######## design 1 ########
**Design 1: wiring by layer**

Scale bar: 20 microns.
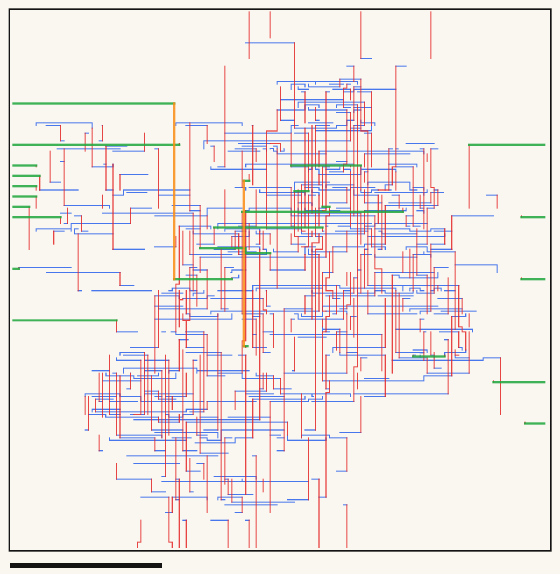

`src/rtl/slow_clk_pkg.sv`:
```
// Shared types and BCD helpers for the slow-clock edge counter.
package slow_clk_pkg;

  localparam int unsigned BCD_W = 4;

  typedef enum logic {ST_STOP, ST_RUN} state_t;

  function automatic logic bcd_valid(input logic [BCD_W-1:0] digit);
    return (digit <= 4'd9);
  endfunction

  // Digits above 9 still get weighted; callers pair this with bcd_valid.
  function automatic int unsigned bcd_to_bin(input logic [31:0] bcd, input int unsigned digits);
    int unsigned acc;
    int unsigned weight;
    acc    = 0;
    weight = 1;
    for (int unsigned i = 0; i < digits; i++) begin
      acc    = acc + int'(bcd[i*BCD_W +: BCD_W]) * weight;
      weight = weight * 10;
    end
    return acc;
  endfunction

  function automatic logic [31:0] bin_to_bcd(input int unsigned bin);
    logic [31:0] res;
    int unsigned rem;
    res = '0;
    rem = bin;
    for (int unsigned i = 0; i < 8; i++) begin
      res[i*BCD_W +: BCD_W] = 4'(rem % 10);
      rem = rem / 10;
    end
    return res;
  endfunction

endpackage

```
`src/rtl/slow_clk_edge_counter_sync_edge.sv`:
```
// Synchronises the slow clock as data and emits a registered one-cycle pulse per rising edge.
module slow_clk_sync_edge #(
  parameter int unsigned SYNC_STAGES = 2
) (
  input  logic clk,
  input  logic reset,
  input  logic slow_in,
  output logic rise_pulse
);

  logic [SYNC_STAGES-1:0] r_sync;
  logic                   r_prev;
  logic                   r_rise;

  always_ff @(posedge clk) begin
    if (reset) begin
      r_sync <= '0;
      r_prev <= 1'b0;
      r_rise <= 1'b0;
    end else begin
      r_sync <= {r_sync[SYNC_STAGES-2:0], slow_in};
      r_prev <= r_sync[SYNC_STAGES-1];
      r_rise <= r_sync[SYNC_STAGES-1] & ~r_prev;
    end
  end

  assign rise_pulse = r_rise;

endmodule

```
`src/rtl/slow_clk_edge_counter.sv`:
```
// Run/stop controlled, loadable BCD up/down counter stepped by rising edges of a slow clock.
module slow_clk_edge_counter
  import slow_clk_pkg::*;
#(
  parameter int unsigned DIGITS      = 2,
  parameter int unsigned MAX_COUNT   = 59,
  parameter int unsigned SYNC_STAGES = 2
) (
  input  logic                  clk,
  input  logic                  reset,
  input  logic                  slow_in,
  input  logic                  start,
  input  logic                  stop,
  input  logic                  clear,
  input  logic                  load_en,
  input  logic [4*DIGITS-1:0]   load_value,
  input  logic                  up_down,
  output logic                  rise_pulse,
  output logic [4*DIGITS-1:0]   bcd_count,
  output logic                  wrap,
  output logic                  load_err,
  output logic                  running
);

  localparam int unsigned  W       = BCD_W * DIGITS;
  localparam logic [W-1:0] MAX_BCD = W'(bin_to_bcd(MAX_COUNT));

  if (DIGITS < 1 || DIGITS > 8) begin : g_bad_digits
    $error("slow_clk_edge_counter: DIGITS must be 1..8");
  end
  if (MAX_COUNT >= 10**DIGITS) begin : g_bad_max
    $error("slow_clk_edge_counter: MAX_COUNT must be < 10**DIGITS");
  end
  if (SYNC_STAGES < 2 || SYNC_STAGES > 4) begin : g_bad_sync
    $error("slow_clk_edge_counter: SYNC_STAGES must be 2..4");
  end

  state_t       r_state;
  state_t       w_state_next;
  logic         r_running;
  logic [W-1:0] r_count;
  logic         r_wrap;
  logic         r_load_err;
  logic         w_rise;
  logic         w_step;
  logic         w_load_ok;
  logic [W-1:0] w_inc;
  logic [W-1:0] w_dec;

  slow_clk_sync_edge #(
    .SYNC_STAGES(SYNC_STAGES)
  ) u_sync_edge (
    .clk       (clk),
    .reset     (reset),
    .slow_in   (slow_in),
    .rise_pulse(w_rise)
  );

  always_comb begin
    w_state_next = r_state;
    case (r_state)
      ST_STOP: if (start && !stop) w_state_next = ST_RUN;
      ST_RUN:  if (stop)           w_state_next = ST_STOP;
      default:                     w_state_next = ST_STOP;
    endcase
  end

  always_ff @(posedge clk) begin
    if (reset) begin
      r_state   <= ST_STOP;
      r_running <= 1'b0;
    end else begin
      r_state   <= w_state_next;
      r_running <= (w_state_next == ST_RUN);
    end
  end

  always_comb begin
    w_load_ok = (bcd_to_bin(32'(load_value), DIGITS) <= MAX_COUNT);
    for (int unsigned i = 0; i < DIGITS; i++) begin
      if (!bcd_valid(load_value[i*BCD_W +: BCD_W])) w_load_ok = 1'b0;
    end
  end

  // Ripple carry/borrow across digits; the MAX/zero wrap cases are handled in the register.
  always_comb begin
    logic carry;
    logic borrow;
    w_inc  = r_count;
    w_dec  = r_count;
    carry  = 1'b1;
    borrow = 1'b1;
    for (int unsigned i = 0; i < DIGITS; i++) begin
      if (carry) begin
        if (r_count[i*BCD_W +: BCD_W] == 4'd9) begin
          w_inc[i*BCD_W +: BCD_W] = '0;
        end else begin
          w_inc[i*BCD_W +: BCD_W] = r_count[i*BCD_W +: BCD_W] + 4'd1;
          carry = 1'b0;
        end
      end
      if (borrow) begin
        if (r_count[i*BCD_W +: BCD_W] == 4'd0) begin
          w_dec[i*BCD_W +: BCD_W] = 4'd9;
        end else begin
          w_dec[i*BCD_W +: BCD_W] = r_count[i*BCD_W +: BCD_W] - 4'd1;
          borrow = 1'b0;
        end
      end
    end
  end

  assign w_step = (r_state == ST_RUN) && w_rise;

  always_ff @(posedge clk) begin
    if (reset) begin
      r_count    <= '0;
      r_wrap     <= 1'b0;
      r_load_err <= 1'b0;
    end else begin
      r_wrap     <= 1'b0;
      r_load_err <= 1'b0;
      if (clear) begin
        r_count <= '0;
      end else if (load_en) begin
        if (w_load_ok) r_count    <= load_value;
        else           r_load_err <= 1'b1;
      end else if (w_step) begin
        if (up_down) begin
          if (r_count == MAX_BCD) begin
            r_count <= '0;
            r_wrap  <= 1'b1;
          end else begin
            r_count <= w_inc;
          end
        end else begin
          if (r_count == '0) begin
            r_count <= MAX_BCD;
            r_wrap  <= 1'b1;
          end else begin
            r_count <= w_dec;
          end
        end
      end
    end
  end

  assign rise_pulse = w_rise;
  assign bcd_count  = r_count;
  assign wrap       = r_wrap;
  assign load_err   = r_load_err;
  assign running    = r_running;

endmodule
```
`config.mk`:
```
export PLATFORM = sky130hd
export DESIGN_NAME = slow_clk_edge_counter
export DESIGN_NICKNAME = d
export VERILOG_FILES = /design/src/rtl/slow_clk_pkg.sv /design/src/rtl/slow_clk_edge_counter_sync_edge.sv /design/src/rtl/slow_clk_edge_counter.sv
export SDC_FILE = /design/constraint.sdc
export NUM_CORES = 1
export LEC_CHECK = 0
export CAP_MARGIN = 20
export CORE_MARGIN = 2
export CORE_UTILIZATION = 30
export CTS_BUF_LIST = sky130_fd_sc_hd__clkbuf_2 sky130_fd_sc_hd__clkbuf_4 sky130_fd_sc_hd__clkbuf_8
export DETAILED_ROUTE_END_ITERATION = 6
export SLEW_MARGIN = 20
export SYNTH_ARGS = -nofsm -noshare
export SYNTH_HDL_FRONTEND = slang
export SYNTH_SLANG_ARGS = --single-unit
```
`constraint.sdc`:
```
create_clock -name clk -period 3.3 [get_ports clk]
set_clock_uncertainty 0.05 [all_clocks]
set_input_delay 0.66 -clock clk [delete_from_list [all_inputs] [get_ports clk]]
set_output_delay 0.66 -clock clk [all_outputs]
set_load 0.005 [all_outputs]
```
######## design 2 ########
<file path="config.mk">
export PLATFORM = sky130hd
export DESIGN_NAME = surf_autotrain_sequencer_flat
export DESIGN_NICKNAME = d
export VERILOG_FILES = /design/src/rtl/surf_autotrain_sequencer_if.sv /design/src/rtl/surf_autotrain_sequencer.sv /design/src/flat_wrapper.sv
export SDC_FILE = /design/constraint.sdc
export NUM_CORES = 1
export LEC_CHECK = 0
export ABC_AREA = 0
export CAP_MARGIN = 20
export CORE_MARGIN = 2
export CORE_UTILIZATION = 50
export DETAILED_ROUTE_END_ITERATION = 10
export PLACE_DENSITY_LB_ADDON = 0.1
export SLEW_MARGIN = 10
export SYNTH_ARGS = -nofsm -noshare
export SYNTH_HDL_FRONTEND = slang
export SYNTH_SLANG_ARGS = --single-unit
export TNS_END_PERCENT = 5
</file>
<file path="constraint.sdc">
create_clock -name wb_clk_i -period 7.55 [get_ports wb_clk_i]
set_clock_uncertainty 0.2 [all_clocks]
set_input_delay 1.51 -clock wb_clk_i [delete_from_list [all_inputs] [get_ports wb_clk_i]]
set_output_delay 1.51 -clock wb_clk_i [all_outputs]
set_load 0.01 [all_outputs]
</file>
<file path="src/rtl/surf_autotrain_sequencer_if.sv">
// surf_autotrain_sequencer_if: request/response handshake between the link
// bring-up sequencer (master) and the shared output-alignment engine (slave).
interface surf_autotrain_sequencer_if;
  logic       align_req_o;   // level request, held until done/err
  logic [2:0] align_surf_o;  // SURF index being aligned, stable while requested
  logic       align_done_i;  // 1-cycle pulse: alignment succeeded
  logic       align_err_i;   // 1-cycle pulse: alignment failed

  modport master (
    output align_req_o,
    output align_surf_o,
    input  align_done_i,
    input  align_err_i
  );

  modport slave (
    input  align_req_o,
    input  align_surf_o,
    output align_done_i,
    output align_err_i
  );
endinterface

</file>
<file path="src/rtl/surf_autotrain_sequencer.sv">
// surf_autotrain_sequencer: round-robin SURF link bring-up in the wbclk domain.
// One SURF at a time: enable CIN training, wait for train-out ready, run the
// shared output aligner, then wait for the link to report live and aligned.
// Timeouts and misalignment raise a sticky per-SURF error.
// Optional feature macro: AUTOTRAIN_RETRY_EN (retry a failing SURF up to
// MAX_RETRY times before raising its error bit).
module surf_autotrain_sequencer #(
  parameter int unsigned NUM_SURF     = 7,
  parameter int unsigned TIMEOUT_BITS = 20,
  parameter int unsigned MAX_RETRY    = 2
) (
  input  logic                       wb_clk_i,
  input  logic                       rst_i,
  input  logic [NUM_SURF-1:0]        autotrain_en_i,
  input  logic [NUM_SURF-1:0]        trainin_req_i,
  input  logic [NUM_SURF-1:0]        trainout_rdy_i,
  input  logic [NUM_SURF-1:0]        surf_live_i,
  input  logic [NUM_SURF-1:0]        surf_misaligned_i,
  input  logic                       err_clear_i,
  surf_autotrain_sequencer_if.master align,
  output logic [NUM_SURF-1:0]        cin_train_o,
  output logic [NUM_SURF-1:0]        train_complete_o,
  output logic [NUM_SURF-1:0]        surf_err_o,
  output logic                       busy_o
);

  localparam int unsigned IDX_W = 3;

  typedef enum logic [2:0] {
    S_IDLE,
    S_CIN_TRAIN,
    S_ALIGN,
    S_WAIT_LIVE,
    S_FAIL
  } state_t;

  state_t                  state, state_n;
  logic [IDX_W-1:0]        cur, cur_n;
  logic [IDX_W-1:0]        ptr, ptr_n;
  logic [TIMEOUT_BITS-1:0] tcnt, tcnt_n;
  logic [NUM_SURF-1:0]     done, done_n;
  logic [NUM_SURF-1:0]     cin_n, tc_n, err_n;
  logic                    req_n;
  logic [IDX_W-1:0]        surf_n;
  logic                    busy_n;

  logic [NUM_SURF-1:0]     eligible;
  logic                    timeout;
  logic                    abort;
  logic                    go_abort;
  logic                    sel_found;
  logic [IDX_W-1:0]        sel_idx;
  logic [IDX_W-1:0]        cand;
  int unsigned             idx;

`ifdef AUTOTRAIN_RETRY_EN
  localparam logic [1:0] RETRY_LIM = 2'(MAX_RETRY);
  logic [NUM_SURF-1:0][1:0] retry, retry_n;
`endif

  assign eligible = trainin_req_i & autotrain_en_i & ~done & ~surf_err_o;
  assign timeout  = &tcnt;
  assign abort    = !trainin_req_i[cur];

  // Round-robin pick: first eligible SURF at or after ptr, wrapping past the last index.
  always_comb begin
    sel_found = 1'b0;
    sel_idx   = '0;
    idx       = 0;
    cand      = '0;
    for (int unsigned k = 0; k < NUM_SURF; k++) begin
      idx = 32'(ptr) + k;
      if (idx >= NUM_SURF) idx = idx - NUM_SURF;
      cand = IDX_W'(idx);
      if (!sel_found && eligible[cand]) begin
        sel_found = 1'b1;
        sel_idx   = cand;
      end
    end
  end

  // Next-state and output logic: per-SURF housekeeping first, then the sequencer for cur.
  always_comb begin
    state_n  = state;
    cur_n    = cur;
    ptr_n    = ptr;
    tcnt_n   = tcnt;
    done_n   = done;
    cin_n    = cin_train_o;
    tc_n     = train_complete_o;
    err_n    = surf_err_o;
    req_n    = align.align_req_o;
    surf_n   = align.align_surf_o;
    go_abort = 1'b0;
`ifdef AUTOTRAIN_RETRY_EN
    retry_n  = retry;
    if (err_clear_i) retry_n = '0;
`endif

    // Error bits set later in this block override the clear for that bit.
    if (err_clear_i) err_n = '0;

    // Completed SURFs: loss of request re-arms them, misalignment flags them.
    for (int unsigned i = 0; i < NUM_SURF; i++) begin
      if (done[i] && !trainin_req_i[i]) begin
        done_n[i] = 1'b0;
        tc_n[i]   = 1'b0;
        cin_n[i]  = 1'b0;
      end
      if (done[i] && surf_misaligned_i[i]) begin
        err_n[i]  = 1'b1;
        done_n[i] = 1'b0;
        tc_n[i]   = 1'b0;
      end
    end

    unique case (state)
      S_IDLE: begin
        if (sel_found) begin
          state_n        = S_CIN_TRAIN;
          cur_n          = sel_idx;
          cin_n[sel_idx] = 1'b1;
          ptr_n          = (sel_idx == IDX_W'(NUM_SURF - 1)) ? '0 : sel_idx + IDX_W'(1);
        end
      end
      S_CIN_TRAIN: begin
        if (abort) begin
          go_abort = 1'b1;
        end else if (trainout_rdy_i[cur]) begin
          state_n = S_ALIGN;
          req_n   = 1'b1;
          surf_n  = cur;
        end else if (timeout) begin
          state_n = S_FAIL;
        end
      end
      S_ALIGN: begin
        if (abort) begin
          go_abort = 1'b1;
        end else if (align.align_err_i) begin
          state_n = S_FAIL;
          req_n   = 1'b0;
        end else if (align.align_done_i) begin
          state_n   = S_WAIT_LIVE;
          tc_n[cur] = 1'b1;
          req_n     = 1'b0;
        end else if (timeout) begin
          state_n = S_FAIL;
          req_n   = 1'b0;
        end
      end
      S_WAIT_LIVE: begin
        if (abort) begin
          go_abort = 1'b1;
        end else if (surf_live_i[cur] && !surf_misaligned_i[cur]) begin
          state_n     = S_IDLE;
          done_n[cur] = 1'b1;
          cin_n[cur]  = 1'b0;
`ifdef AUTOTRAIN_RETRY_EN
          retry_n[cur] = 2'd0;
`endif
        end else if (surf_misaligned_i[cur] || timeout) begin
          state_n = S_FAIL;
        end
      end
      S_FAIL: begin
        state_n    = S_IDLE;
        cin_n[cur] = 1'b0;
        tc_n[cur]  = 1'b0;
`ifdef AUTOTRAIN_RETRY_EN
        if (retry[cur] < RETRY_LIM) retry_n[cur] = retry[cur] + 2'd1;
        else                        err_n[cur]   = 1'b1;
`else
        err_n[cur] = 1'b1;
`endif
      end
      default: state_n = S_IDLE;
    endcase

    if (go_abort) begin
      state_n    = S_IDLE;
      cin_n[cur] = 1'b0;
      tc_n[cur]  = 1'b0;
      req_n      = 1'b0;
`ifdef AUTOTRAIN_RETRY_EN
      retry_n[cur] = 2'd0;
`endif
    end

    // Step timer restarts on any state change and saturates at all-ones.
    if (state_n != state) begin
      tcnt_n = '0;
    end else if ((state == S_CIN_TRAIN || state == S_ALIGN || state == S_WAIT_LIVE) && !timeout) begin
      tcnt_n = tcnt + TIMEOUT_BITS'(1);
    end

    busy_n = (state_n != S_IDLE);
  end

  // State, bookkeeping and registered outputs.
  always_ff @(posedge wb_clk_i or posedge rst_i) begin
    if (rst_i) begin
      state              <= S_IDLE;
      cur                <= '0;
      ptr                <= '0;
      tcnt               <= '0;
      done               <= '0;
      cin_train_o        <= '0;
      train_complete_o   <= '0;
      surf_err_o         <= '0;
      align.align_req_o  <= 1'b0;
      align.align_surf_o <= '0;
      busy_o             <= 1'b0;
    end else begin
      state              <= state_n;
      cur                <= cur_n;
      ptr                <= ptr_n;
      tcnt               <= tcnt_n;
      done               <= done_n;
      cin_train_o        <= cin_n;
      train_complete_o   <= tc_n;
      surf_err_o         <= err_n;
      align.align_req_o  <= req_n;
      align.align_surf_o <= surf_n;
      busy_o             <= busy_n;
    end
  end

`ifdef AUTOTRAIN_RETRY_EN
  // Per-SURF failure counts for the retry budget.
  always_ff @(posedge wb_clk_i or posedge rst_i) begin
    if (rst_i) retry <= '0;
    else       retry <= retry_n;
  end
`endif

endmodule

</file>
<file path="src/flat_wrapper.sv">
// flat-port wrapper written by rule: the top's interface ports become plain ports
module surf_autotrain_sequencer_flat 
#(
  parameter int unsigned NUM_SURF     = 7,
  parameter int unsigned TIMEOUT_BITS = 20,
  parameter int unsigned MAX_RETRY    = 2
)
  (wb_clk_i, rst_i, autotrain_en_i, trainin_req_i, trainout_rdy_i, surf_live_i, surf_misaligned_i, err_clear_i, cin_train_o, train_complete_o, surf_err_o, busy_o, align_align_req_o, align_align_surf_o, align_align_done_i, align_align_err_i);
  surf_autotrain_sequencer_if align_i ();
  input  logic wb_clk_i;
  input  logic rst_i;
  input  logic [NUM_SURF-1:0] autotrain_en_i;
  input  logic [NUM_SURF-1:0] trainin_req_i;
  input  logic [NUM_SURF-1:0] trainout_rdy_i;
  input  logic [NUM_SURF-1:0] surf_live_i;
  input  logic [NUM_SURF-1:0] surf_misaligned_i;
  input  logic err_clear_i;
  output logic [NUM_SURF-1:0] cin_train_o;
  output logic [NUM_SURF-1:0] train_complete_o;
  output logic [NUM_SURF-1:0] surf_err_o;
  output logic busy_o;
  output wire logic [$bits(align_i.align_req_o)-1:0] align_align_req_o;
  output wire logic [$bits(align_i.align_surf_o)-1:0] align_align_surf_o;
  input wire logic [$bits(align_i.align_done_i)-1:0] align_align_done_i;
  input wire logic [$bits(align_i.align_err_i)-1:0] align_align_err_i;
  assign align_align_req_o = align_i.align_req_o;
  assign align_align_surf_o = align_i.align_surf_o;
  assign align_i.align_done_i = align_align_done_i;
  assign align_i.align_err_i = align_align_err_i;
  surf_autotrain_sequencer #(.NUM_SURF(NUM_SURF), .TIMEOUT_BITS(TIMEOUT_BITS), .MAX_RETRY(MAX_RETRY)) u_core (.wb_clk_i(wb_clk_i), .rst_i(rst_i), .autotrain_en_i(autotrain_en_i), .trainin_req_i(trainin_req_i), .trainout_rdy_i(trainout_rdy_i), .surf_live_i(surf_live_i), .surf_misaligned_i(surf_misaligned_i), .err_clear_i(err_clear_i), .align(align_i), .cin_train_o(cin_train_o), .train_complete_o(train_complete_o), .surf_err_o(surf_err_o), .busy_o(busy_o));
endmodule
</file>
######## design 3 ########
<file path="config.mk">
export PLATFORM = sky130hd
export DESIGN_NAME = writeback_arbiter
export DESIGN_NICKNAME = d
export VERILOG_FILES = /design/src/rtl/writeback_arbiter.sv
export SDC_FILE = /design/constraint.sdc
export NUM_CORES = 1
export LEC_CHECK = 0
export CAP_MARGIN = 5
export CORE_UTILIZATION = 51
export DETAILED_ROUTE_END_ITERATION = 10
export MAX_ROUTING_LAYER = met4
export PLACE_DENSITY_LB_ADDON = 0.1
export SLEW_MARGIN = 20
export SYNTH_ARGS = -nofsm -noshare
export SYNTH_HDL_FRONTEND = slang
export SYNTH_SLANG_ARGS = --single-unit
</file>
<file path="constraint.sdc">
create_clock -name clk -period 4.15 [get_ports clk]
set_input_delay 0.83 -clock clk [delete_from_list [all_inputs] [get_ports clk]]
set_output_delay 0.83 -clock clk [all_outputs]
set_load 0.005 [all_outputs]
</file>
<file path="src/rtl/writeback_arbiter.sv">
// Writeback arbiter: merges the never-stalled load path and the backpressured ALU path onto the
// single register-file write port. Optional stall counter enabled by defining WB_STALL_COUNT_EN.
module writeback_arbiter #(
   parameter int unsigned XLEN           = 32,
   parameter int unsigned ALU_FIFO_DEPTH = 2
) (
   input  logic                            clk,
   input  logic                            reset,
   input  logic                            alu_valid,
   output logic                            alu_ready,
   input  logic [4:0]                      alu_rd_index,
   input  logic [XLEN-1:0]                 alu_result,
   input  logic                            ld_valid,
   input  logic [4:0]                      ld_rd_index,
   input  logic [2:0]                      ld_funct3,
   input  logic [1:0]                      ld_addr_lo,
   input  logic [XLEN-1:0]                 ld_word,
   output logic [4:0]                      rd_index,
   output logic [XLEN-1:0]                 rd,
   output logic                            write_en,
   output logic [$clog2(ALU_FIFO_DEPTH):0] alu_fifo_count
`ifdef WB_STALL_COUNT_EN
   ,
   output logic [31:0]                     stall_cycles
`endif
);

   localparam int unsigned PtrW = $clog2(ALU_FIFO_DEPTH);
   localparam int unsigned CntW = PtrW + 1;

   logic [4:0]      fifo_idx_q  [ALU_FIFO_DEPTH];
   logic [XLEN-1:0] fifo_data_q [ALU_FIFO_DEPTH];
   logic [PtrW-1:0] wr_ptr_q, wr_ptr_d, rd_ptr_q, rd_ptr_d;
   logic [CntW-1:0] count_q, count_d;
   logic [4:0]      rd_index_q, rd_index_d;
   logic [XLEN-1:0] rd_q, rd_d;
   logic            write_en_q, write_en_d;

   logic            fifo_empty, accept, push, pop, bypass, ld_legal;
   logic [7:0]      ld_byte;
   logic [15:0]     ld_half;
   logic [XLEN-1:0] ld_data;

   assign fifo_empty     = (count_q == '0);
   assign alu_ready      = (count_q != CntW'(ALU_FIFO_DEPTH));
   assign alu_fifo_count = count_q;
   assign rd_index       = rd_index_q;
   assign rd             = rd_q;
   assign write_en       = write_en_q;

   assign ld_byte = ld_word[{ld_addr_lo, 3'b000} +: 8];
   assign ld_half = ld_word[{ld_addr_lo[1], 4'b0000} +: 16];

   always_comb begin
      ld_data  = '0;
      ld_legal = 1'b1;
      case (ld_funct3)
         3'b000:  ld_data = {{(XLEN-8){ld_byte[7]}}, ld_byte};
         3'b001:  ld_data = {{(XLEN-16){ld_half[15]}}, ld_half};
         3'b010:  ld_data = ld_word;
         3'b100:  ld_data = {{(XLEN-8){1'b0}}, ld_byte};
         3'b101:  ld_data = {{(XLEN-16){1'b0}}, ld_half};
         default: ld_legal = 1'b0;
      endcase
   end

   always_comb begin
      // An illegal load still owns the port, so the FIFO must not pop under it.
      pop    = !ld_valid && !fifo_empty;
      bypass = !ld_valid && fifo_empty && alu_valid;
      accept = alu_valid && alu_ready;
      push   = accept && !bypass;

      wr_ptr_d = push ? wr_ptr_q + 1'b1 : wr_ptr_q;
      rd_ptr_d = pop ? rd_ptr_q + 1'b1 : rd_ptr_q;
      count_d  = count_q + CntW'(push) - CntW'(pop);

      write_en_d = 1'b0;
      rd_index_d = rd_index_q;
      rd_d       = rd_q;
      if (ld_valid) begin
         if (ld_legal) begin
            rd_index_d = ld_rd_index;
            rd_d       = ld_data;
            write_en_d = (ld_rd_index != 5'd0);
         end
      end else if (pop) begin
         rd_index_d = fifo_idx_q[rd_ptr_q];
         rd_d       = fifo_data_q[rd_ptr_q];
         write_en_d = (fifo_idx_q[rd_ptr_q] != 5'd0);
      end else if (bypass) begin
         rd_index_d = alu_rd_index;
         rd_d       = alu_result;
         write_en_d = (alu_rd_index != 5'd0);
      end
   end

   always_ff @(posedge clk or posedge reset) begin
      if (reset) begin
         wr_ptr_q   <= '0;
         rd_ptr_q   <= '0;
         count_q    <= '0;
         rd_index_q <= '0;
         rd_q       <= '0;
         write_en_q <= 1'b0;
      end else begin
         wr_ptr_q   <= wr_ptr_d;
         rd_ptr_q   <= rd_ptr_d;
         count_q    <= count_d;
         rd_index_q <= rd_index_d;
         rd_q       <= rd_d;
         write_en_q <= write_en_d;
      end
   end

   // Storage needs no reset: occupancy is tracked by the pointers and count.
   always_ff @(posedge clk) begin
      if (push) begin
         fifo_idx_q[wr_ptr_q]  <= alu_rd_index;
         fifo_data_q[wr_ptr_q] <= alu_result;
      end
   end

`ifdef WB_STALL_COUNT_EN
   logic [31:0] stall_q, stall_d;

   always_comb begin
      stall_d = stall_q;
      if (alu_valid && !alu_ready && (stall_q != 32'hFFFF_FFFF)) stall_d = stall_q + 32'd1;
   end

   always_ff @(posedge clk or posedge reset) begin
      if (reset) stall_q <= '0;
      else       stall_q <= stall_d;
   end

   assign stall_cycles = stall_q;
`endif

endmodule

</file>
######## design 4 ########
==> src/rtl/memory_arbiter_pkg.sv <==
// Shared types and sizes for the two-port block-RAM read arbiter.
// Optional feature: MEMORY_ARBITER_ROUND_ROBIN_EN selects round-robin tie-breaking.
package memory_arbiter_pkg;

    localparam int unsigned LGMEMSZ = 14;
    localparam int unsigned DATA_W  = 32;
    localparam int unsigned LEN_W   = 2;
    localparam int unsigned NREQ    = 2;
    localparam int unsigned OWN_W   = 1;

    typedef enum logic [0:0] {
        ST_IDLE,
        ST_BURST
    } state_e;

    // One entry per issued beat, consumed the cycle the memory data returns.
    typedef struct packed {
        logic             valid;
        logic [OWN_W-1:0] owner;
        logic             last;
    } rsp_t;

endpackage

==> src/rtl/memory_arbiter_if.sv <==
// Requester and memory-side signals of memory_arbiter, bundled as one interface.
// The arbiter uses the slave modport; the environment (requesters plus RAM) uses master.
interface memory_arbiter_if;
    import memory_arbiter_pkg::*;

    logic [NREQ-1:0]         i_req;
    logic [NREQ*LGMEMSZ-1:0] i_addr;
    logic [NREQ*LEN_W-1:0]   i_len;
    logic [NREQ-1:0]         o_gnt;
    logic [NREQ-1:0]         o_rvalid;
    logic [DATA_W-1:0]       o_rdata;
    logic                    o_rlast;
    logic                    o_mem_read;
    logic [LGMEMSZ-1:0]      o_mem_address;
    logic [DATA_W-1:0]       i_mem_data;

    modport slave (
        input  i_req, i_addr, i_len, i_mem_data,
        output o_gnt, o_rvalid, o_rdata, o_rlast, o_mem_read, o_mem_address
    );

    modport master (
        output i_req, i_addr, i_len, i_mem_data,
        input  o_gnt, o_rvalid, o_rdata, o_rlast, o_mem_read, o_mem_address
    );

endinterface

==> src/rtl/memory_arbiter_arb_pick.sv <==
// Combinational one-hot winner selection for two requesters.
// MEMORY_ARBITER_ROUND_ROBIN_EN adds the pointer input; otherwise port 0 always wins ties.
module arb_pick
    import memory_arbiter_pkg::*;
(
    input  logic [NREQ-1:0] req_i,
`ifdef MEMORY_ARBITER_ROUND_ROBIN_EN
    input  logic            ptr_i,
`endif
    output logic [NREQ-1:0] gnt_o
);

    always_comb begin
        gnt_o = '0;
`ifdef MEMORY_ARBITER_ROUND_ROBIN_EN
        if (req_i == 2'b11) begin
            gnt_o[ptr_i] = 1'b1;
        end else begin
            gnt_o = req_i;
        end
`else
        if (req_i[0]) begin
            gnt_o = 2'b01;
        end else begin
            gnt_o = req_i;
        end
`endif
    end

endmodule

==> src/rtl/memory_arbiter.sv <==
// Shares one registered block-RAM read port between two burst requesters (1-4 words).
// Define MEMORY_ARBITER_ROUND_ROBIN_EN for round-robin ties; default is fixed priority.
module memory_arbiter
    import memory_arbiter_pkg::*;
(
    input  logic            i_clk,
    input  logic            i_reset,
    memory_arbiter_if.slave bus
);

    state_e             state_q, state_d;
    logic [OWN_W-1:0]   owner_q, owner_d;
    logic [LGMEMSZ-1:0] addr_q, addr_d;
    logic [LEN_W-1:0]   rem_q, rem_d;
    rsp_t               rsp_q, rsp_d;

    logic [NREQ-1:0]    req_v;
    logic [NREQ-1:0]    win;
    logic [OWN_W-1:0]   win_idx;
    logic [LGMEMSZ-1:0] win_addr;
    logic [LEN_W-1:0]   win_len;
    logic               mem_read;
    logic [LGMEMSZ-1:0] mem_addr;

    // Grants only happen in IDLE, and never while reset is held.
    assign req_v    = (state_q == ST_IDLE && !i_reset) ? bus.i_req : '0;
    assign win_idx  = win[1];
    assign win_addr = win_idx ? bus.i_addr[2*LGMEMSZ-1:LGMEMSZ] : bus.i_addr[LGMEMSZ-1:0];
    assign win_len  = win_idx ? bus.i_len[2*LEN_W-1:LEN_W] : bus.i_len[LEN_W-1:0];

`ifdef MEMORY_ARBITER_ROUND_ROBIN_EN
    logic ptr_q, ptr_d;

    arb_pick u_pick (
        .req_i (req_v),
        .ptr_i (ptr_q),
        .gnt_o (win)
    );

    // Pointer names the port that wins the next tie: the one not granted last.
    assign ptr_d = (win != '0) ? ~win_idx : ptr_q;

    always_ff @(posedge i_clk or posedge i_reset) begin
        if (i_reset) begin
            ptr_q <= 1'b0;
        end else begin
            ptr_q <= ptr_d;
        end
    end
`else
    arb_pick u_pick (
        .req_i (req_v),
        .gnt_o (win)
    );
`endif

    always_comb begin
        state_d  = state_q;
        owner_d  = owner_q;
        addr_d   = addr_q;
        rem_d    = rem_q;
        rsp_d    = '0;
        mem_read = 1'b0;
        mem_addr = '0;
        unique case (state_q)
            ST_IDLE: begin
                if (win != '0) begin
                    mem_read = 1'b1;
                    mem_addr = win_addr;
                    owner_d  = win_idx;
                    addr_d   = win_addr + LGMEMSZ'(1);
                    rem_d    = win_len;
                    rsp_d    = '{valid: 1'b1, owner: win_idx, last: (win_len == '0)};
                    if (win_len != '0) begin
                        state_d = ST_BURST;
                    end
                end
            end
            ST_BURST: begin
                mem_read = 1'b1;
                mem_addr = addr_q;
                addr_d   = addr_q + LGMEMSZ'(1);
                rem_d    = rem_q - LEN_W'(1);
                rsp_d    = '{valid: 1'b1, owner: owner_q, last: (rem_q == LEN_W'(1))};
                if (rem_q == LEN_W'(1)) begin
                    state_d = ST_IDLE;
                end
            end
        endcase
    end

    always_ff @(posedge i_clk or posedge i_reset) begin
        if (i_reset) begin
            state_q <= ST_IDLE;
            owner_q <= '0;
            addr_q  <= '0;
            rem_q   <= '0;
            rsp_q   <= '0;
        end else begin
            state_q <= state_d;
            owner_q <= owner_d;
            addr_q  <= addr_d;
            rem_q   <= rem_d;
            rsp_q   <= rsp_d;
        end
    end

    assign bus.o_gnt         = win;
    assign bus.o_mem_read    = mem_read;
    assign bus.o_mem_address = mem_addr;
    assign bus.o_rvalid      = rsp_q.valid ? (rsp_q.owner[0] ? 2'b10 : 2'b01) : '0;
    assign bus.o_rdata       = rsp_q.valid ? bus.i_mem_data : '0;
    assign bus.o_rlast       = rsp_q.valid & rsp_q.last;

endmodule

==> src/flat_wrapper.sv <==
// flat-port wrapper written by rule: the top's interface ports become plain ports
module memory_arbiter_flat import memory_arbiter_pkg::*;
  (i_clk, i_reset, bus_i_req, bus_i_addr, bus_i_len, bus_i_mem_data, bus_o_gnt, bus_o_rvalid, bus_o_rdata, bus_o_rlast, bus_o_mem_read, bus_o_mem_address);
  memory_arbiter_if bus_i ();
  input  logic i_clk;
  input  logic i_reset;
  input wire logic [$bits(bus_i.i_req)-1:0] bus_i_req;
  input wire logic [$bits(bus_i.i_addr)-1:0] bus_i_addr;
  input wire logic [$bits(bus_i.i_len)-1:0] bus_i_len;
  input wire logic [$bits(bus_i.i_mem_data)-1:0] bus_i_mem_data;
  output wire logic [$bits(bus_i.o_gnt)-1:0] bus_o_gnt;
  output wire logic [$bits(bus_i.o_rvalid)-1:0] bus_o_rvalid;
  output wire logic [$bits(bus_i.o_rdata)-1:0] bus_o_rdata;
  output wire logic [$bits(bus_i.o_rlast)-1:0] bus_o_rlast;
  output wire logic [$bits(bus_i.o_mem_read)-1:0] bus_o_mem_read;
  output wire logic [$bits(bus_i.o_mem_address)-1:0] bus_o_mem_address;
  assign bus_i.i_req = bus_i_req;
  assign bus_i.i_addr = bus_i_addr;
  assign bus_i.i_len = bus_i_len;
  assign bus_i.i_mem_data = bus_i_mem_data;
  assign bus_o_gnt = bus_i.o_gnt;
  assign bus_o_rvalid = bus_i.o_rvalid;
  assign bus_o_rdata = bus_i.o_rdata;
  assign bus_o_rlast = bus_i.o_rlast;
  assign bus_o_mem_read = bus_i.o_mem_read;
  assign bus_o_mem_address = bus_i.o_mem_address;
  memory_arbiter u_core (.i_clk(i_clk), .i_reset(i_reset), .bus(bus_i));
endmodule
==> config.mk <==
export PLATFORM = sky130hd
export DESIGN_NAME = memory_arbiter_flat
export DESIGN_NICKNAME = d
export VERILOG_FILES = /design/src/rtl/memory_arbiter_pkg.sv /design/src/rtl/memory_arbiter_if.sv /design/src/rtl/memory_arbiter_arb_pick.sv /design/src/rtl/memory_arbiter.sv /design/src/flat_wrapper.sv
export SDC_FILE = /design/constraint.sdc
export NUM_CORES = 1
export LEC_CHECK = 0
export ABC_AREA = 1
export CORE_ASPECT_RATIO = 0.5
export CORE_MARGIN = 2
export CORE_UTILIZATION = 42
export DETAILED_ROUTE_END_ITERATION = 10
export PLACE_DENSITY = 0.88
export SYNTH_ARGS = -nofsm -noshare
export SYNTH_HDL_FRONTEND = slang
export SYNTH_SLANG_ARGS = --single-unit
==> constraint.sdc <==
create_clock -name i_clk -period 4.4 [get_ports i_clk]
set_clock_uncertainty 0.15 [all_clocks]
set_input_delay 0.44 -clock i_clk [delete_from_list [all_inputs] [get_ports i_clk]]
set_output_delay 0.44 -clock i_clk [all_outputs]
set_load 0.01 [all_outputs]
**Design 4: selected gate families**

Scale bar: 20 microns.
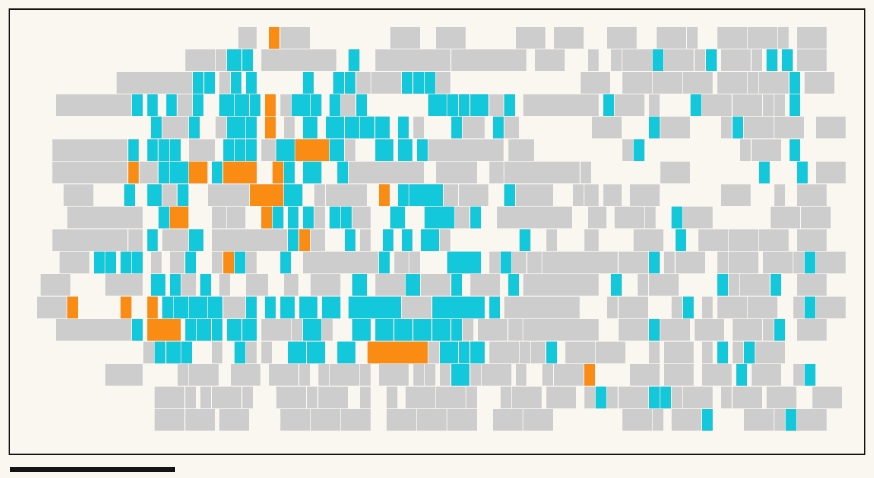
[nand cells] cyan | cells: 171 | most used: nand2_1 | where: spread over the die
[nor cells] orange | cells: 20 | most used: nor2_1
logic share of the area: 34.8%
commonest non-fill, non-tap cell in the layout: sky130_fd_sc_hd__clkdlybuf4s50_1
Post-Layout Cell Count: 527

==> deck_impl_summary.md, design 4 <==
Run Summary

Logic synthesis
  – Yosys warning tally: 0
  – Count of mapped cells out of synthesis: 347
  – Area of the synthesized netlist per yosys stat: 0.00207 sq mm
  – Synthesized cell area: roughly 0.0021 sq mm
  – Area share of fa/ha/maj cells after synthesis: under 10%
  – Main flop type: sky130_fd_sc_hd__dfrtp_1

Power and ir drop
  – Switching Power: between 800 and 900 uW
  – Comb power: between 1 and 1.5 mW
  – Share of power burned in combinational logic: between 70% and 80%
  – Peak supply drop: 0.357 mV
  – Power density relative to cell area: approximately 540 mW/mm^2

Layout
  – Layout Nets: 529
  – Commonest cells after routing, fill and taps aside: 119 x sky130_fd_sc_hd__clkdlybuf4s50_1, 118 x sky130_fd_sc_hd__nand2_1, 79 x sky130_fd_sc_hd__inv_1, 23 x sky130_fd_sc_hd__nand3_1, 22 x sky130_fd_sc_hd__o21ai_0
  – Share of cells above drive strength 1: between 5 and 6%
  – P&R area growth vs syn: 60.4%

Global routing
  – Met3 layer usage reported by global route: under 10%
  – Vias in the first global route: between 2,000 and 2,500
  – First-pass GRT wire length: a little over 10 mm
  – GRT met2 Usage: between 40% and 50%

Placement
  – Weighted congestion at the end of routability-driven global placement: slightly above 0.9

Timing
  – Worst hold slack: approximately 0.33 ns
  – Portion of the clock cycle consumed by the worst path in the final layout: between 70 and 80%
  – Maximum operating frequency: between 0.2 and 0.3 GHz
  – Final Hold Viols: 0
  – Number of endpoints failing setup at the final stage: 0

CTS
  – Inserted Clock Buffers: 3
  – Post-cts sizing count: 0
  – Clock sink count: 21
  – Clock slew seen by the registers of the worst setup and hold paths: roughly 0.08 ns

Routing
  – Antenna violation net count after detailed routing: 0
  – Routed wire length on met2: roughly 2.9 mm

Run
  – Total tool warning count: 27
  – Max-cap violations: 0

Setup path
  – CP max stage cell: sky130_fd_sc_hd__dfrtp_1
  – Crit path launch: u_core.state_q
  – Critical path endpoint: bus_o_mem_address[0]
  – Element type at the critical path end: primary output
  – Setup crit start kind: flip-flop
  – R2R Path End: u_core.addr_q[12]

Die
  – Number of rows created at floorplan: 18
  – FP Util: 42.8%
  – Die footprint: between 0.005 and 0.006 sq mm

Run status
  – Outcome: complete, no violations
==> design 4: area by class of cell <==
class | instances | area [sq um]
multi-input combinational | 230 | 1160
inverter | 81 | 304
clock buffer | 4 | 45.0
sequential | 21 | 526
timing repair buffer | 121 | 1210
tap | 70 | 87.6
fill | 399 | 1520
==> design 4: cells by family after synthesis <==
family | count (synthesis)
and+or+nand+nor | 193
buffers and inverters | 96
AOI/OAI and AO/OA | 30
DFF | 21
xor gates and xnor gates | 3
adders and majority gates | 3
muxes | 1
**Design 2: routing congestion**

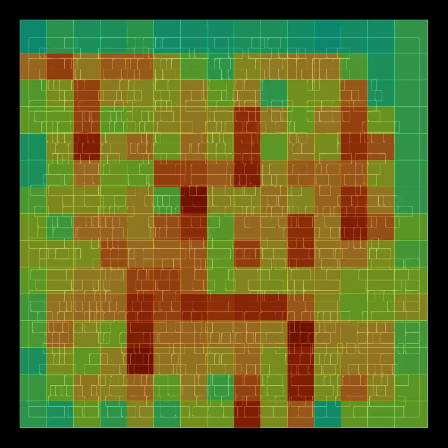
met3 layer usage reported by global route: 4.80%
grt peak-use layer: met2
utilization after layout: 61.7%
met1 Track Usage GR: 40.3%
wire length per cell: 19.0 microns

==> deck_impl_summary.md, design 2 <==
Run Summary

Layout
  – Layout Nets: a little over 700
  – Commonest cells after routing, fill and taps aside: 65 x sky130_fd_sc_hd__clkdlybuf4s50_1, 62 x sky130_fd_sc_hd__dfrtp_1, 58 x sky130_fd_sc_hd__nand2_1, 56 x sky130_fd_sc_hd__nor2_1, 33 x sky130_fd_sc_hd__o21ai_0
  – Flip-flop count of the largest register, all copies and words added: 20

Setup path
  – CP max stage cell: sky130_fd_sc_hd__nor4bb_1
  – Cell repeated most along the worst path: sky130_fd_sc_hd__mux2i_1
  – Crit-path cells: clkdlybuf4s50_1, nor4bb_1, mux2i_1, mux2i_1, mux2i_1, and3_1, or3b_2, a2bb2oi_1, o32ai_2, or4b_1, a21oi_1
  – Buffers plus inverters on the worst setup path: 1
  – Largest stage delay, worst path: ~0.95 ns
  – Data required, critical path: about 7.6 ns
  – Cell family with the largest share of critical-path delay: simple AND/OR/NAND/NOR gates
  – Startpoint-to-endpoint class of the critical path: primary input to flip-flop
  – CP Max Fanout: 9

CTS
  – Inserted Clock Buffers: 9
  – Library cell used as clock root buffer: sky130_fd_sc_hd__clkbuf_8
  – CTS tree: built
  – Setup Buffers After CTS: 0

Hold path
  – Worst min path class: flip-flop to flip-flop

Logic synthesis
  – Main flop type: sky130_fd_sc_hd__dfrtp_1
  – Count of mapped cells out of synthesis: approximately 600
  – Cells in synth_stat.txt: around 600
  – Post-Synthesis Net Count: approximately 650
  – Registers, synthesis: ~62
  – Most area-hungry cell type in the Yosys netlist: sky130_fd_sc_hd__dfrtp_1

Global routing
  – Residual overflow from global routing: 0
  – Number of antenna violations at the first check in global routing: 0
  – First-pass GRT wire length: 25.0 mm
  – Combined global-route utilization of all metal layers: between 20% and 30%

Die
  – Die span in x: around 110 microns
  – Die boundary height: roughly 110 microns

Routing
  – Met1 layer wirelength in the final routing: roughly 6.6 mm
  – Topmost layer with routed signal wires: met4
  – Detailed router's first-iteration violation count: between 400 and 500
  – First-pass detailed-route iteration total: 5
  – Overall via count from detail_route: about 5,000
  – Routed WL: about 15 mm
  – Via count normalized by instance count: 6.31

Timing
  – Maximum operating frequency: roughly 0.18 GHz

Run status
  – Outcome: complete, no violations

Run
  – Total tool warning count: 36

Placement
  – Number of port buffers: between 60 and 70
  – Weighted congestion at the end of routability-driven global placement: ~0.92

Power and ir drop
  – Reg power frac: approximately 18%
## design 2: final cells by class
type	count	area, sq um
Clock buffer	10	138
Sequential cell	62	1550
Fill cell	880	3770
Timing Repair Buffer	71	696
Clock inverter	6	85.1
Multi-Input combinational cell	478	3330
Tap cell	133	166
Inverter	33	124
## design 2: power by group through the flow
stage / clock network, mW / logic [mW] / registers (mW)
after global routing: 0.354 / 2.44 / 0.567
after CTS: 0.336 / 2.21 / 0.548
after global placement: 0 / 2.16 / 0.552
after detailed placement: 0 / 2.20 / 0.554
final: 0.332 / 2.23 / 0.552
after floorplan: 0 / 1.71 / 0.485
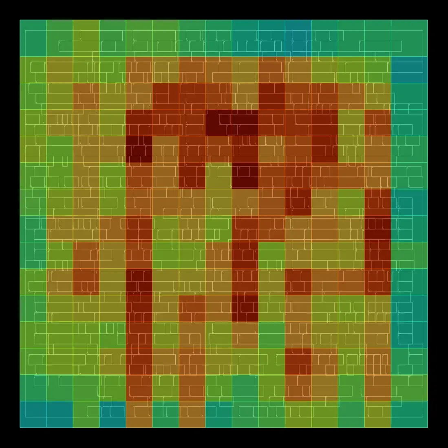
**Above:** design 3 (routing congestion).
utilization after layout: 71.7%
GRT met2 Usage: 46.8%
combined global-route utilization of all metal layers: 29.6%
met1 Track Usage GR: 37.7%

==> deck_impl_summary.md, design 3 <==
Run Summary

Hold path
  – Number of cells on the worst hold path: 2

CTS
  – Setup Buffers After CTS: 0
  – Number of hold buffers added after cts: 0
  – Post-cts sizing count: 0

Setup path
  – Crit-path cells: buf_4, or2_4, o31ai_4, buf_4, a211oi_1, a211oi_1
  – R2R Path End: rd[18]
  – Cell family with the largest share of critical-path delay: AND-OR/OR-AND gates
  – Setup crit start kind: flip-flop
  – Largest stage delay, worst path: approximately 0.66 ns
  – Crit path launch: alu_fifo_count[0]

Layout
  – Clock buffers and inverters, area share: 8.40%
  – Logic share of the area: between 20% and 30%
  – Inverters excl. clock: 4
  – Design Area, Final: roughly 0.0075 sq mm
  – Commonest non-fill, non-tap cell in the layout: sky130_fd_sc_hd__clkdlybuf4s50_1

Placement
  – Number of port buffers: roughly 120
  – Placed wire-length estimate: approximately 11 mm
  – Total placed cells including tap cells: approximately 670

Global routing
  – Residual overflow from global routing: 0

Routing
  – Detailed router's first-iteration violation count: approximately 340
  – Met1 layer wirelength in the final routing: between 6 and 7 mm
  – Post-route DRC violation count: 0

Timing
  – Number of endpoints failing setup at the final stage: 0

Power and ir drop
  – Power density relative to cell area: just under 700 mW/mm^2
  – Peak supply drop: 0.384 mV

Logic synthesis
  – Share of the yosys chip area belonging to registers: about 59%
  – Post-synthesis cell type count: ~50
  – Area of the synthesized netlist per yosys stat: approximately 0.0055 sq mm
  – XOR/XNOR Fraction of Synth Area: less than 1%
  – Main flop type: sky130_fd_sc_hd__edfxtp_1

Die
  – Core region area: around 0.010 sq mm

Run status
  – Outcome: complete, no violations
-- design 3: synth_stat cells, drive strengths merged (7+ instances only) --
master / n
o21ai: 24
dfrtp: 42
edfxtp: 74
a22oi: 18
clkbuf: 8
buf: 27
nor3: 27
mux2i: 35
a221o: 8
o22ai: 7
nand2: 17
mux2: 13
a21oi: 30
nor2: 17
a211oi: 36
a222oi: 8
-- design 3: power breakdown --
part	internal, mW	switching [mW]
clock	1.06	0.504
combinational	0.837	0.791
sequential	1.60	0.276
total	3.49	1.57
**Design 1: placement density heat map**

The die is cut into 7 by 7 equal tiles; dark blue is low, red is high, 0 to 100% covered.
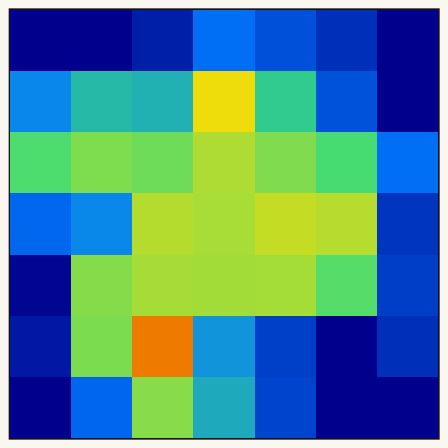
emptiest ninth of the die: lower right
mean over tiles: 34%
nearly empty tiles: 18%
tiles over 75% full: 2.0%
fullest tile: 86%
utilization after layout: 40.5%
FP Util: 31.1%
core region area: 0.00435 sq mm

Notes on 'wiring by layer' of design 1 above:
[metal 2] red | wire length: 1,530 microns
[metal 3] green | wire length: 173 microns
[metal 1] blue | wire length: 1,630 microns
[metal 4] orange | wire length: 44.9 microns
Routed WL: 3.38 mm
wire length per cell: 13.7 microns
combined global-route utilization of all metal layers: 13.8%
overall via count from detail_route: 1,341

==> deck_impl_summary.md, design 1 <==
Run Summary

Setup path
  – Critical path endpoint: bcd_count[6]
  – Element type at the critical path end: flip-flop
  – Internal reg-to-reg setup slack: about 1.4 ns
  – R2R Path End: bcd_count[6]

Run status
  – Outcome: complete, no violations

Timing
  – Total Negative Setup Slacks: 0 ns
  – Post-layout minimum cycle time: 3.15 ns
  – Portion of the clock cycle consumed by the worst path in the final layout: between 90% and 100%
  – Worst Tran Pin Value: between 0.5 and 0.6 ns
  – Worst hold slack: between 0.3 and 0.4 ns

Layout
  – Logic Gate Count: ~130
  – Post-Layout Cell Count: 246
  – Commonest cells after routing, fill and taps aside: 27 x sky130_fd_sc_hd__clkdlybuf4s50_1, 15 x sky130_fd_sc_hd__dfxtp_1, 14 x sky130_fd_sc_hd__nand2_1, 13 x sky130_fd_sc_hd__nor2_1, 10 x sky130_fd_sc_hd__buf_4
  – Antenna fix cells: 0
  – Share of cells above drive strength 1: about an eighth

CTS
  – Post-cts sizing count: 0
  – Setup Buffers After CTS: 0
  – Clock slew seen by the registers of the worst setup and hold paths: around 0.06 ns
  – CTS max path bufs: 2

Logic synthesis
  – Yosys warning tally: 0
  – Aoi share: roughly a quarter
  – Main flop type: sky130_fd_sc_hd__dfxtp_1
  – Post-synthesis cell type count: between 50 and 60

Routing
  – Met1 layer wirelength in the final routing: roughly 1.6 mm
  – Met3 wirelength from detailed routing: 172 microns

Run
  – Max-cap violations: 0

Hold path
  – Number of cells on the worst hold path: 1
  – Worst min path class: flip-flop to flip-flop
  – Critical hold path startpoint: u_sync_edge.r_prev

Power and ir drop
  – Power density relative to cell area: roughly 280 mW/mm^2

Die
  – Die span in x: 71.1 microns
==> design 1: sequential cells by signal, summed over array words and instances, names as in the netlist <==
name / count
bcd_count: 8
u_sync_edge.r_sync: 2
u_sync_edge.r_prev: 1
wrap: 1
u_sync_edge.rise_pulse: 1
load_err: 1
running: 1
==> design 1: worst max-delay path: cells and delay by family <==
family | cells | cell delay, ns
xor+xnor | 1 | 0.18
buf+inv | 2 | 0.58
compound gates | 4 | 0.92
fa+ha+maj | 3 | 0.92
==> design 1: power by group <==
group          internal (mW)  switching [mW]
combinational         0.0744          0.0743
clock                 0.0836          0.0672
sequential             0.186         0.00597
total                  0.344           0.148

######## design 5 ########
**src/rtl/alu_sequencer.sv**
```systemverilog
// alu_sequencer: request/response front end for the 32-bit ALU.
// Takes one operation at a time and drives the ALU with stable operands.
// Single-cycle and MUL ops get a fixed EXEC/CAPTURE sequence. DIV is
// started with a one-cycle pulse and then watched by a watchdog.
// The ALU outputs are captured into a response register, which is held
// until the requester takes it.
module alu_sequencer #(
    parameter int N           = 32,
    parameter int OP_W        = 4,
    parameter int FLAGS_W     = 5,
    parameter int DIV_TIMEOUT = 64
) (
    input  logic               CLK,
    input  logic               rst,

    // request channel
    input  logic               req_valid,
    output logic               req_ready,
    input  logic [OP_W-1:0]    req_op,
    input  logic [N-1:0]       req_a,
    input  logic [N-1:0]       req_b,
    input  logic               req_uns,

    // response channel
    output logic               rsp_valid,
    input  logic               rsp_ready,
    output logic [N-1:0]       rsp_result,
    output logic [N-1:0]       rsp_high,
    output logic [FLAGS_W-1:0] rsp_flags,
    output logic               rsp_err,

    // ALU side
    output logic [N-1:0]       alu_a,
    output logic [N-1:0]       alu_b,
    output logic [OP_W-1:0]    alu_opcode,
    output logic               alu_uns,
    output logic               alu_start,
    input  logic [N-1:0]       alu_result,
    input  logic [N-1:0]       alu_high,
    input  logic [FLAGS_W-1:0] alu_flags,
    input  logic               alu_finished
);

    // Sequencer states. Plain constants keep the encoding fixed for
    // older tools and for anyone probing the state register.
    localparam logic [2:0] IDLE     = 3'd0;
    localparam logic [2:0] EXEC     = 3'd1;
    localparam logic [2:0] DIV_WAIT = 3'd2;
    localparam logic [2:0] CAPTURE  = 3'd3;
    localparam logic [2:0] DONE     = 3'd4;

    // Opcodes. Only the ends of the legal range and DIV matter here.
    localparam logic [OP_W-1:0] OP_ADD = OP_W'(1);
    localparam logic [OP_W-1:0] OP_DIV = OP_W'(4);
    localparam logic [OP_W-1:0] OP_NEG = OP_W'(11);

    // The watchdog counts DIV_WAIT cycles. It is cleared in EXEC, so during
    // the k-th DIV_WAIT cycle it holds k-1. The last allowed cycle is
    // therefore the one where the count equals DIV_TIMEOUT-1.
    localparam int              CNT_W    = $clog2(DIV_TIMEOUT + 1);
    localparam logic [CNT_W-1:0] CNT_LAST = CNT_W'(DIV_TIMEOUT - 1);

    logic [2:0]       state;
    logic [2:0]       state_nx;

    // Operation latched at the handshake. The ALU sees only these values.
    logic [OP_W-1:0]  op_q;
    logic [N-1:0]     a_q;
    logic [N-1:0]     b_q;
    logic             uns_q;

    logic [CNT_W-1:0] wd_cnt;

    logic             accept;
    logic             req_legal;
    logic             alu_drive;
    logic             div_done;
    logic             div_timeout;

    // Opcodes 1..11 are implemented. 0 and 12..15 are rejected before
    // the ALU is ever driven.
    function automatic logic op_legal(input logic [OP_W-1:0] op);
        return (op >= OP_ADD) && (op <= OP_NEG);
    endfunction

    assign req_ready = (state == IDLE);
    assign rsp_valid = (state == DONE);
    assign accept    = req_valid && req_ready;
    assign req_legal = op_legal(req_op);

    // The ALU is driven only while an operation is in flight. Elsewhere
    // opcode 0 makes the ALU hold.
    assign alu_drive  = (state == EXEC) || (state == DIV_WAIT) || (state == CAPTURE);
    assign alu_a      = alu_drive ? a_q   : '0;
    assign alu_b      = alu_drive ? b_q   : '0;
    assign alu_opcode = alu_drive ? op_q  : '0;
    assign alu_uns    = alu_drive ? uns_q : 1'b0;

    // The start pulse is decoded from state, so an async reset drops it
    // at once without waiting for a clock edge.
    assign alu_start = (state == EXEC) && (op_q == OP_DIV);

    // In the first DIV_WAIT cycle, alu_finished may still be left over
    // from an earlier operation. It is trusted only once the counter has
    // moved past zero.
    assign div_done    = (state == DIV_WAIT) && (wd_cnt != '0) && alu_finished;
    assign div_timeout = (state == DIV_WAIT) && !div_done && (wd_cnt == CNT_LAST);

    // Next-state decode for the operation sequence.
    always_comb begin
        // NOTE: default first so every path assigns state_nx; otherwise a latch is inferred.
        state_nx = state;
        case (state)
            IDLE: begin
                if (accept) begin
                    state_nx = req_legal ? EXEC : DONE;
                end
            end
            EXEC: begin
                state_nx = (op_q == OP_DIV) ? DIV_WAIT : CAPTURE;
            end
            DIV_WAIT: begin
                if (div_done) begin
                    state_nx = CAPTURE;
                end else if (div_timeout) begin
                    state_nx = DONE;
                end
            end
            CAPTURE: begin
                state_nx = DONE;
            end
            DONE: begin
                if (rsp_ready) begin
                    state_nx = IDLE;
                end
            end
            default: begin
                state_nx = IDLE;
            end
        endcase
    end

    // State register.
    always_ff @(posedge CLK or negedge rst) begin
        if (!rst) begin
            // NOTE: non-blocking assignments for all clocked state, so every register samples pre-edge values.
            state <= IDLE;
        end else begin
            state <= state_nx;
        end
    end

    // Latch the accepted operation. It then stays fixed until the next handshake.
    always_ff @(posedge CLK or negedge rst) begin
        if (!rst) begin
            op_q  <= '0;
            a_q   <= '0;
            b_q   <= '0;
            uns_q <= 1'b0;
        end else if (accept) begin
            op_q  <= req_op;
            a_q   <= req_a;
            b_q   <= req_b;
            uns_q <= req_uns;
        end
    end

    // Division watchdog: cleared in EXEC, incremented in every DIV_WAIT cycle.
    always_ff @(posedge CLK or negedge rst) begin
        if (!rst) begin
            wd_cnt <= '0;
        end else if (state == EXEC) begin
            wd_cnt <= '0;
        end else if (state == DIV_WAIT) begin
            wd_cnt <= wd_cnt + 1'b1;
        end
    end

    // Response register. It is loaded by CAPTURE, or by an error path
    // (illegal op, DIV timeout), and holds its value until the next load.
    always_ff @(posedge CLK or negedge rst) begin
        if (!rst) begin
            rsp_result <= '0;
            rsp_high   <= '0;
            rsp_flags  <= '0;
            rsp_err    <= 1'b0;
        end else if ((accept && !req_legal) || div_timeout) begin
            rsp_result <= '0;
            rsp_high   <= '0;
            rsp_flags  <= '0;
            rsp_err    <= 1'b1;
        end else if (state == CAPTURE) begin
            rsp_result <= alu_result;
            rsp_high   <= alu_high;
            rsp_flags  <= alu_flags;
            rsp_err    <= 1'b0;
        end
    end

endmodule

```
**config.mk**
```make
export PLATFORM = sky130hd
export DESIGN_NAME = alu_sequencer
export DESIGN_NICKNAME = d
export VERILOG_FILES = /design/src/rtl/alu_sequencer.sv
export SDC_FILE = /design/constraint.sdc
export NUM_CORES = 1
export LEC_CHECK = 0
export CAP_MARGIN = 25
export CORE_ASPECT_RATIO = 1.1
export CORE_MARGIN = 2
export CORE_UTILIZATION = 43
export CTS_CLUSTER_DIAMETER = 150
export CTS_CLUSTER_SIZE = 40
export DETAILED_ROUTE_END_ITERATION = 10
export PLACE_DENSITY = 0.92
export SLEW_MARGIN = 10
export SYNTH_ARGS = -nofsm -noshare
export SYNTH_HDL_FRONTEND = slang
export SYNTH_SLANG_ARGS = --single-unit
export TNS_END_PERCENT = 5
```
**constraint.sdc**
```tcl
create_clock -name CLK -period 2.69 [get_ports CLK]
set_clock_uncertainty 0.2 [all_clocks]
set_input_delay 0.538 -clock CLK [delete_from_list [all_inputs] [get_ports CLK]]
set_output_delay 0.538 -clock CLK [all_outputs]
set_load 0.02 [all_outputs]
```
######## design 6 ########
[src/rtl/fft_addr_gen.sv]
// fft_addr_gen: address/twiddle sequencer for an in-place radix-2 DIT FFT.
// It walks LOG2N stages of N/2 butterflies each. For every butterfly it
// emits the operand addresses a/b and the twiddle-ROM index. Input data is
// expected in bit-reversed order.
// Optional feature: define FFT_STAGE_DRAIN_EN to insert DRAIN_CYCLES idle
// cycles between stages. This gives the butterfly pipeline time to write
// its results back before the next stage reads them.
module fft_addr_gen #(
    parameter int LOG2N        = 3,
    parameter int DRAIN_CYCLES = 2
) (
    input  logic                     clk_i,
    input  logic                     rst_ni,
    input  logic                     start_i,
    input  logic                     ready_i,
    output logic                     valid_o,
    output logic [LOG2N-1:0]         addr_a_o,
    output logic [LOG2N-1:0]         addr_b_o,
    output logic [LOG2N-2:0]         tw_idx_o,
    output logic [$clog2(LOG2N)-1:0] stage_o,
    output logic                     last_o,
    output logic                     busy_o,
    output logic                     done_o
);

    localparam int KW = LOG2N - 1;
    localparam int SW = $clog2(LOG2N);
    localparam int CW = (DRAIN_CYCLES > 1) ? $clog2(DRAIN_CYCLES) : 1;

    localparam logic [KW-1:0] K_LAST = {KW{1'b1}};
    localparam logic [SW-1:0] S_LAST = SW'(LOG2N - 1);

    typedef enum logic [1:0] {
        ST_IDLE  = 2'd0,
        ST_RUN   = 2'd1,
        ST_DRAIN = 2'd2
    } state_t;

    state_t          state_r, state_s;
    logic [KW-1:0]   k_r, k_s;
    logic [SW-1:0]   s_r, s_s;
    logic [CW-1:0]   cnt_r, cnt_s;
    logic            valid_r, valid_s;
    logic            busy_r, busy_s;
    logic            done_r, done_s;
    logic            last_r, last_s;
    logic [LOG2N-1:0] addr_a_r, addr_a_s;
    logic [LOG2N-1:0] addr_b_r, addr_b_s;
    logic [KW-1:0]   tw_r, tw_s;
    logic [SW-1:0]   stage_r, stage_s;
    logic            xfer_s;

    // Operand a address: k with a zero bit inserted at position s.
    function automatic logic [LOG2N-1:0] calc_addr_a(input logic [KW-1:0] k,
                                                     input logic [SW-1:0] s);
        logic [LOG2N-1:0] kx;
        logic [LOG2N-1:0] mask;
        logic [LOG2N-1:0] hi;
        kx   = {1'b0, k};
        mask = (LOG2N'(1) << s) - LOG2N'(1);
        hi   = (kx >> s) << (int'(s) + 1);
        return hi | (kx & mask);
    endfunction

    // Twiddle index: position within the butterfly group, scaled to W_N.
    function automatic logic [KW-1:0] calc_tw(input logic [KW-1:0] k,
                                              input logic [SW-1:0] s);
        logic [KW-1:0] mask;
        mask = KW'((LOG2N'(1) << s) - LOG2N'(1));
        return (k & mask) << (LOG2N - 1 - int'(s));
    endfunction

    // Next-state, counter and output-value logic.
    always_comb begin
        state_s = state_r;
        k_s     = k_r;
        s_s     = s_r;
        cnt_s   = cnt_r;
        valid_s = valid_r;
        busy_s  = busy_r;
        done_s  = 1'b0;
        xfer_s  = valid_r & ready_i;
        case (state_r)
            ST_IDLE: begin
                k_s = {KW{1'b0}};
                s_s = {SW{1'b0}};
                if (start_i) begin
                    state_s = ST_RUN;
                    valid_s = 1'b1;
                    busy_s  = 1'b1;
                end else begin
                    valid_s = 1'b0;
                    busy_s  = 1'b0;
                end
            end
            ST_RUN: begin
                valid_s = 1'b1;
                busy_s  = 1'b1;
                if (xfer_s) begin
                    if (k_r == K_LAST) begin
                        k_s = {KW{1'b0}};
                        if (s_r == S_LAST) begin
                            state_s = ST_IDLE;
                            s_s     = {SW{1'b0}};
                            valid_s = 1'b0;
                            busy_s  = 1'b0;
                            done_s  = 1'b1;
                        end else begin
                            s_s = s_r + SW'(1);
`ifdef FFT_STAGE_DRAIN_EN
                            state_s = ST_DRAIN;
                            cnt_s   = {CW{1'b0}};
                            valid_s = 1'b0;
`else
                            state_s = ST_RUN;
`endif
                        end
                    end else begin
                        k_s = k_r + KW'(1);
                    end
                end else begin
                    k_s = k_r;
                end
            end
`ifdef FFT_STAGE_DRAIN_EN
            ST_DRAIN: begin
                busy_s  = 1'b1;
                valid_s = 1'b0;
                if (cnt_r == CW'(DRAIN_CYCLES - 1)) begin
                    state_s = ST_RUN;
                    valid_s = 1'b1;
                    cnt_s   = {CW{1'b0}};
                end else begin
                    cnt_s = cnt_r + CW'(1);
                end
            end
`endif
            default: begin
                state_s = ST_IDLE;
                k_s     = {KW{1'b0}};
                s_s     = {SW{1'b0}};
                cnt_s   = {CW{1'b0}};
                valid_s = 1'b0;
                busy_s  = 1'b0;
            end
        endcase

        if (busy_s) begin
            addr_a_s = calc_addr_a(k_s, s_s);
            addr_b_s = calc_addr_a(k_s, s_s) + (LOG2N'(1) << s_s);
            tw_s     = calc_tw(k_s, s_s);
            stage_s  = s_s;
            last_s   = (k_s == K_LAST);
        end else begin
            addr_a_s = {LOG2N{1'b0}};
            addr_b_s = {LOG2N{1'b0}};
            tw_s     = {KW{1'b0}};
            stage_s  = {SW{1'b0}};
            last_s   = 1'b0;
        end
    end

    // State, counters and registered outputs; reset aborts any transform.
    always_ff @(posedge clk_i or negedge rst_ni) begin
        if (!rst_ni) begin
            state_r  <= ST_IDLE;
            k_r      <= {KW{1'b0}};
            s_r      <= {SW{1'b0}};
            cnt_r    <= {CW{1'b0}};
            valid_r  <= 1'b0;
            busy_r   <= 1'b0;
            done_r   <= 1'b0;
            last_r   <= 1'b0;
            addr_a_r <= {LOG2N{1'b0}};
            addr_b_r <= {LOG2N{1'b0}};
            tw_r     <= {KW{1'b0}};
            stage_r  <= {SW{1'b0}};
        end else begin
            state_r  <= state_s;
            k_r      <= k_s;
            s_r      <= s_s;
            cnt_r    <= cnt_s;
            valid_r  <= valid_s;
            busy_r   <= busy_s;
            done_r   <= done_s;
            last_r   <= last_s;
            addr_a_r <= addr_a_s;
            addr_b_r <= addr_b_s;
            tw_r     <= tw_s;
            stage_r  <= stage_s;
        end
    end

    assign valid_o  = valid_r;
    assign addr_a_o = addr_a_r;
    assign addr_b_o = addr_b_r;
    assign tw_idx_o = tw_r;
    assign stage_o  = stage_r;
    assign last_o   = last_r;
    assign busy_o   = busy_r;
    assign done_o   = done_r;

endmodule
[config.mk]
export PLATFORM = sky130hd
export DESIGN_NAME = fft_addr_gen
export DESIGN_NICKNAME = d
export VERILOG_FILES = /design/src/rtl/fft_addr_gen.sv
export SDC_FILE = /design/constraint.sdc
export NUM_CORES = 1
export LEC_CHECK = 0
export ABC_AREA = 0
export CORE_UTILIZATION = 50
export DETAILED_ROUTE_END_ITERATION = 10
export MAX_ROUTING_LAYER = met4
export PLACE_DENSITY_LB_ADDON = 0.05
export REMOVE_ABC_BUFFERS = 1
export SYNTH_ARGS = -nofsm -noshare
export SYNTH_HDL_FRONTEND = slang
export SYNTH_SLANG_ARGS = --single-unit
export TNS_END_PERCENT = 1
[constraint.sdc]
create_clock -name clk_i -period 3.1 [get_ports clk_i]
set_input_delay 0.62 -clock clk_i [delete_from_list [all_inputs] [get_ports clk_i]]
set_output_delay 0.62 -clock clk_i [all_outputs]
set_load 0.01 [all_outputs]
######## design 7 ########
### config.mk
export PLATFORM = sky130hd
export DESIGN_NAME = sseg_scan
export DESIGN_NICKNAME = d
export VERILOG_FILES = /design/src/rtl/sseg_scan.sv
export SDC_FILE = /design/constraint.sdc
export NUM_CORES = 1
export LEC_CHECK = 0
export CAP_MARGIN = 20
export CORE_MARGIN = 5
export CORE_UTILIZATION = 25
export CTS_CLUSTER_SIZE = 25
export DETAILED_ROUTE_END_ITERATION = 7
export DONT_BUFFER_PORTS = 1
export MAX_ROUTING_LAYER = met4
export PLACE_DENSITY = 0.38
export SYNTH_ARGS = -nofsm -noshare
export SYNTH_HDL_FRONTEND = slang
export SYNTH_SLANG_ARGS = --single-unit
### constraint.sdc
create_clock -name clk -period 4.7 [get_ports clk]
set_input_delay 0.94 -clock clk [delete_from_list [all_inputs] [get_ports clk]]
set_output_delay 0.94 -clock clk [all_outputs]
set_load 0.02 [all_outputs]
### src/rtl/sseg_scan.sv
// Multiplexed common-anode seven-segment scanner with frame-synchronous loading,
// leading-zero suppression, per-digit blank/dp and 16-level PWM with dead time.
module sseg_scan #(
  parameter int DIGITS   = 4,
  parameter int SCAN_DIV = 16384,
  parameter int DEAD     = 64
) (
  input  logic                  clk,
  input  logic                  res,
  input  logic [4*DIGITS-1:0]   value,
  input  logic [DIGITS-1:0]     dp,
  input  logic [DIGITS-1:0]     blank,
  input  logic                  load,
  input  logic                  lzs,
  input  logic [3:0]            bright,
  output logic [DIGITS-1:0]     anode,
  output logic [6:0]            cathode,
  output logic                  dp_n,
  output logic                  frame_start
);

  localparam int SW = $clog2(SCAN_DIV);
  localparam int DW = (DIGITS > 1) ? $clog2(DIGITS) : 1;
  localparam logic [SW-1:0] SLOT_LAST  = SW'(SCAN_DIV - 1);
  localparam logic [DW-1:0] DIGIT_LAST = DW'(DIGITS - 1);
  localparam logic [SW-1:0] DEAD_CNT   = SW'(DEAD);

  logic [SW-1:0]       slot_cnt;
  logic [DW-1:0]       digit_idx;
  logic                slot_wrap;
  logic                frame_wrap;

  logic [4*DIGITS-1:0] pend_value;
  logic [DIGITS-1:0]   pend_dp;
  logic [DIGITS-1:0]   pend_blank;
  logic [4*DIGITS-1:0] disp_value;
  logic [DIGITS-1:0]   disp_dp;
  logic [DIGITS-1:0]   disp_blank;

  logic [3:0]          cur_nib;
  logic                cur_dp;
  logic                cur_blank;
  logic                cur_supp;
  logic                higher_zero;
  logic                lit;
  logic [DIGITS-1:0]   anode_nxt;

  // Active-high gfedcba patterns, inverted for the common-anode cathodes.
  function automatic logic [6:0] glyph(input logic [3:0] nib);
    logic [6:0] seg;
    case (nib)
      4'h0: seg = 7'h3F;
      4'h1: seg = 7'h06;
      4'h2: seg = 7'h5B;
      4'h3: seg = 7'h4F;
      4'h4: seg = 7'h66;
      4'h5: seg = 7'h6D;
      4'h6: seg = 7'h7D;
      4'h7: seg = 7'h07;
      4'h8: seg = 7'h7F;
      4'h9: seg = 7'h6F;
      4'hA: seg = 7'h77;
      4'hB: seg = 7'h7C;
      4'hC: seg = 7'h39;
      4'hD: seg = 7'h5E;
      4'hE: seg = 7'h79;
      default: seg = 7'h71;
    endcase
    return ~seg;
  endfunction

  assign slot_wrap  = (slot_cnt == SLOT_LAST);
  assign frame_wrap = slot_wrap && (digit_idx == DIGIT_LAST);

  always_ff @(posedge clk or negedge res) begin
    if (!res) begin
      slot_cnt  <= '0;
      digit_idx <= '0;
    end else begin
      slot_cnt <= slot_wrap ? '0 : slot_cnt + 1'b1;
      if (frame_wrap)
        digit_idx <= '0;
      else if (slot_wrap)
        digit_idx <= digit_idx + 1'b1;
    end
  end

  // Blank defaults to all ones so nothing lights before the first load reaches disp.
  // disp copies the pre-edge pending value, so a load on the boundary waits a frame.
  always_ff @(posedge clk or negedge res) begin
    if (!res) begin
      pend_value <= '0;
      pend_dp    <= '0;
      pend_blank <= '1;
      disp_value <= '0;
      disp_dp    <= '0;
      disp_blank <= '1;
    end else begin
      if (load) begin
        pend_value <= value;
        pend_dp    <= dp;
        pend_blank <= blank;
      end
      if (frame_wrap) begin
        disp_value <= pend_value;
        disp_dp    <= pend_dp;
        disp_blank <= pend_blank;
      end
    end
  end

  // Walk from the most significant digit down so higher_zero covers nibbles k..DIGITS-1.
  always_comb begin
    cur_nib     = '0;
    cur_dp      = 1'b0;
    cur_blank   = 1'b1;
    cur_supp    = 1'b0;
    higher_zero = 1'b1;
    for (int k = DIGITS - 1; k >= 0; k--) begin
      higher_zero = higher_zero && (disp_value[4*k +: 4] == 4'h0);
      if (DW'(k) == digit_idx) begin
        cur_nib   = disp_value[4*k +: 4];
        cur_dp    = disp_dp[k];
        cur_blank = disp_blank[k];
        cur_supp  = lzs && (k != 0) && higher_zero;
      end
    end
  end

  assign lit = (slot_cnt >= DEAD_CNT) && (slot_cnt[3:0] < bright) &&
               !cur_blank && !cur_supp;

  always_comb begin
    anode_nxt = '1;
    for (int k = 0; k < DIGITS; k++)
      anode_nxt[k] = !(lit && (DW'(k) == digit_idx));
  end

  always_ff @(posedge clk or negedge res) begin
    if (!res) begin
      anode       <= '1;
      cathode     <= '1;
      dp_n        <= 1'b1;
      frame_start <= 1'b0;
    end else begin
      anode       <= anode_nxt;
      cathode     <= lit ? glyph(cur_nib) : 7'h7F;
      dp_n        <= lit ? !cur_dp : 1'b1;
      frame_start <= (digit_idx == '0) && (slot_cnt == '0);
    end
  end

endmodule

######## design 8 ########
[config.mk]
export PLATFORM = sky130hd
export DESIGN_NAME = cdb_arbiter
export DESIGN_NICKNAME = d
export VERILOG_FILES = /design/src/rtl/cdb_arbiter_pkg.sv /design/src/rtl/cdb_arbiter_picker.sv /design/src/rtl/cdb_arbiter.sv
export SDC_FILE = /design/constraint.sdc
export NUM_CORES = 1
export LEC_CHECK = 0
export ABC_CLOCK_PERIOD_IN_PS = 2850
export CAP_MARGIN = 40
export CELL_PAD_IN_SITES_DETAIL_PLACEMENT = 0
export CELL_PAD_IN_SITES_GLOBAL_PLACEMENT = 1
export CORE_AREA = 4 4 106 98
export DETAILED_ROUTE_END_ITERATION = 10
export DIE_AREA = 0 0 110 102
export PLACE_DENSITY = 0.91
export SLEW_MARGIN = 10
export SYNTH_ARGS = -nofsm -noshare
export SYNTH_HDL_FRONTEND = slang
export SYNTH_SLANG_ARGS = --single-unit
[constraint.sdc]
create_clock -name clk -period 2.85 [get_ports clk]
set_clock_uncertainty 0.15 [all_clocks]
set_input_delay 0.285 -clock clk [delete_from_list [all_inputs] [get_ports clk]]
set_output_delay 0.285 -clock clk [all_outputs]
set_load 0.01 [all_outputs]
[src/rtl/cdb_arbiter_pkg.sv]
// Shared core types: functional-unit tags and the index/tag helpers used by the CDB arbiter.
package types;

   localparam int NUM_FUNCTIONAL_UNITS = 4;
   localparam int FU_TAG_W             = 2;

   typedef enum logic [FU_TAG_W-1:0] {
      FU_ALU = 2'd0,
      FU_MUL = 2'd1,
      FU_LSU = 2'd2,
      FU_BRU = 2'd3
   } e_functional_unit;

   // Station index i is the producer tag e_functional_unit'(i).
   function automatic e_functional_unit fu_from_index(input int idx);
      logic [FU_TAG_W-1:0] tag;
      tag = idx[FU_TAG_W-1:0];
      return e_functional_unit'(tag);
   endfunction

   function automatic int idx_width(input int n);
      return (n > 1) ? $clog2(n) : 1;
   endfunction

endpackage

[src/rtl/cdb_arbiter_picker.sv]
// Combinational round-robin picker: first set request at or after start_i, searching upward with wrap.
module rr_picker
   import types::*;
#(
   parameter int N     = 4,
   parameter int IDX_W = idx_width(N)
) (
   input  logic [N-1:0]     req_i,
   input  logic [IDX_W-1:0] start_i,
   output logic             found_o,
   output logic [IDX_W-1:0] idx_o
);

   int pos;

   always_comb begin
      found_o = 1'b0;
      idx_o   = '0;
      pos     = 0;
      for (int k = 0; k < N; k++) begin
         // Two subtractions cover an out-of-range start on non-power-of-two N.
         pos = int'(start_i) + k;
         if (pos >= N) pos = pos - N;
         if (pos >= N) pos = pos - N;
         if (!found_o && req_i[pos[IDX_W-1:0]]) begin
            found_o = 1'b1;
            idx_o   = pos[IDX_W-1:0];
         end
      end
   end

endmodule

[src/rtl/cdb_arbiter.sv]
// CDB arbiter: one registered broadcast + retire pulse per cycle from the ready stations.
// Define CDB_ROUND_ROBIN_EN for round-robin selection; otherwise the lowest ready index wins.
module cdb_arbiter
   import types::*;
#(
   parameter int DATA_WIDTH = 32,
   parameter int NUM_RS     = NUM_FUNCTIONAL_UNITS
) (
   input  logic                               clk,
   input  logic                               rst,
   input  logic [NUM_RS-1:0]                  ready_i,
   input  logic [NUM_RS-1:0][DATA_WIDTH-1:0]  result_i,
   output logic [NUM_RS-1:0]                  retire_o,
   output logic                               bcast_en_o,
   output logic [DATA_WIDTH-1:0]              bcast_data_o,
   output e_functional_unit                   bcast_rs_o
);

   localparam int IDX_W = idx_width(NUM_RS);

   logic [NUM_RS-1:0]     retire_q, retire_d;
   logic                  bcast_en_q, bcast_en_d;
   logic [DATA_WIDTH-1:0] bcast_data_q, bcast_data_d;
   e_functional_unit      bcast_rs_q, bcast_rs_d;

   logic [NUM_RS-1:0]     cand;
   logic [IDX_W-1:0]      start;
   logic                  found;
   logic [IDX_W-1:0]      win;

   // The station being retired still shows ready until this edge; masking it avoids a double grant.
   assign cand = ready_i & ~retire_q;

   rr_picker #(
      .N     (NUM_RS),
      .IDX_W (IDX_W)
   ) u_picker (
      .req_i   (cand),
      .start_i (start),
      .found_o (found),
      .idx_o   (win)
   );

`ifdef CDB_ROUND_ROBIN_EN
   logic [IDX_W-1:0] ptr_q, ptr_d;

   assign start = ptr_q;

   always_comb begin
      ptr_d = ptr_q;
      if (found) begin
         ptr_d = (int'(win) == NUM_RS - 1) ? '0 : win + 1'b1;
      end
   end

   always_ff @(posedge clk) begin
      if (rst) ptr_q <= '0;
      else     ptr_q <= ptr_d;
   end
`else
   assign start = '0;
`endif

   always_comb begin
      retire_d     = '0;
      bcast_en_d   = 1'b0;
      bcast_data_d = '0;
      bcast_rs_d   = fu_from_index(0);
      if (found) begin
         retire_d[win] = 1'b1;
         bcast_en_d    = 1'b1;
         bcast_data_d  = result_i[win];
         bcast_rs_d    = fu_from_index(int'(win));
      end
   end

   always_ff @(posedge clk) begin
      if (rst) begin
         retire_q     <= '0;
         bcast_en_q   <= 1'b0;
         bcast_data_q <= '0;
         bcast_rs_q   <= fu_from_index(0);
      end else begin
         retire_q     <= retire_d;
         bcast_en_q   <= bcast_en_d;
         bcast_data_q <= bcast_data_d;
         bcast_rs_q   <= bcast_rs_d;
      end
   end

   assign retire_o     = retire_q;
   assign bcast_en_o   = bcast_en_q;
   assign bcast_data_o = bcast_data_q;
   assign bcast_rs_o   = bcast_rs_q;

endmodule

######## design 9 ########
### src/rtl/and_word_gate.sv
// rtl/and_word_gate.sv - word-wide AND reduction with companion reductions and a registered copy
//
// Ports:
//   clk        rising-edge clock for the registered copy
//   rst        asynchronous active-high reset, clears only the registered outputs
//   in         WIDTH-bit word to evaluate
//   AND_       combinational AND of all bits of in
//   OR_        combinational OR of all bits of in
//   XOR_       combinational XOR (odd parity) of all bits of in
//   zero_cnt   combinational count of 0 bits in in (0..WIDTH)
//   AND_r      AND_ captured on every rising clk edge
//   OR_r       OR_ captured on every rising clk edge
//   zero_cnt_r zero_cnt captured on every rising clk edge

module and_word_gate #(
    parameter int WIDTH = 8,
    parameter int ZCW   = $clog2(WIDTH + 1)
) (
    input  logic             clk,
    input  logic             rst,
    input  logic [WIDTH-1:0] in,
    output logic             AND_,
    output logic             OR_,
    output logic             XOR_,
    output logic [ZCW-1:0]   zero_cnt,
    output logic             AND_r,
    output logic             OR_r,
    output logic [ZCW-1:0]   zero_cnt_r
);

    // Reduction operators keep the language's X/Z semantics: a known 0
    // anywhere forces AND_ low no matter what the other bits hold.
    assign AND_ = &in;
    assign OR_  = |in;
    assign XOR_ = ^in;

    always_comb begin
        zero_cnt = '0;
        for (int i = 0; i < WIDTH; i++) begin
            zero_cnt = zero_cnt + ZCW'(!in[i]);
        end
    end

    // Free-running capture: no enable, every edge samples the settled word.
    always_ff @(posedge clk or posedge rst) begin
        if (rst) begin
            AND_r      <= 1'b0;
            OR_r       <= 1'b0;
            zero_cnt_r <= '0;
        end else begin
            AND_r      <= AND_;
            OR_r       <= OR_;
            zero_cnt_r <= zero_cnt;
        end
    end

endmodule

### config.mk
export PLATFORM = sky130hd
export DESIGN_NAME = and_word_gate
export DESIGN_NICKNAME = d
export VERILOG_FILES = /design/src/rtl/and_word_gate.sv
export SDC_FILE = /design/constraint.sdc
export NUM_CORES = 1
export LEC_CHECK = 0
export CAP_MARGIN = 20
export CORE_MARGIN = 8
export CORE_UTILIZATION = 35
export CTS_CLUSTER_SIZE = 12
export DETAILED_ROUTE_END_ITERATION = 7
export GPL_TIMING_DRIVEN = 0
export PLACE_DENSITY = 0.84
export SLEW_MARGIN = 20
export SYNTH_ARGS = -nofsm -noshare
export SYNTH_HDL_FRONTEND = slang
export SYNTH_SLANG_ARGS = --single-unit
### constraint.sdc
create_clock -name clk -period 3.6 [get_ports clk]
set_input_delay 0.72 -clock clk [delete_from_list [all_inputs] [get_ports clk]]
set_output_delay 0.72 -clock clk [all_outputs]
set_load 0.02 [all_outputs]

==> notes/layouts.md <==
Pictures saved along the way, in no particular order.

Placement density heat map.
image #1
The die is cut into 9 by 9 equal tiles; dark blue is low, red is high, 0 to 100% covered.
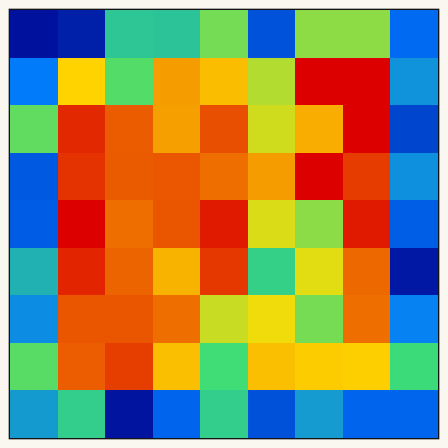
image #2
The die is cut into 11 by 11 equal tiles; dark blue is low, red is high, 0 to 100% covered.
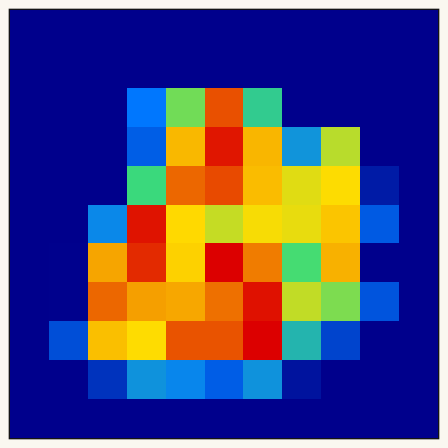
image #3
The die is cut into 11 by 10 equal tiles; dark blue is low, red is high, 0 to 100% covered.
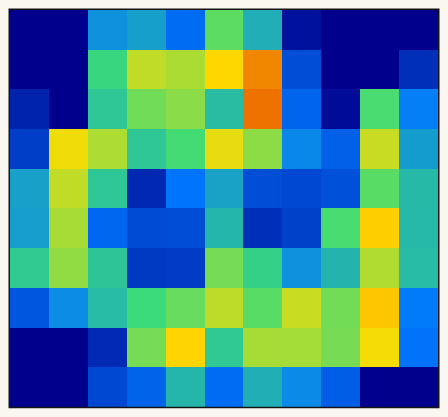
image #4
The die is cut into 13 by 13 equal tiles; dark blue is low, red is high, 0 to 100% covered.
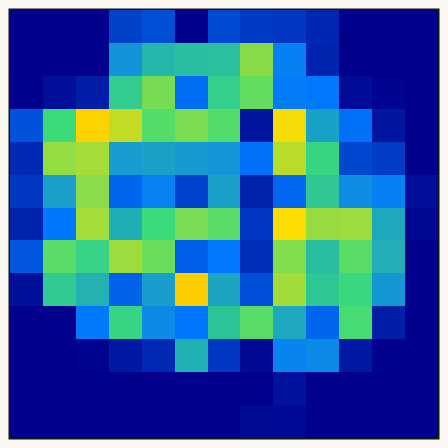
image #5
The die is cut into 12 by 13 equal tiles; dark blue is low, red is high, 0 to 100% covered.
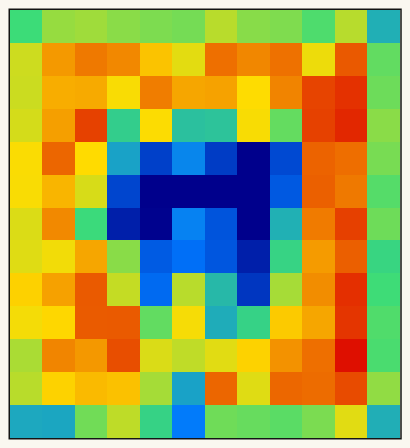
design 7 -> image #4
design 8 -> image #3
design 6 -> image #1
design 9 -> image #2
design 5 -> image #5

**Design 8: clock distribution**

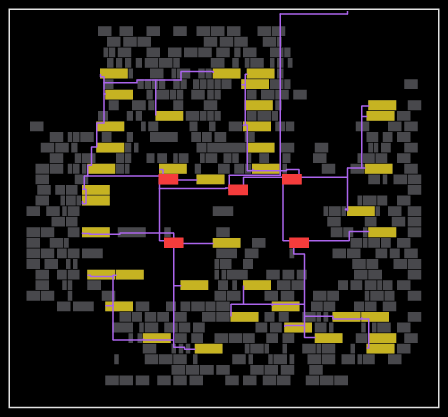
[flip-flops] yellow | count: 39
[clock drivers] red | count: 5
[clock wires] purple | length: 577 microns
flops lie: spread over the die
routed clock nets: 6
clk latency of the worst-skew pair: 0.28 ns
Clk network pwr share: 23.4%
clock distribution power: 365 uW

**Design 8: selected gate families**

Scale bar: 20 microns.
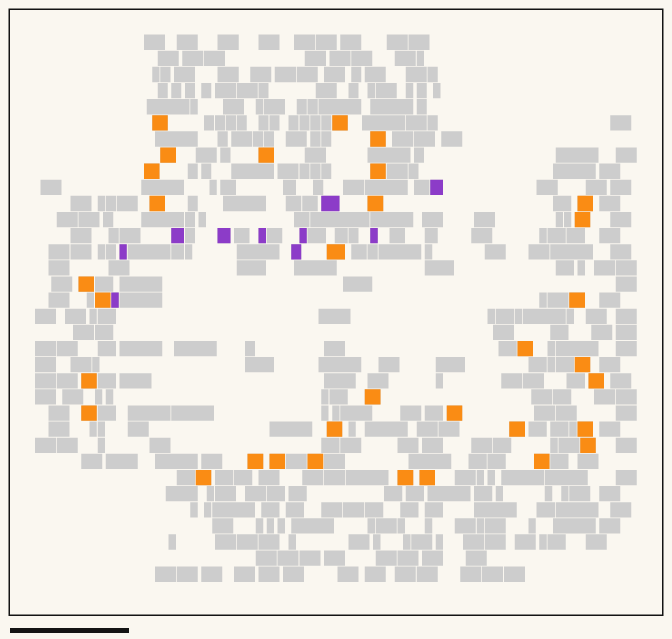
[non-inverting ao/oa cells] orange | cells: 33 | most used: o21a_1
[nor cells] purple | cells: 10 | most used: nor2_1
commonest non-fill, non-tap cell in the layout: sky130_fd_sc_hd__clkdlybuf4s50_1
logic share of the area: 30.3%

==> deck_impl_summary.md, design 8 <==
Run Summary

Layout
  – Number of filler instances in the final layout: 910
  – Register cell area after layout: ~780 sq um

Die
  – Core region area: 0.00940 sq mm

Hold path
  – Hold Path Sink: bcast_data_o[16]

Global routing
  – Grt peak-use layer: met2
  – Met3 layer usage reported by global route: approximately 3.4%
  – Number of antenna violations at the first check in global routing: 0
  – Residual overflow from global routing: 0

Power and ir drop
  – Switching Power: 451 uW
  – Total internal power: between 1 and 1.5 mW

Setup path
  – Logic depth of the worst setup path including buffers: 7
  – CP max stage cell: sky130_fd_sc_hd__clkdlybuf4s50_1

Run status
  – Outcome: complete, no violations

Logic synthesis
  – Area of the synthesized netlist per yosys stat: roughly 0.0022 sq mm
  – Post-Synthesis Net Count: about 410

Routing
  – Met3 wirelength from detailed routing: 741 microns

Timing
  – Number of endpoints failing setup at the final stage: 0
  – Worst slew margin: 54.9%

CTS
  – Clock slew seen by the registers of the worst setup and hold paths: approximately 0.08 ns
## design 8: cell families after synthesis
group	synth area share, %
AOI/OAI and AO/OA	38.8
buffers and inverters	7.67
DFF	35.7
and+or+nand+nor	17.8
## design 8: final cells by class
cell class / instances / area share, %
repair buffers: 183 / 44.8
flip-flops and latches: 39 / 19.0
well taps: 126 / 3.83
clock buffers: 7 / 1.86
multi-input cells: 200 / 30.3
clock inverters: 1 / 0.122
inverters: 1 / 0.0913
## design 8: flip-flops by register name (all words and copies together) (netlist names)
signal / count
bcast_data_o: 32
retire_o: 4
bcast_rs_o: 2
bcast_en_o: 1
**Design 7: selected gate families**

Scale bar: 50 microns.
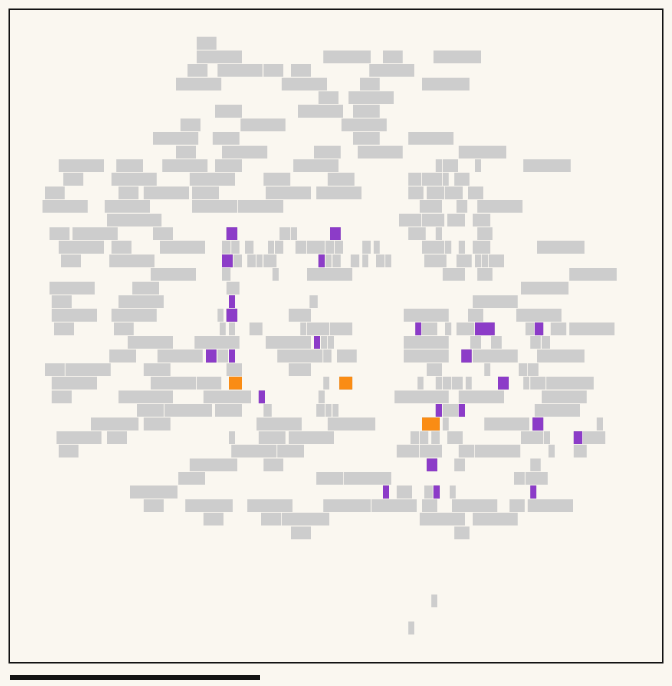
[nor cells] purple | cells: 23 | most used: nor2_1
[non-inverting ao/oa cells] orange | cells: 3
commonest non-fill, non-tap cell in the layout: sky130_fd_sc_hd__dfrtp_1
logic share of the area: 37.5%
Post-Layout Cell Count: 476

==> deck_impl_summary.md, design 7 <==
Run Summary

Logic synthesis
  – Main flop type: sky130_fd_sc_hd__dfrtp_1
  – Logic family by area: multiplexers
  – Post-Synthesis Net Count: approximately 340
  – Post-Synth Simple-Gate Area: approximately a tenth
  – Count of mapped cells out of synthesis: between 200 and 300

Run status
  – Outcome: complete, no violations

Die
  – FP Util: about a quarter
  – Number of tap instances: between 150 and 200
  – Number of rows created at floorplan: approximately 44

Setup path
  – Arrival time at the worst endpoint: ~3.1 ns

Timing
  – Worst hold slack: 0.302 ns
  – Worst setup margin: between 1.5 and 2 ns

Layout
  – P&R area growth vs syn: 14.0%
  – Largest registers: disp_value: 16 flops, pend_value: 16 flops, slot_cnt: 14 flops

Power and ir drop
  – Clk network pwr share: ~53%
  – Switching Power: a little under 300 uW

Routing
  – Met1 layer wirelength in the final routing: 3.72 mm
  – First-pass detailed-route iteration total: 4

CTS
  – Inserted Clock Buffers: 9
## design 7: worst paths after layout
path,slack [ns],end,cells past startpoint,start
setup / recovery,1.86,cathode[3],11,digit_idx[0]
hold / removal,0.30,slot_cnt[10],0,res
setup reg to reg,1.86,cathode[3],11,digit_idx[0]
hold reg to reg,0.48,slot_cnt[0],1,slot_cnt[0]
max in group asynchronous,4.14,cathode[1],0,res
min in group clk,0.48,slot_cnt[0],1,slot_cnt[0]
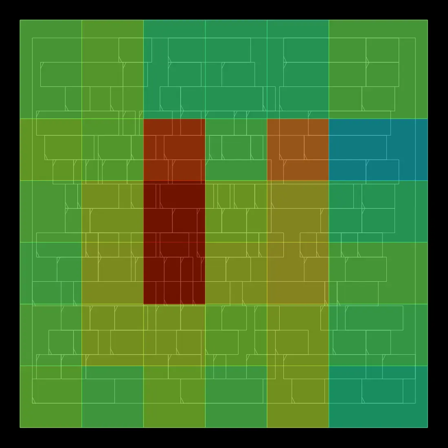
**Above:** design 6 (routing congestion).
met1 Track Usage GR: 25.7%
combined global-route utilization of all metal layers: 20.0%

==> deck_impl_summary.md, design 6 <==
Run Summary

Layout
  – Number of clock buffer instances in the layout: 4
  – Clock buffers and inverters, area share: 2.75%
  – Flip-flop and latch count: 18
  – P&R area growth vs syn: 39.5%

Die
  – Die boundary height: ~46 microns
  – Die footprint: about 0.0021 sq mm
  – Number of placed I/O pins: 18

Global routing
  – Number of antenna violations at the first check in global routing: 0

Placement
  – Pre-CTS setup slack: -0.312 ns

Logic synthesis
  – Registers, synthesis: 18
  – Aoi share: a little under an eighth

Run status
  – Outcome: complete, no violations

Setup path
  – Crit-path cells: ha_1, nand3_4, and2_2, o21a_2, ha_1, nor3_2, a31o_2, ha_1, inv_1, fa_1, xnor2_1, xnor2_1, nor2_1
  – Setup crit start kind: flip-flop
  – Critical path endpoint: addr_b_o[2]
  – Internal reg-to-reg setup slack: roughly 0.36 ns
  – Cell repeated most along the worst path: sky130_fd_sc_hd__ha_1

Routing
  – Antenna violation net count after detailed routing: 0
  – First-pass detailed-route iteration total: 4

Timing
  – Worst Tran Pin Value: 0.810 ns
  – Maximum operating frequency: between 0.3 and 0.4 GHz

Run
  – Total tool warning count: 28
==> design 6: routing by layer <==
layer / up-vias / part of all wire, %
met3: 2 / 3.3
met4: 0 / 0.66
li1: 366 / -
met2: 13 / 52
met5: - / 0
met1: 353 / 44
==> design 6: power groups by stage <==
stage	sequential, mW	clock [mW]	combinational (mW)
2_1_floorplan	0.408	0	0.400
3_3_place_gp	0.381	0	0.742
3_5_place_dp	0.386	0	0.764
4_1_cts	0.380	0.148	0.768
5_1_grt	0.392	0.161	0.880
6_report	0.383	0.143	0.803
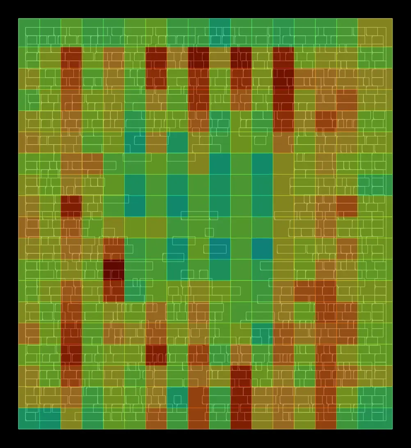
**Above:** design 5 (routing congestion).
met1 Track Usage GR: 24.0%
utilization after layout: 68.6%

==> deck_impl_summary.md, design 5 <==
Run Summary

Logic synthesis
  – Most area-hungry cell type in the Yosys netlist: sky130_fd_sc_hd__dfrtp_1
  – Most area-consuming cells after synthesis: sky130_fd_sc_hd__dfrtp_1 57%, sky130_fd_sc_hd__mux2_2 12%, sky130_fd_sc_hd__mux2i_1 11%
  – Top-area cell type share of the netlist area: around 57%
  – Main flop type: sky130_fd_sc_hd__dfrtp_1

Placement
  – Number of port buffers: around 280

Die
  – Die boundary height: between 100 and 150 microns
  – Number of placed I/O pins: between 200 and 300
  – Number of tap instances: between 150 and 200

Setup path
  – Startpoint-to-endpoint class of the critical path: flip-flop to primary output
  – Internal reg-to-reg setup slack: 0.50 ns
  – Setup crit start kind: flip-flop
  – Launching point of the worst reg2reg path: state[2]

Power and ir drop
  – Clk network pwr share: 20.2%
  – Power of the sequential group: 3.83 mW

Timing
  – Portion of the clock cycle consumed by the worst path in the final layout: between 90 and 100%
  – Final Hold Viols: 0
  – Maximum operating frequency: just under 0.4 GHz
  – Total Negative Setup Slacks: 0 ns

Routing
  – Routed wire length on met2: about 9 mm

Layout
  – Antenna fix cells: 0
  – Clock buffers and inverters, area share: about 6.3%
  – Register share of the cell area: a little over a third
  – Inverters excl. clock: 3
  – Flip-flop and latch count: about 150

Run status
  – Outcome: complete, no violations

CTS
  – Setup Buffers After CTS: 0
  – CTS max path bufs: 2

Global routing
  – Pin count of the biggest net entering global routing: about 72
  – Number of antenna violations at the first check in global routing: 0
  – Grt peak-use layer: met2
design 5: stage by stage:
stage / power, mW / worst slack, ns / util, % / std cells / hold slack [ns]
after floorplan: 7.56 / 0.479 / - / 520 / 0.0424
after global placement: 10.6 / 0.130 / 64.8 / 982 / 0.269
after detailed placement: 10.8 / 0.125 / 64.8 / 982 / 0.287
after CTS: 13.0 / 0.0281 / 68.6 / 1015 / 0.301
after global routing: 13.6 / 0.0397 / 68.6 / 1015 / 0.308
final: 12.8 / 0.129 / 68.6 / 1015 / 0.294
**Design 9: wiring by layer**

Scale bar: 20 microns.
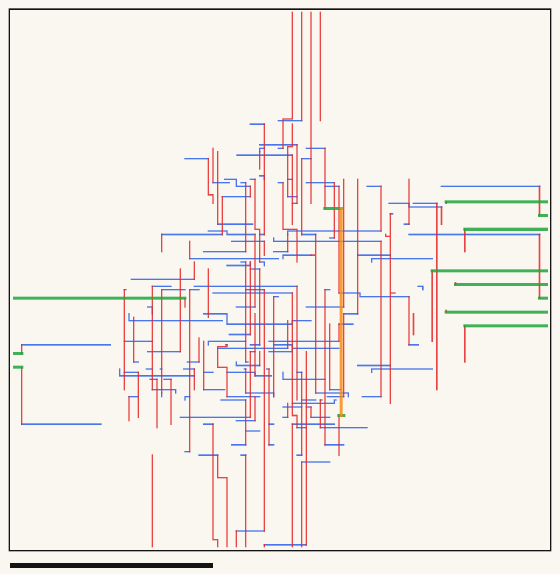
[metal 2] red | wire length: 662 microns
[metal 1] blue | wire length: 375 microns
[metal 4] orange | wire length: 20.4 microns
[metal 3] green | wire length: 77.5 microns
combined global-route utilization of all metal layers: 9.67%
wire length per cell: 12.9 microns
overall via count from detail_route: 395

==> deck_impl_summary.md, design 9 <==
Run Summary

Run status
  – Outcome: finished, violations left
  – Failing checks: setup timing

Setup path
  – Startpoint-to-endpoint class of the critical path: primary input to primary output
  – Critical path endpoint: zero_cnt[2]

Die
  – Number of tap instances: 15
  – Number of rows created at floorplan: 13
  – Die span in x: 53.2 microns

Routing
  – Via count normalized by instance count: about 4.5
  – First-pass detailed-route iteration total: 2

Logic synthesis
  – Fraction of registers with async set or reset after synthesis: 100%

Power and ir drop
  – Share of power burned in combinational logic: 62.4%

Timing
  – Number of endpoints failing setup at the final stage: 3
  – Worst setup margin: -0.407 ns

Layout
  – Largest Register: zero_cnt_r
  – Flip-flop count of the largest register, all copies and words added: 4
[design 9: critical path, delay by kind of cell]
family     cells  cell delay [ns]
fa+ha+maj      5             2.05
buf+inv        4             0.33
xor+xnor       1             0.19
[design 9: logic make-up after synthesis]
family / count (synthesis)
simple gates: 3
compound gates: 1
flops: 6
buf+inv: 15
xor+xnor: 4
fa+ha+maj: 15
[design 9: repair_timing]
| action | CTS | global route |
|---|---|---|
| hold endpoints to repair | 0 | 0 |
| gates resized | 40 | 2 |
| endpoints found under the setup margin | 4 | 4 |
| pin swaps | 6 | 6 |
| buffers inserted | 3 | 1 |

######## design 10 ########
**Design 10: clock distribution**

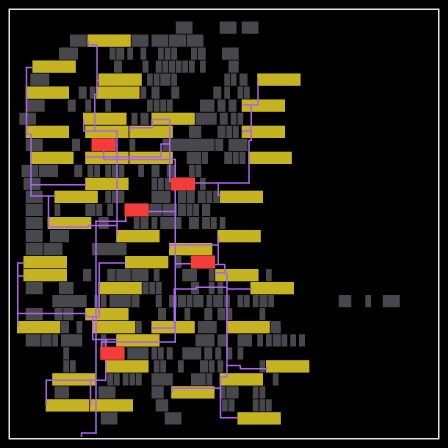

--- src/rtl/led_scan_if.sv ---
// Command handshake and column/row drive bundle between the scan scheduler and its neighbours.
interface led_scan_if;
    logic       cmd_valid;
    logic [7:0] cmd;
    logic       cmd_ready;
    logic [2:0] col_idx;
    logic       plane;
    logic       col_en;
    logic       static_mode;
    logic       scroll_sel;
    logic [4:0] frame_idx;
    logic       frame_start;

    modport slave (
        input  cmd_valid, cmd,
        output cmd_ready, col_idx, plane, col_en, static_mode, scroll_sel, frame_idx, frame_start
    );

    modport master (
        output cmd_valid, cmd,
        input  cmd_ready, col_idx, plane, col_en, static_mode, scroll_sel, frame_idx, frame_start
    );
endinterface

--- src/rtl/led_scan_scheduler.sv ---
// LED matrix scan scheduler: column/plane slot sequencing, brightness gate, frame-synchronous commands, scroll step.
// Latency: cmd_ready drops 1 cycle after accept; command takes effect in the first cycle of the next frame.
// Backpressure: one-deep pending buffer; cmd_ready stays low until the buffered command is applied.
module led_scan_scheduler #(
    parameter int TICK_DIV    = 16384,
    parameter int STEP_FRAMES = 16
) (
    input  logic        clk,
    input  logic        reset,
    led_scan_if.slave   bus
);
    localparam int CW = $clog2(TICK_DIV);
    localparam int FW = (STEP_FRAMES > 1) ? $clog2(STEP_FRAMES) : 1;
    localparam int Q  = TICK_DIV / 4;

    logic [CW-1:0] r_cnt;
    logic [3:0]    r_slot;
    logic [7:0]    r_pend;
    logic          r_pend_vld;
    logic [7:0]    r_act;
    logic [3:0]    r_pos;
    logic [FW-1:0] r_fcnt;
    logic          r_frame_start;

    logic          w_cnt_wrap;
    logic          w_boundary;
    logic          w_accept;
    logic          w_mode_chg;
    logic          w_step_last;
    logic [CW:0]   w_thresh;

    assign w_cnt_wrap  = (r_cnt == CW'(TICK_DIV - 1));
    assign w_boundary  = w_cnt_wrap && (r_slot == 4'd15);
    assign w_accept    = bus.cmd_valid && !r_pend_vld;
    assign w_mode_chg  = r_pend_vld && ((r_pend[5] ^ r_act[5]) || (r_pend[0] ^ r_act[0]));
    assign w_step_last = (r_fcnt == FW'(STEP_FRAMES - 1));

    always_ff @(posedge clk or posedge reset) begin
        if (reset) begin
            r_cnt  <= '0;
            r_slot <= '0;
        end else if (w_cnt_wrap) begin
            r_cnt  <= '0;
            r_slot <= r_slot + 4'd1;
        end else begin
            r_cnt  <= r_cnt + CW'(1);
        end
    end

    // Apply happens only at the boundary; an accept in that same cycle lands in pending for the next frame.
    always_ff @(posedge clk or posedge reset) begin
        if (reset) begin
            r_pend     <= '0;
            r_pend_vld <= 1'b0;
            r_act      <= '0;
        end else if (w_boundary && r_pend_vld) begin
            r_act      <= r_pend;
            r_pend_vld <= 1'b0;
        end else if (w_accept) begin
            r_pend     <= bus.cmd;
            r_pend_vld <= 1'b1;
        end
    end

    always_ff @(posedge clk or posedge reset) begin
        if (reset) begin
            r_pos  <= '0;
            r_fcnt <= '0;
        end else if (w_boundary) begin
            if (w_mode_chg) begin
                r_pos  <= '0;
                r_fcnt <= '0;
            end else if (!r_act[5]) begin
                if (w_step_last) begin
                    r_fcnt <= '0;
                    r_pos  <= r_pos + 4'd1;
                end else begin
                    r_fcnt <= r_fcnt + FW'(1);
                end
            end
        end
    end

    always_ff @(posedge clk or posedge reset) begin
        if (reset) begin
            r_frame_start <= 1'b0;
        end else begin
            r_frame_start <= w_boundary;
        end
    end

    always_comb begin
        w_thresh = (CW+1)'(Q);
        case (r_act[7:6])
            2'd0:    w_thresh = (CW+1)'(Q);
            2'd1:    w_thresh = (CW+1)'(2 * Q);
            2'd2:    w_thresh = (CW+1)'(3 * Q);
            default: w_thresh = (CW+1)'(4 * Q);
        endcase
    end

    assign bus.cmd_ready   = !r_pend_vld;
    assign bus.col_idx     = r_slot[3:1];
    assign bus.plane       = r_slot[0];
    assign bus.col_en      = ({1'b0, r_cnt} < w_thresh);
    assign bus.static_mode = r_act[5];
    assign bus.scroll_sel  = r_act[0];
    assign bus.frame_idx   = r_act[5] ? r_act[4:0] : {1'b0, r_pos};
    assign bus.frame_start = r_frame_start;
endmodule

--- src/flat_wrapper.sv ---
// flat-port wrapper written by rule: the top's interface ports become plain ports
module led_scan_scheduler_flat 
#(
    parameter int TICK_DIV    = 16384,
    parameter int STEP_FRAMES = 16
)
  (clk, reset, bus_cmd_valid, bus_cmd, bus_cmd_ready, bus_col_idx, bus_plane, bus_col_en, bus_static_mode, bus_scroll_sel, bus_frame_idx, bus_frame_start);
  led_scan_if bus_i ();
  input  logic clk;
  input  logic reset;
  input wire logic [$bits(bus_i.cmd_valid)-1:0] bus_cmd_valid;
  input wire logic [$bits(bus_i.cmd)-1:0] bus_cmd;
  output wire logic [$bits(bus_i.cmd_ready)-1:0] bus_cmd_ready;
  output wire logic [$bits(bus_i.col_idx)-1:0] bus_col_idx;
  output wire logic [$bits(bus_i.plane)-1:0] bus_plane;
  output wire logic [$bits(bus_i.col_en)-1:0] bus_col_en;
  output wire logic [$bits(bus_i.static_mode)-1:0] bus_static_mode;
  output wire logic [$bits(bus_i.scroll_sel)-1:0] bus_scroll_sel;
  output wire logic [$bits(bus_i.frame_idx)-1:0] bus_frame_idx;
  output wire logic [$bits(bus_i.frame_start)-1:0] bus_frame_start;
  assign bus_i.cmd_valid = bus_cmd_valid;
  assign bus_i.cmd = bus_cmd;
  assign bus_cmd_ready = bus_i.cmd_ready;
  assign bus_col_idx = bus_i.col_idx;
  assign bus_plane = bus_i.plane;
  assign bus_col_en = bus_i.col_en;
  assign bus_static_mode = bus_i.static_mode;
  assign bus_scroll_sel = bus_i.scroll_sel;
  assign bus_frame_idx = bus_i.frame_idx;
  assign bus_frame_start = bus_i.frame_start;
  led_scan_scheduler #(.TICK_DIV(TICK_DIV), .STEP_FRAMES(STEP_FRAMES)) u_core (.clk(clk), .reset(reset), .bus(bus_i));
endmodule
--- config.mk ---
export PLATFORM = sky130hd
export DESIGN_NAME = led_scan_scheduler_flat
export DESIGN_NICKNAME = d
export VERILOG_FILES = /design/src/rtl/led_scan_if.sv /design/src/rtl/led_scan_scheduler.sv /design/src/flat_wrapper.sv
export SDC_FILE = /design/constraint.sdc
export NUM_CORES = 1
export LEC_CHECK = 0
export ABC_AREA = 1
export CORE_UTILIZATION = 30
export DETAILED_ROUTE_END_ITERATION = 12
export SYNTH_ARGS = -nofsm -noshare
export SYNTH_HDL_FRONTEND = slang
export SYNTH_SLANG_ARGS = --single-unit
--- constraint.sdc ---
create_clock -name clk -period 3.1 [get_ports clk]
set_input_delay 0.775 -clock clk [delete_from_list [all_inputs] [get_ports clk]]
set_output_delay 0.775 -clock clk [all_outputs]
set_load 0.02 [all_outputs]
######## design 11 ########
$ cat config.mk
export PLATFORM = sky130hd
export DESIGN_NAME = pll_lock_rst_seq
export DESIGN_NICKNAME = d
export VERILOG_FILES = /design/src/rtl/pll_lock_rst_seq.sv
export SDC_FILE = /design/constraint.sdc
export NUM_CORES = 1
export LEC_CHECK = 0
export CAP_MARGIN = 20
export CORE_MARGIN = 10
export CORE_UTILIZATION = 45
export CTS_CLUSTER_DIAMETER = 100
export DETAILED_ROUTE_END_ITERATION = 8
export GPL_TIMING_DRIVEN = 0
export PLACE_DENSITY = 0.64
export SLEW_MARGIN = 30
export SYNTH_ARGS = -nofsm -noshare
export SYNTH_HDL_FRONTEND = slang
export SYNTH_SLANG_ARGS = --single-unit
$ cat constraint.sdc
create_clock -name CLK -period 5.5 [get_ports CLK]
set_clock_uncertainty 0.15 [all_clocks]
set_input_delay 1.65 -clock CLK [delete_from_list [all_inputs] [get_ports CLK]]
set_output_delay 1.65 -clock CLK [all_outputs]
set_load 0.05 [all_outputs]
$ cat src/rtl/pll_lock_rst_seq.sv
// Reset sequencer for the fabric CCC/PLL: power-down pulse, lock qualification with timeout,
// then staggered release of the per-stage resets. Runs on the free-running reference clock.
module pll_lock_rst_seq #(
  parameter int unsigned SYNC_STAGES        = 2,
  parameter int unsigned PD_CYCLES          = 16,
  parameter int unsigned LOCK_STABLE_CYCLES = 1024,
  parameter int unsigned LOCK_TIMEOUT       = 65536,
  parameter int unsigned NUM_STAGES         = 3,
  parameter int unsigned STAGE_GAP          = 16,
  parameter int unsigned CNT_W              = 8
) (
  input  logic                  CLK,
  input  logic                  RST,
  input  logic                  PLL_LOCK,
  input  logic                  SW_RESET_REQ,
  output logic                  PLL_POWERDOWN_N,
  output logic [NUM_STAGES-1:0] RST_OUT,
  output logic                  READY,
  output logic [CNT_W-1:0]      LOCK_LOSS_CNT,
  output logic [CNT_W-1:0]      RETRY_CNT,
  output logic [1:0]            STATE
);

  localparam int unsigned PD_W  = $clog2(PD_CYCLES + 1);
  localparam int unsigned STB_W = $clog2(LOCK_STABLE_CYCLES + 1);
  localparam int unsigned TO_W  = $clog2(LOCK_TIMEOUT + 1);
  localparam int unsigned GAP_W = $clog2(STAGE_GAP + 1);

  localparam logic [PD_W-1:0]  PD_LAST  = PD_W'(PD_CYCLES - 1);
  localparam logic [STB_W-1:0] STB_LAST = STB_W'(LOCK_STABLE_CYCLES - 1);
  localparam logic [TO_W-1:0]  TO_LAST  = TO_W'(LOCK_TIMEOUT - 1);
  localparam logic [GAP_W-1:0] GAP_LAST = GAP_W'(STAGE_GAP - 1);

  typedef enum logic [1:0] {
    StPwrdn    = 2'b00,
    StWaitLock = 2'b01,
    StRelease  = 2'b10,
    StRun      = 2'b11
  } state_e;

  state_e                  state_q, state_d;
  logic [SYNC_STAGES-1:0]  sync_q;
  logic [PD_W-1:0]         pd_cnt_q, pd_cnt_d;
  logic [STB_W-1:0]        stable_q, stable_d;
  logic [TO_W-1:0]         timeout_q, timeout_d;
  logic [GAP_W-1:0]        gap_q, gap_d;
  logic [NUM_STAGES-1:0]   rst_out_q, rst_out_d;
  logic                    ready_q, ready_d;
  logic                    pd_n_q, pd_n_d;
  logic [CNT_W-1:0]        loss_q, loss_d;
  logic [CNT_W-1:0]        retry_q, retry_d;

  logic lock_s;
  logic lock_drop;
  logic sw_abort;

  assign lock_s    = sync_q[SYNC_STAGES-1];
  assign lock_drop = ((state_q == StRelease) || (state_q == StRun)) && !lock_s;
  assign sw_abort  = SW_RESET_REQ && (state_q != StPwrdn);

  function automatic logic [CNT_W-1:0] sat_inc(input logic [CNT_W-1:0] v);
    return (v == {CNT_W{1'b1}}) ? v : v + 1'b1;
  endfunction

  always_comb begin
    state_d   = state_q;
    pd_cnt_d  = pd_cnt_q;
    stable_d  = stable_q;
    timeout_d = timeout_q;
    gap_d     = gap_q;
    rst_out_d = rst_out_q;
    ready_d   = ready_q;
    pd_n_d    = pd_n_q;
    loss_d    = loss_q;
    retry_d   = retry_q;

    // A lock drop is counted even when a simultaneous software request wins the transition.
    if (lock_drop) begin
      loss_d = sat_inc(loss_q);
    end

    if (sw_abort) begin
      state_d   = StPwrdn;
      pd_cnt_d  = '0;
      rst_out_d = '1;
      ready_d   = 1'b0;
      pd_n_d    = 1'b0;
    end else if (lock_drop) begin
      state_d   = StWaitLock;
      stable_d  = '0;
      timeout_d = '0;
      rst_out_d = '1;
      ready_d   = 1'b0;
    end else begin
      case (state_q)
        StPwrdn: begin
          if (pd_cnt_q == PD_LAST) begin
            state_d   = StWaitLock;
            stable_d  = '0;
            timeout_d = '0;
            pd_n_d    = 1'b1;
          end else begin
            pd_cnt_d = pd_cnt_q + 1'b1;
          end
        end
        StWaitLock: begin
          timeout_d = timeout_q + 1'b1;
          stable_d  = lock_s ? stable_q + 1'b1 : '0;
          if (lock_s && (stable_q == STB_LAST)) begin
            state_d   = StRelease;
            gap_d     = '0;
            rst_out_d = {NUM_STAGES{1'b1}} << 1;
          end else if (timeout_q == TO_LAST) begin
            state_d  = StPwrdn;
            pd_cnt_d = '0;
            pd_n_d   = 1'b0;
            retry_d  = sat_inc(retry_q);
          end
        end
        StRelease: begin
          // Each gap period clears the next stage; one extra gap after the last enters RUN.
          if (gap_q == GAP_LAST) begin
            gap_d = '0;
            if (rst_out_q == '0) begin
              state_d = StRun;
              ready_d = 1'b1;
            end else begin
              rst_out_d = rst_out_q << 1;
            end
          end else begin
            gap_d = gap_q + 1'b1;
          end
        end
        StRun: begin
        end
        default: begin
          state_d = StPwrdn;
        end
      endcase
    end
  end

  always_ff @(posedge CLK or posedge RST) begin
    if (RST) begin
      state_q   <= StPwrdn;
      sync_q    <= '0;
      pd_cnt_q  <= '0;
      stable_q  <= '0;
      timeout_q <= '0;
      gap_q     <= '0;
      rst_out_q <= '1;
      ready_q   <= 1'b0;
      pd_n_q    <= 1'b0;
      loss_q    <= '0;
      retry_q   <= '0;
    end else begin
      state_q   <= state_d;
      sync_q    <= {sync_q[SYNC_STAGES-2:0], PLL_LOCK};
      pd_cnt_q  <= pd_cnt_d;
      stable_q  <= stable_d;
      timeout_q <= timeout_d;
      gap_q     <= gap_d;
      rst_out_q <= rst_out_d;
      ready_q   <= ready_d;
      pd_n_q    <= pd_n_d;
      loss_q    <= loss_d;
      retry_q   <= retry_d;
    end
  end

  assign PLL_POWERDOWN_N = pd_n_q;
  assign RST_OUT         = rst_out_q;
  assign READY           = ready_q;
  assign LOCK_LOSS_CNT   = loss_q;
  assign RETRY_CNT       = retry_q;
  assign STATE           = state_q;

endmodule

**Design 10: routing congestion**

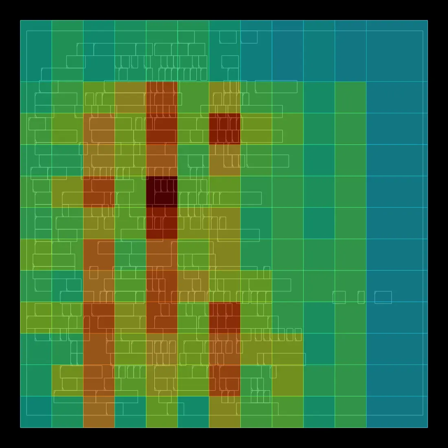
combined global-route utilization of all metal layers: 11.8%
utilization after layout: 36.9%

## Picture notes: 'clock distribution' of design 10
[clock drivers] red | count: 5
[clock wires] purple | length: 559 microns
[flip-flops] yellow | count: 44
routed clock nets: 6
Clk network pwr share: 40.3%
clk latency of the worst-skew pair: 0.30 ns
Post-Route Skew: 0.00640 ns
clock distribution power: 430 uW

==> deck_impl_summary.md, design 10 <==
Run Summary

Logic synthesis
  – Post-synth mux share: roughly 3.0%
  – Registers, synthesis: approximately 44
  – Most used standard cells in the synthesized netlist: 76 x sky130_fd_sc_hd__nand2_1, 44 x sky130_fd_sc_hd__dfrtp_1, 26 x sky130_fd_sc_hd__nand3_1, 25 x sky130_fd_sc_hd__inv_1, 19 x sky130_fd_sc_hd__nor2_1

Run
  – Max-cap violations: 0
  – Total tool warning count: 26

Placement
  – Weighted congestion at the end of routability-driven global placement: about 0.8

Layout
  – Logic area: 0.00100 sq mm
  – Largest Register: u_core.r_cnt
  – Inverters excl. clock: 30
  – Register share of the cell area: 40.7%
  – P&R area growth vs syn: 18.2%
  – Number of filler instances in the final layout: 759
  – Antenna fix cells: 0

Setup path
  – Cell family with the largest share of critical-path delay: buffers and inverters
  – Register-to-Register Path Depth: 8
  – Internal reg-to-reg setup slack: 1.34 ns

CTS
  – Number of hold buffers added after cts: 0

Run status
  – Outcome: complete, no violations

Hold path
  – Worst min path class: flip-flop to flip-flop

Routing
  – Detailed router's first-iteration violation count: 105

Die
  – Number of placed I/O pins: 25
  – Die boundary height: 89.3 microns
  – FP Util: a little under a third

Global routing
  – Pin count of the biggest net entering global routing: about 45
  – Met3 layer usage reported by global route: 1.66%
  – Met1 Track Usage GR: ~16%

Timing
  – Final Hold Viols: 0
[design 10: metrics by stage]
step	hold WS [ns]	util [%]
floorplan	0.432	-
global placement	0.454	35.4
detailed placement	0.456	35.4
CTS	0.466	36.9
global route	0.488	36.9
finish	0.462	36.9
[design 10: power breakdown]
| part | leakage (nW) | internal (mW) | total [mW] | switching (mW) |
|---|---|---|---|---|
| combinational | 0.759 | 0.0224 | 0.0461 | 0.0237 |
| sequential | 0.579 | 0.586 | 0.592 | 0.00669 |
| clock | 0.0552 | 0.239 | 0.430 | 0.191 |
**Design 11: wiring by layer**

Scale bar: 20 microns.
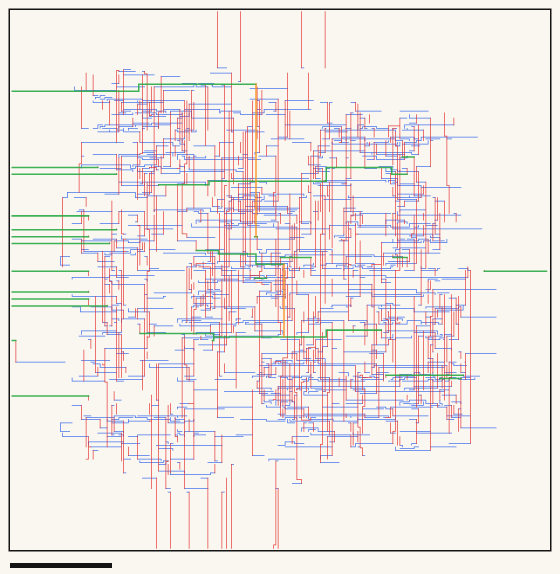
[metal 3] green | wire length: 404 microns
[metal 2] red | wire length: 3,320 microns
[metal 1] blue | wire length: 3,350 microns
[metal 4] orange | wire length: 44.2 microns
overall via count from detail_route: 2,685
Routed WL: 7.11 mm
combined global-route utilization of all metal layers: 13.6%

==> deck_impl_summary.md, design 11 <==
Run Summary

Routing
  – Via count normalized by instance count: 5.54
  – Met1 layer wirelength in the final routing: approximately 3.3 mm
  – Topmost layer with routed signal wires: met4

Logic synthesis
  – Most area-consuming cells after synthesis: sky130_fd_sc_hd__dfrtp_1 45%, sky130_fd_sc_hd__o21ai_0 6.5%, sky130_fd_sc_hd__ha_1 4.9%
  – Post-Synth Simple-Gate Area: ~21%
  – Synthesized cell area: ~0.0033 sq mm
  – Post-synthesis cell type count: 49
  – Post-Synthesis Net Count: ~360
  – Post-synth mux share: a little over 2%
  – Aoi share: a little under a fifth
  – Fraction of registers with async set or reset after synthesis: 100%

Layout
  – P&R area growth vs syn: 18.1%
  – Design Area, Final: 0.00394 sq mm
  – Number of clock buffer instances in the layout: 9
  – Logic Gate Count: 260
  – Share of cells above drive strength 1: approximately a tenth

Die
  – Die boundary height: 106 microns
  – Number of rows created at floorplan: 31
  – Die span in x: around 110 microns
  – Number of tap instances: a little under 100

Timing
  – Max-slew violation total from the final report: 0
  – Portion of the clock cycle consumed by the worst path in the final layout: 64.0%
  – Number of endpoints failing setup at the final stage: 0
  – Total Negative Setup Slacks: 0 ns

Setup path
  – Critical path endpoint: RST_OUT[1]
  – Crit-path cells: clkdlybuf4s50_1
  – R2R Path End: RETRY_CNT[1]

CTS
  – Clock slew seen by the registers of the worst setup and hold paths: approximately 0.08 ns
  – Clk latency of the worst-skew pair: around 0.35 ns
  – Inserted Clock Buffers: 9
  – Number of H-tree branching levels: 3

Power and ir drop
  – Net switching fraction of the power: 37.8%
  – Power density relative to cell area: between 300 and 400 mW/mm^2
  – Power of the sequential group: ~550 uW
  – Comb power: 433 uW

Placement
  – Cell area reported after detailed placement: approximately 0.0037 sq mm
  – Total placed cells including tap cells: roughly 470

Run status
  – Outcome: complete, no violations

Global routing
  – Number of antenna violations at the first check in global routing: 0
  – Residual overflow from global routing: 0
-- design 11: per-stage QoR --
stage / hold slack (ns) / power, mW / setup WS, ns / util (%)
finish: 0.200 / 1.38 / 1.98 / 54.6
CTS: 0.204 / 1.39 / 1.96 / 54.6
global placement: 0.183 / 0.981 / 0.918 / 51.5
detailed placement: 0.186 / 0.990 / 1.68 / 51.8
global route: 0.213 / 1.48 / 1.92 / 54.6
floorplan: 0.181 / 0.870 / 2.14 / -

==> screenshots <==
Placement density heat map.
panel A
The die is cut into 11 by 11 equal tiles; dark blue is low, red is high, 0 to 100% covered.
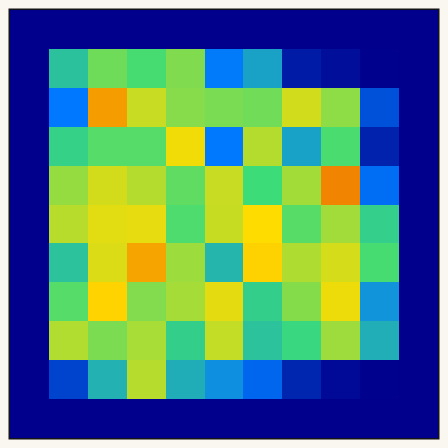
panel B
The die is cut into 9 by 9 equal tiles; dark blue is low, red is high, 0 to 100% covered.
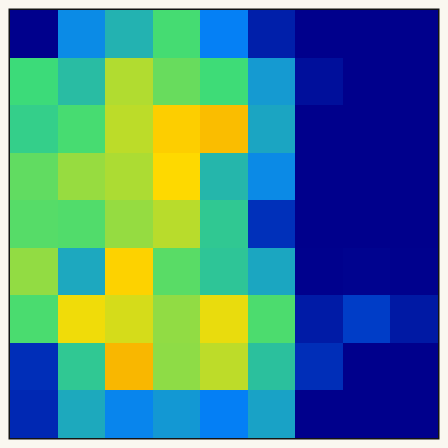
design 10 -> panel B
design 11 -> panel A



==> gallery <==
Selected gate families.
(a)
Scale bar: 20 microns.
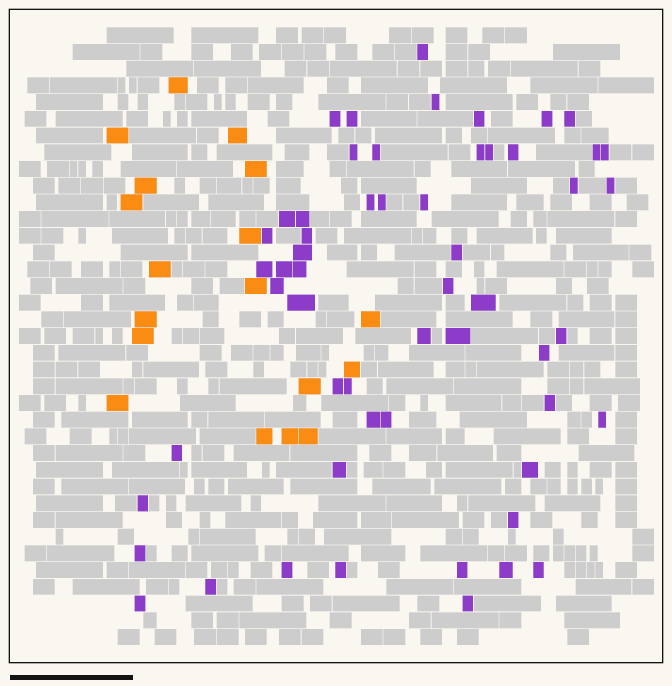
(b)
Scale bar: 20 microns.
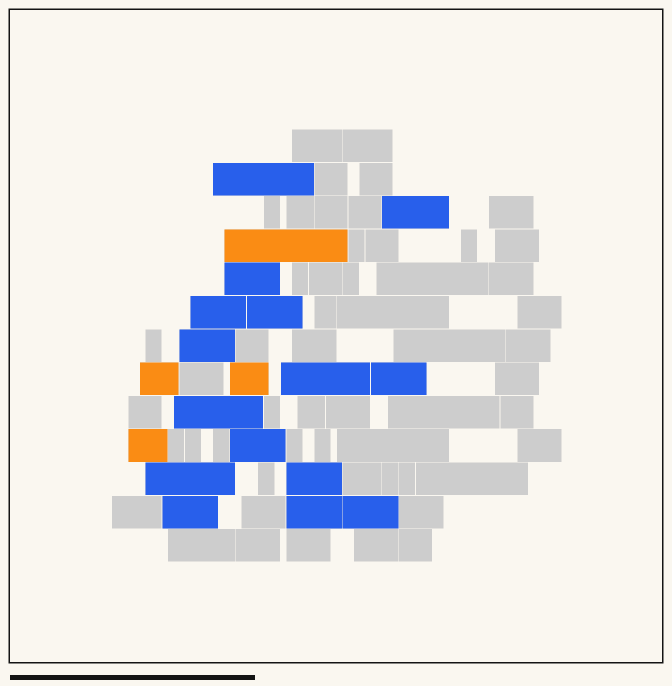
(c)
Scale bar: 10 microns.
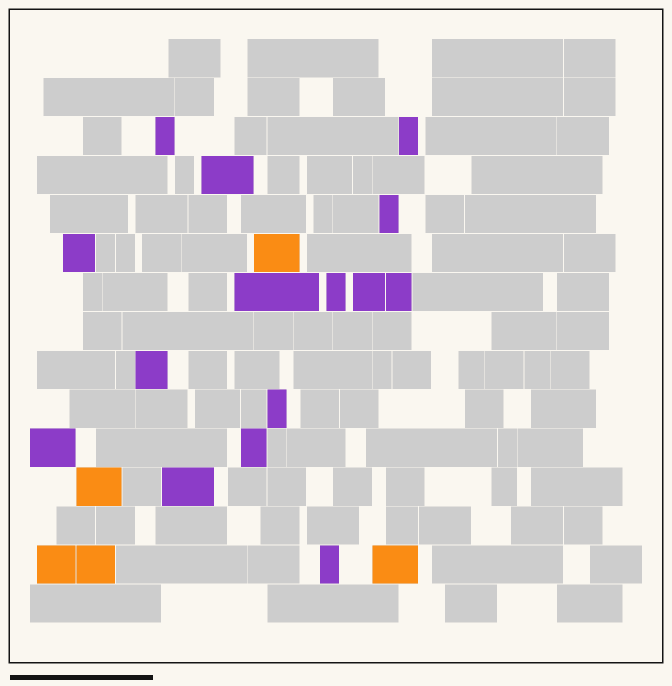
(d)
Scale bar: 20 microns.
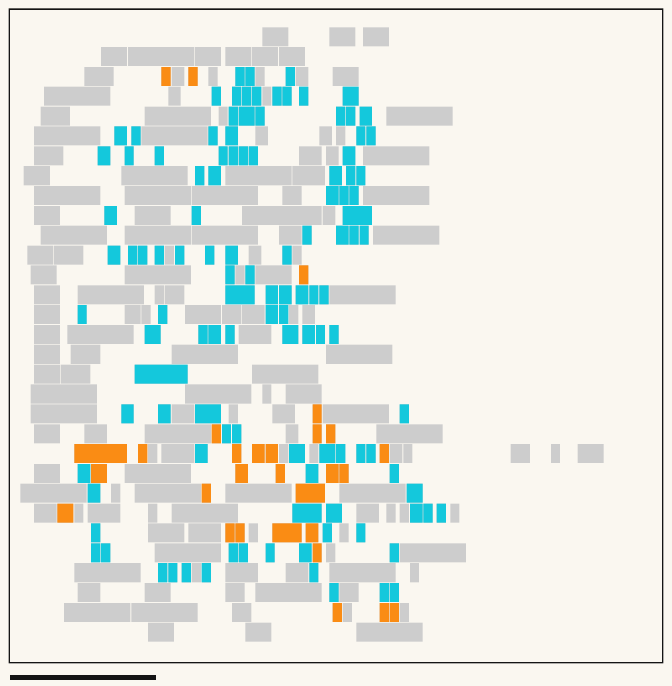
(e)
Scale bar: 20 microns.
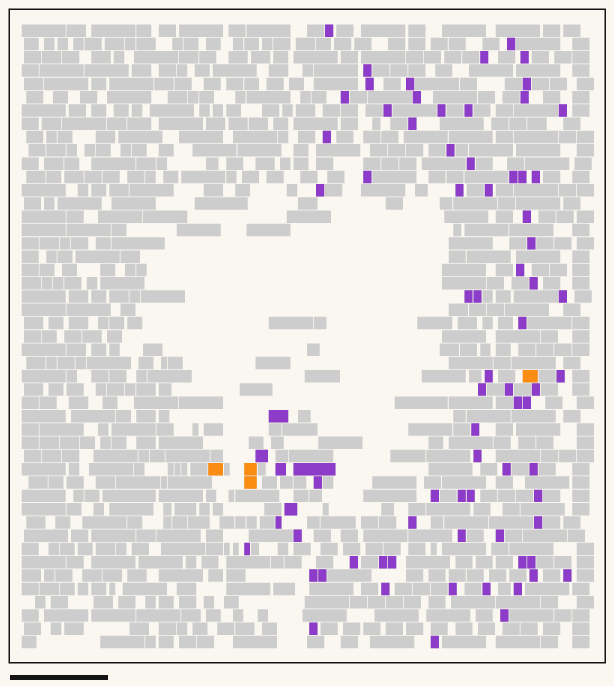
(f)
Scale bar: 20 microns.
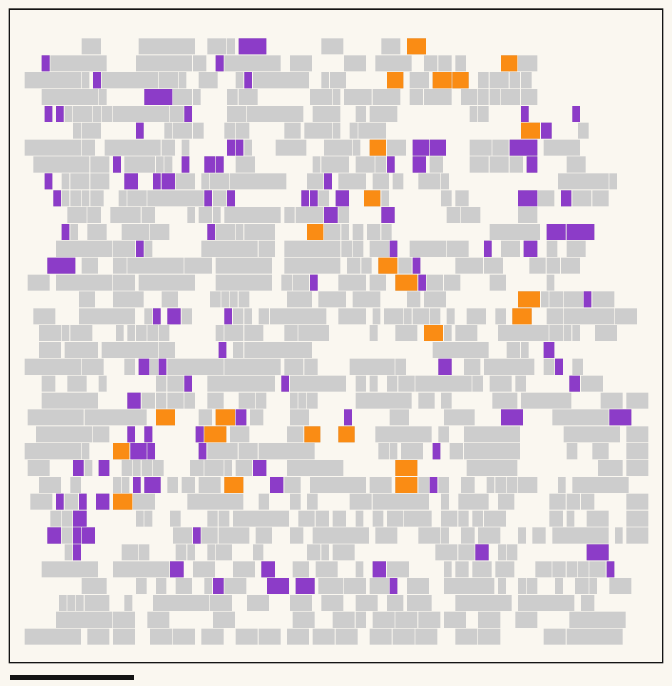
- design 3 = (a)
- design 10 = (d)
- design 2 = (f)
- design 9 = (b)
- design 5 = (e)
- design 6 = (c)

Key to (d):
[nor cells] orange | cells: 29 | most used: nor2_1
[nand cells] cyan | cells: 115 | most used: nand2_1


==> screenshots <==
Wiring by layer.
picture 1
Scale bar: 20 microns.
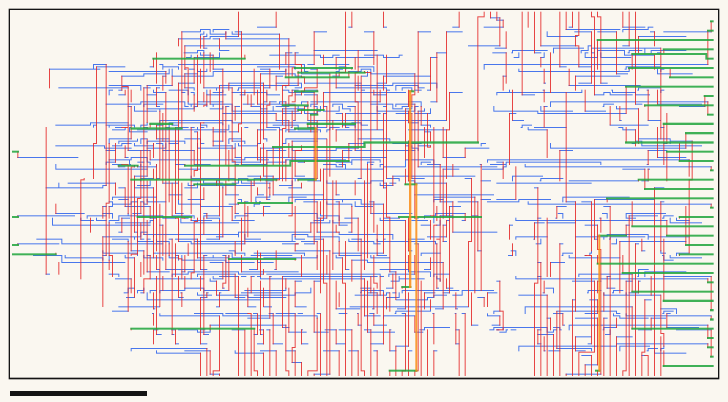
picture 2
Scale bar: 20 microns.
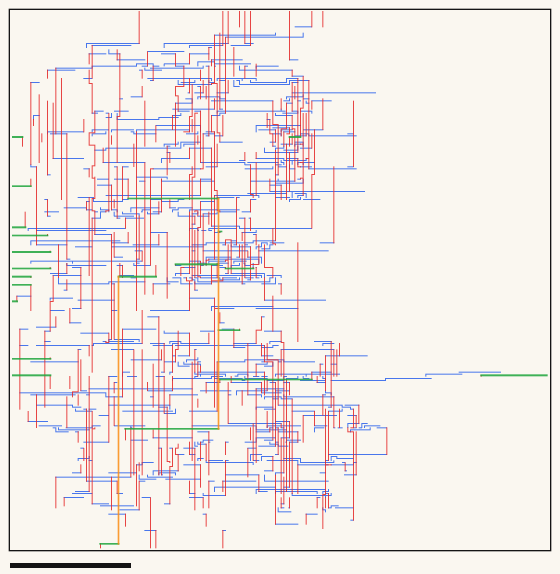
picture 3
Scale bar: 20 microns.
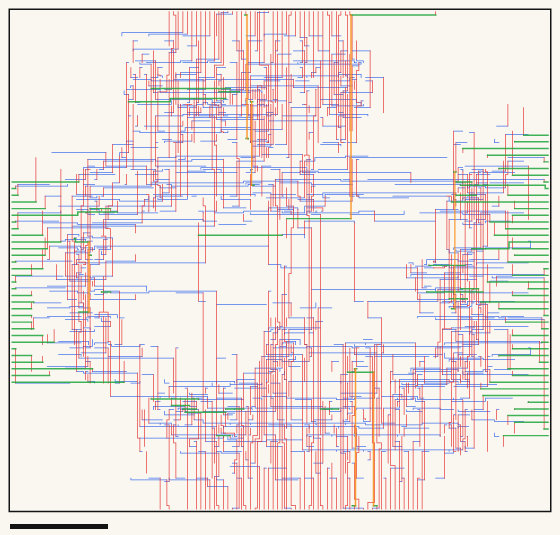
picture 4
Scale bar: 50 microns.
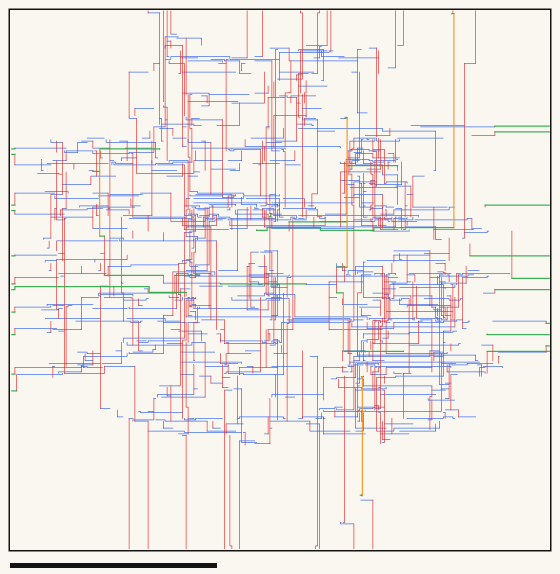
picture 5
Scale bar: 20 microns.
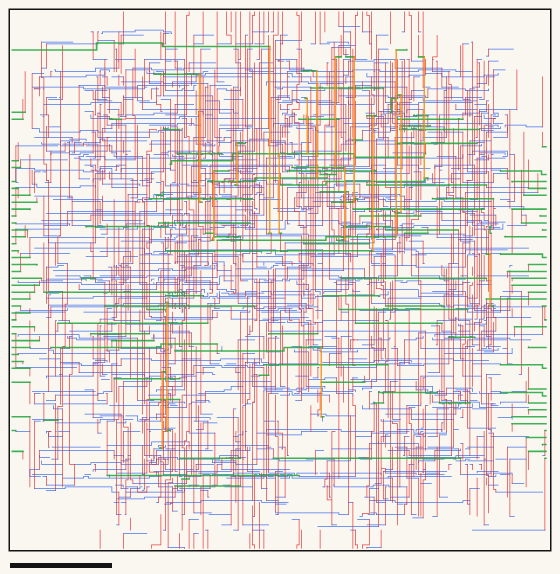
picture 6
Scale bar: 10 microns.
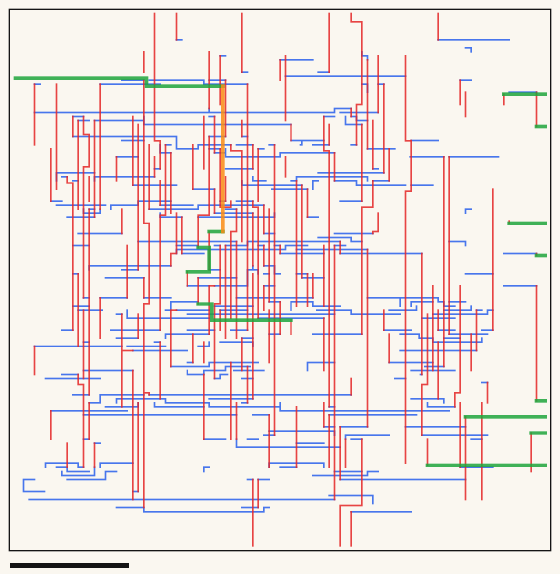
| from | picture |
|---|---|
| design 4 | picture 1 |
| design 6 | picture 6 |
| design 10 | picture 2 |
| design 3 | picture 5 |
| design 8 | picture 3 |
| design 7 | picture 4 |
The one with the least wire is picture 6.

Key to picture 4:
[metal 1] blue | wire length: 3,720 microns
[metal 4] orange | wire length: 152 microns
[metal 3] green | wire length: 320 microns
[metal 2] red | wire length: 3,400 microns

Power figures rest on the tool's default switching activity, not on a simulated workload.
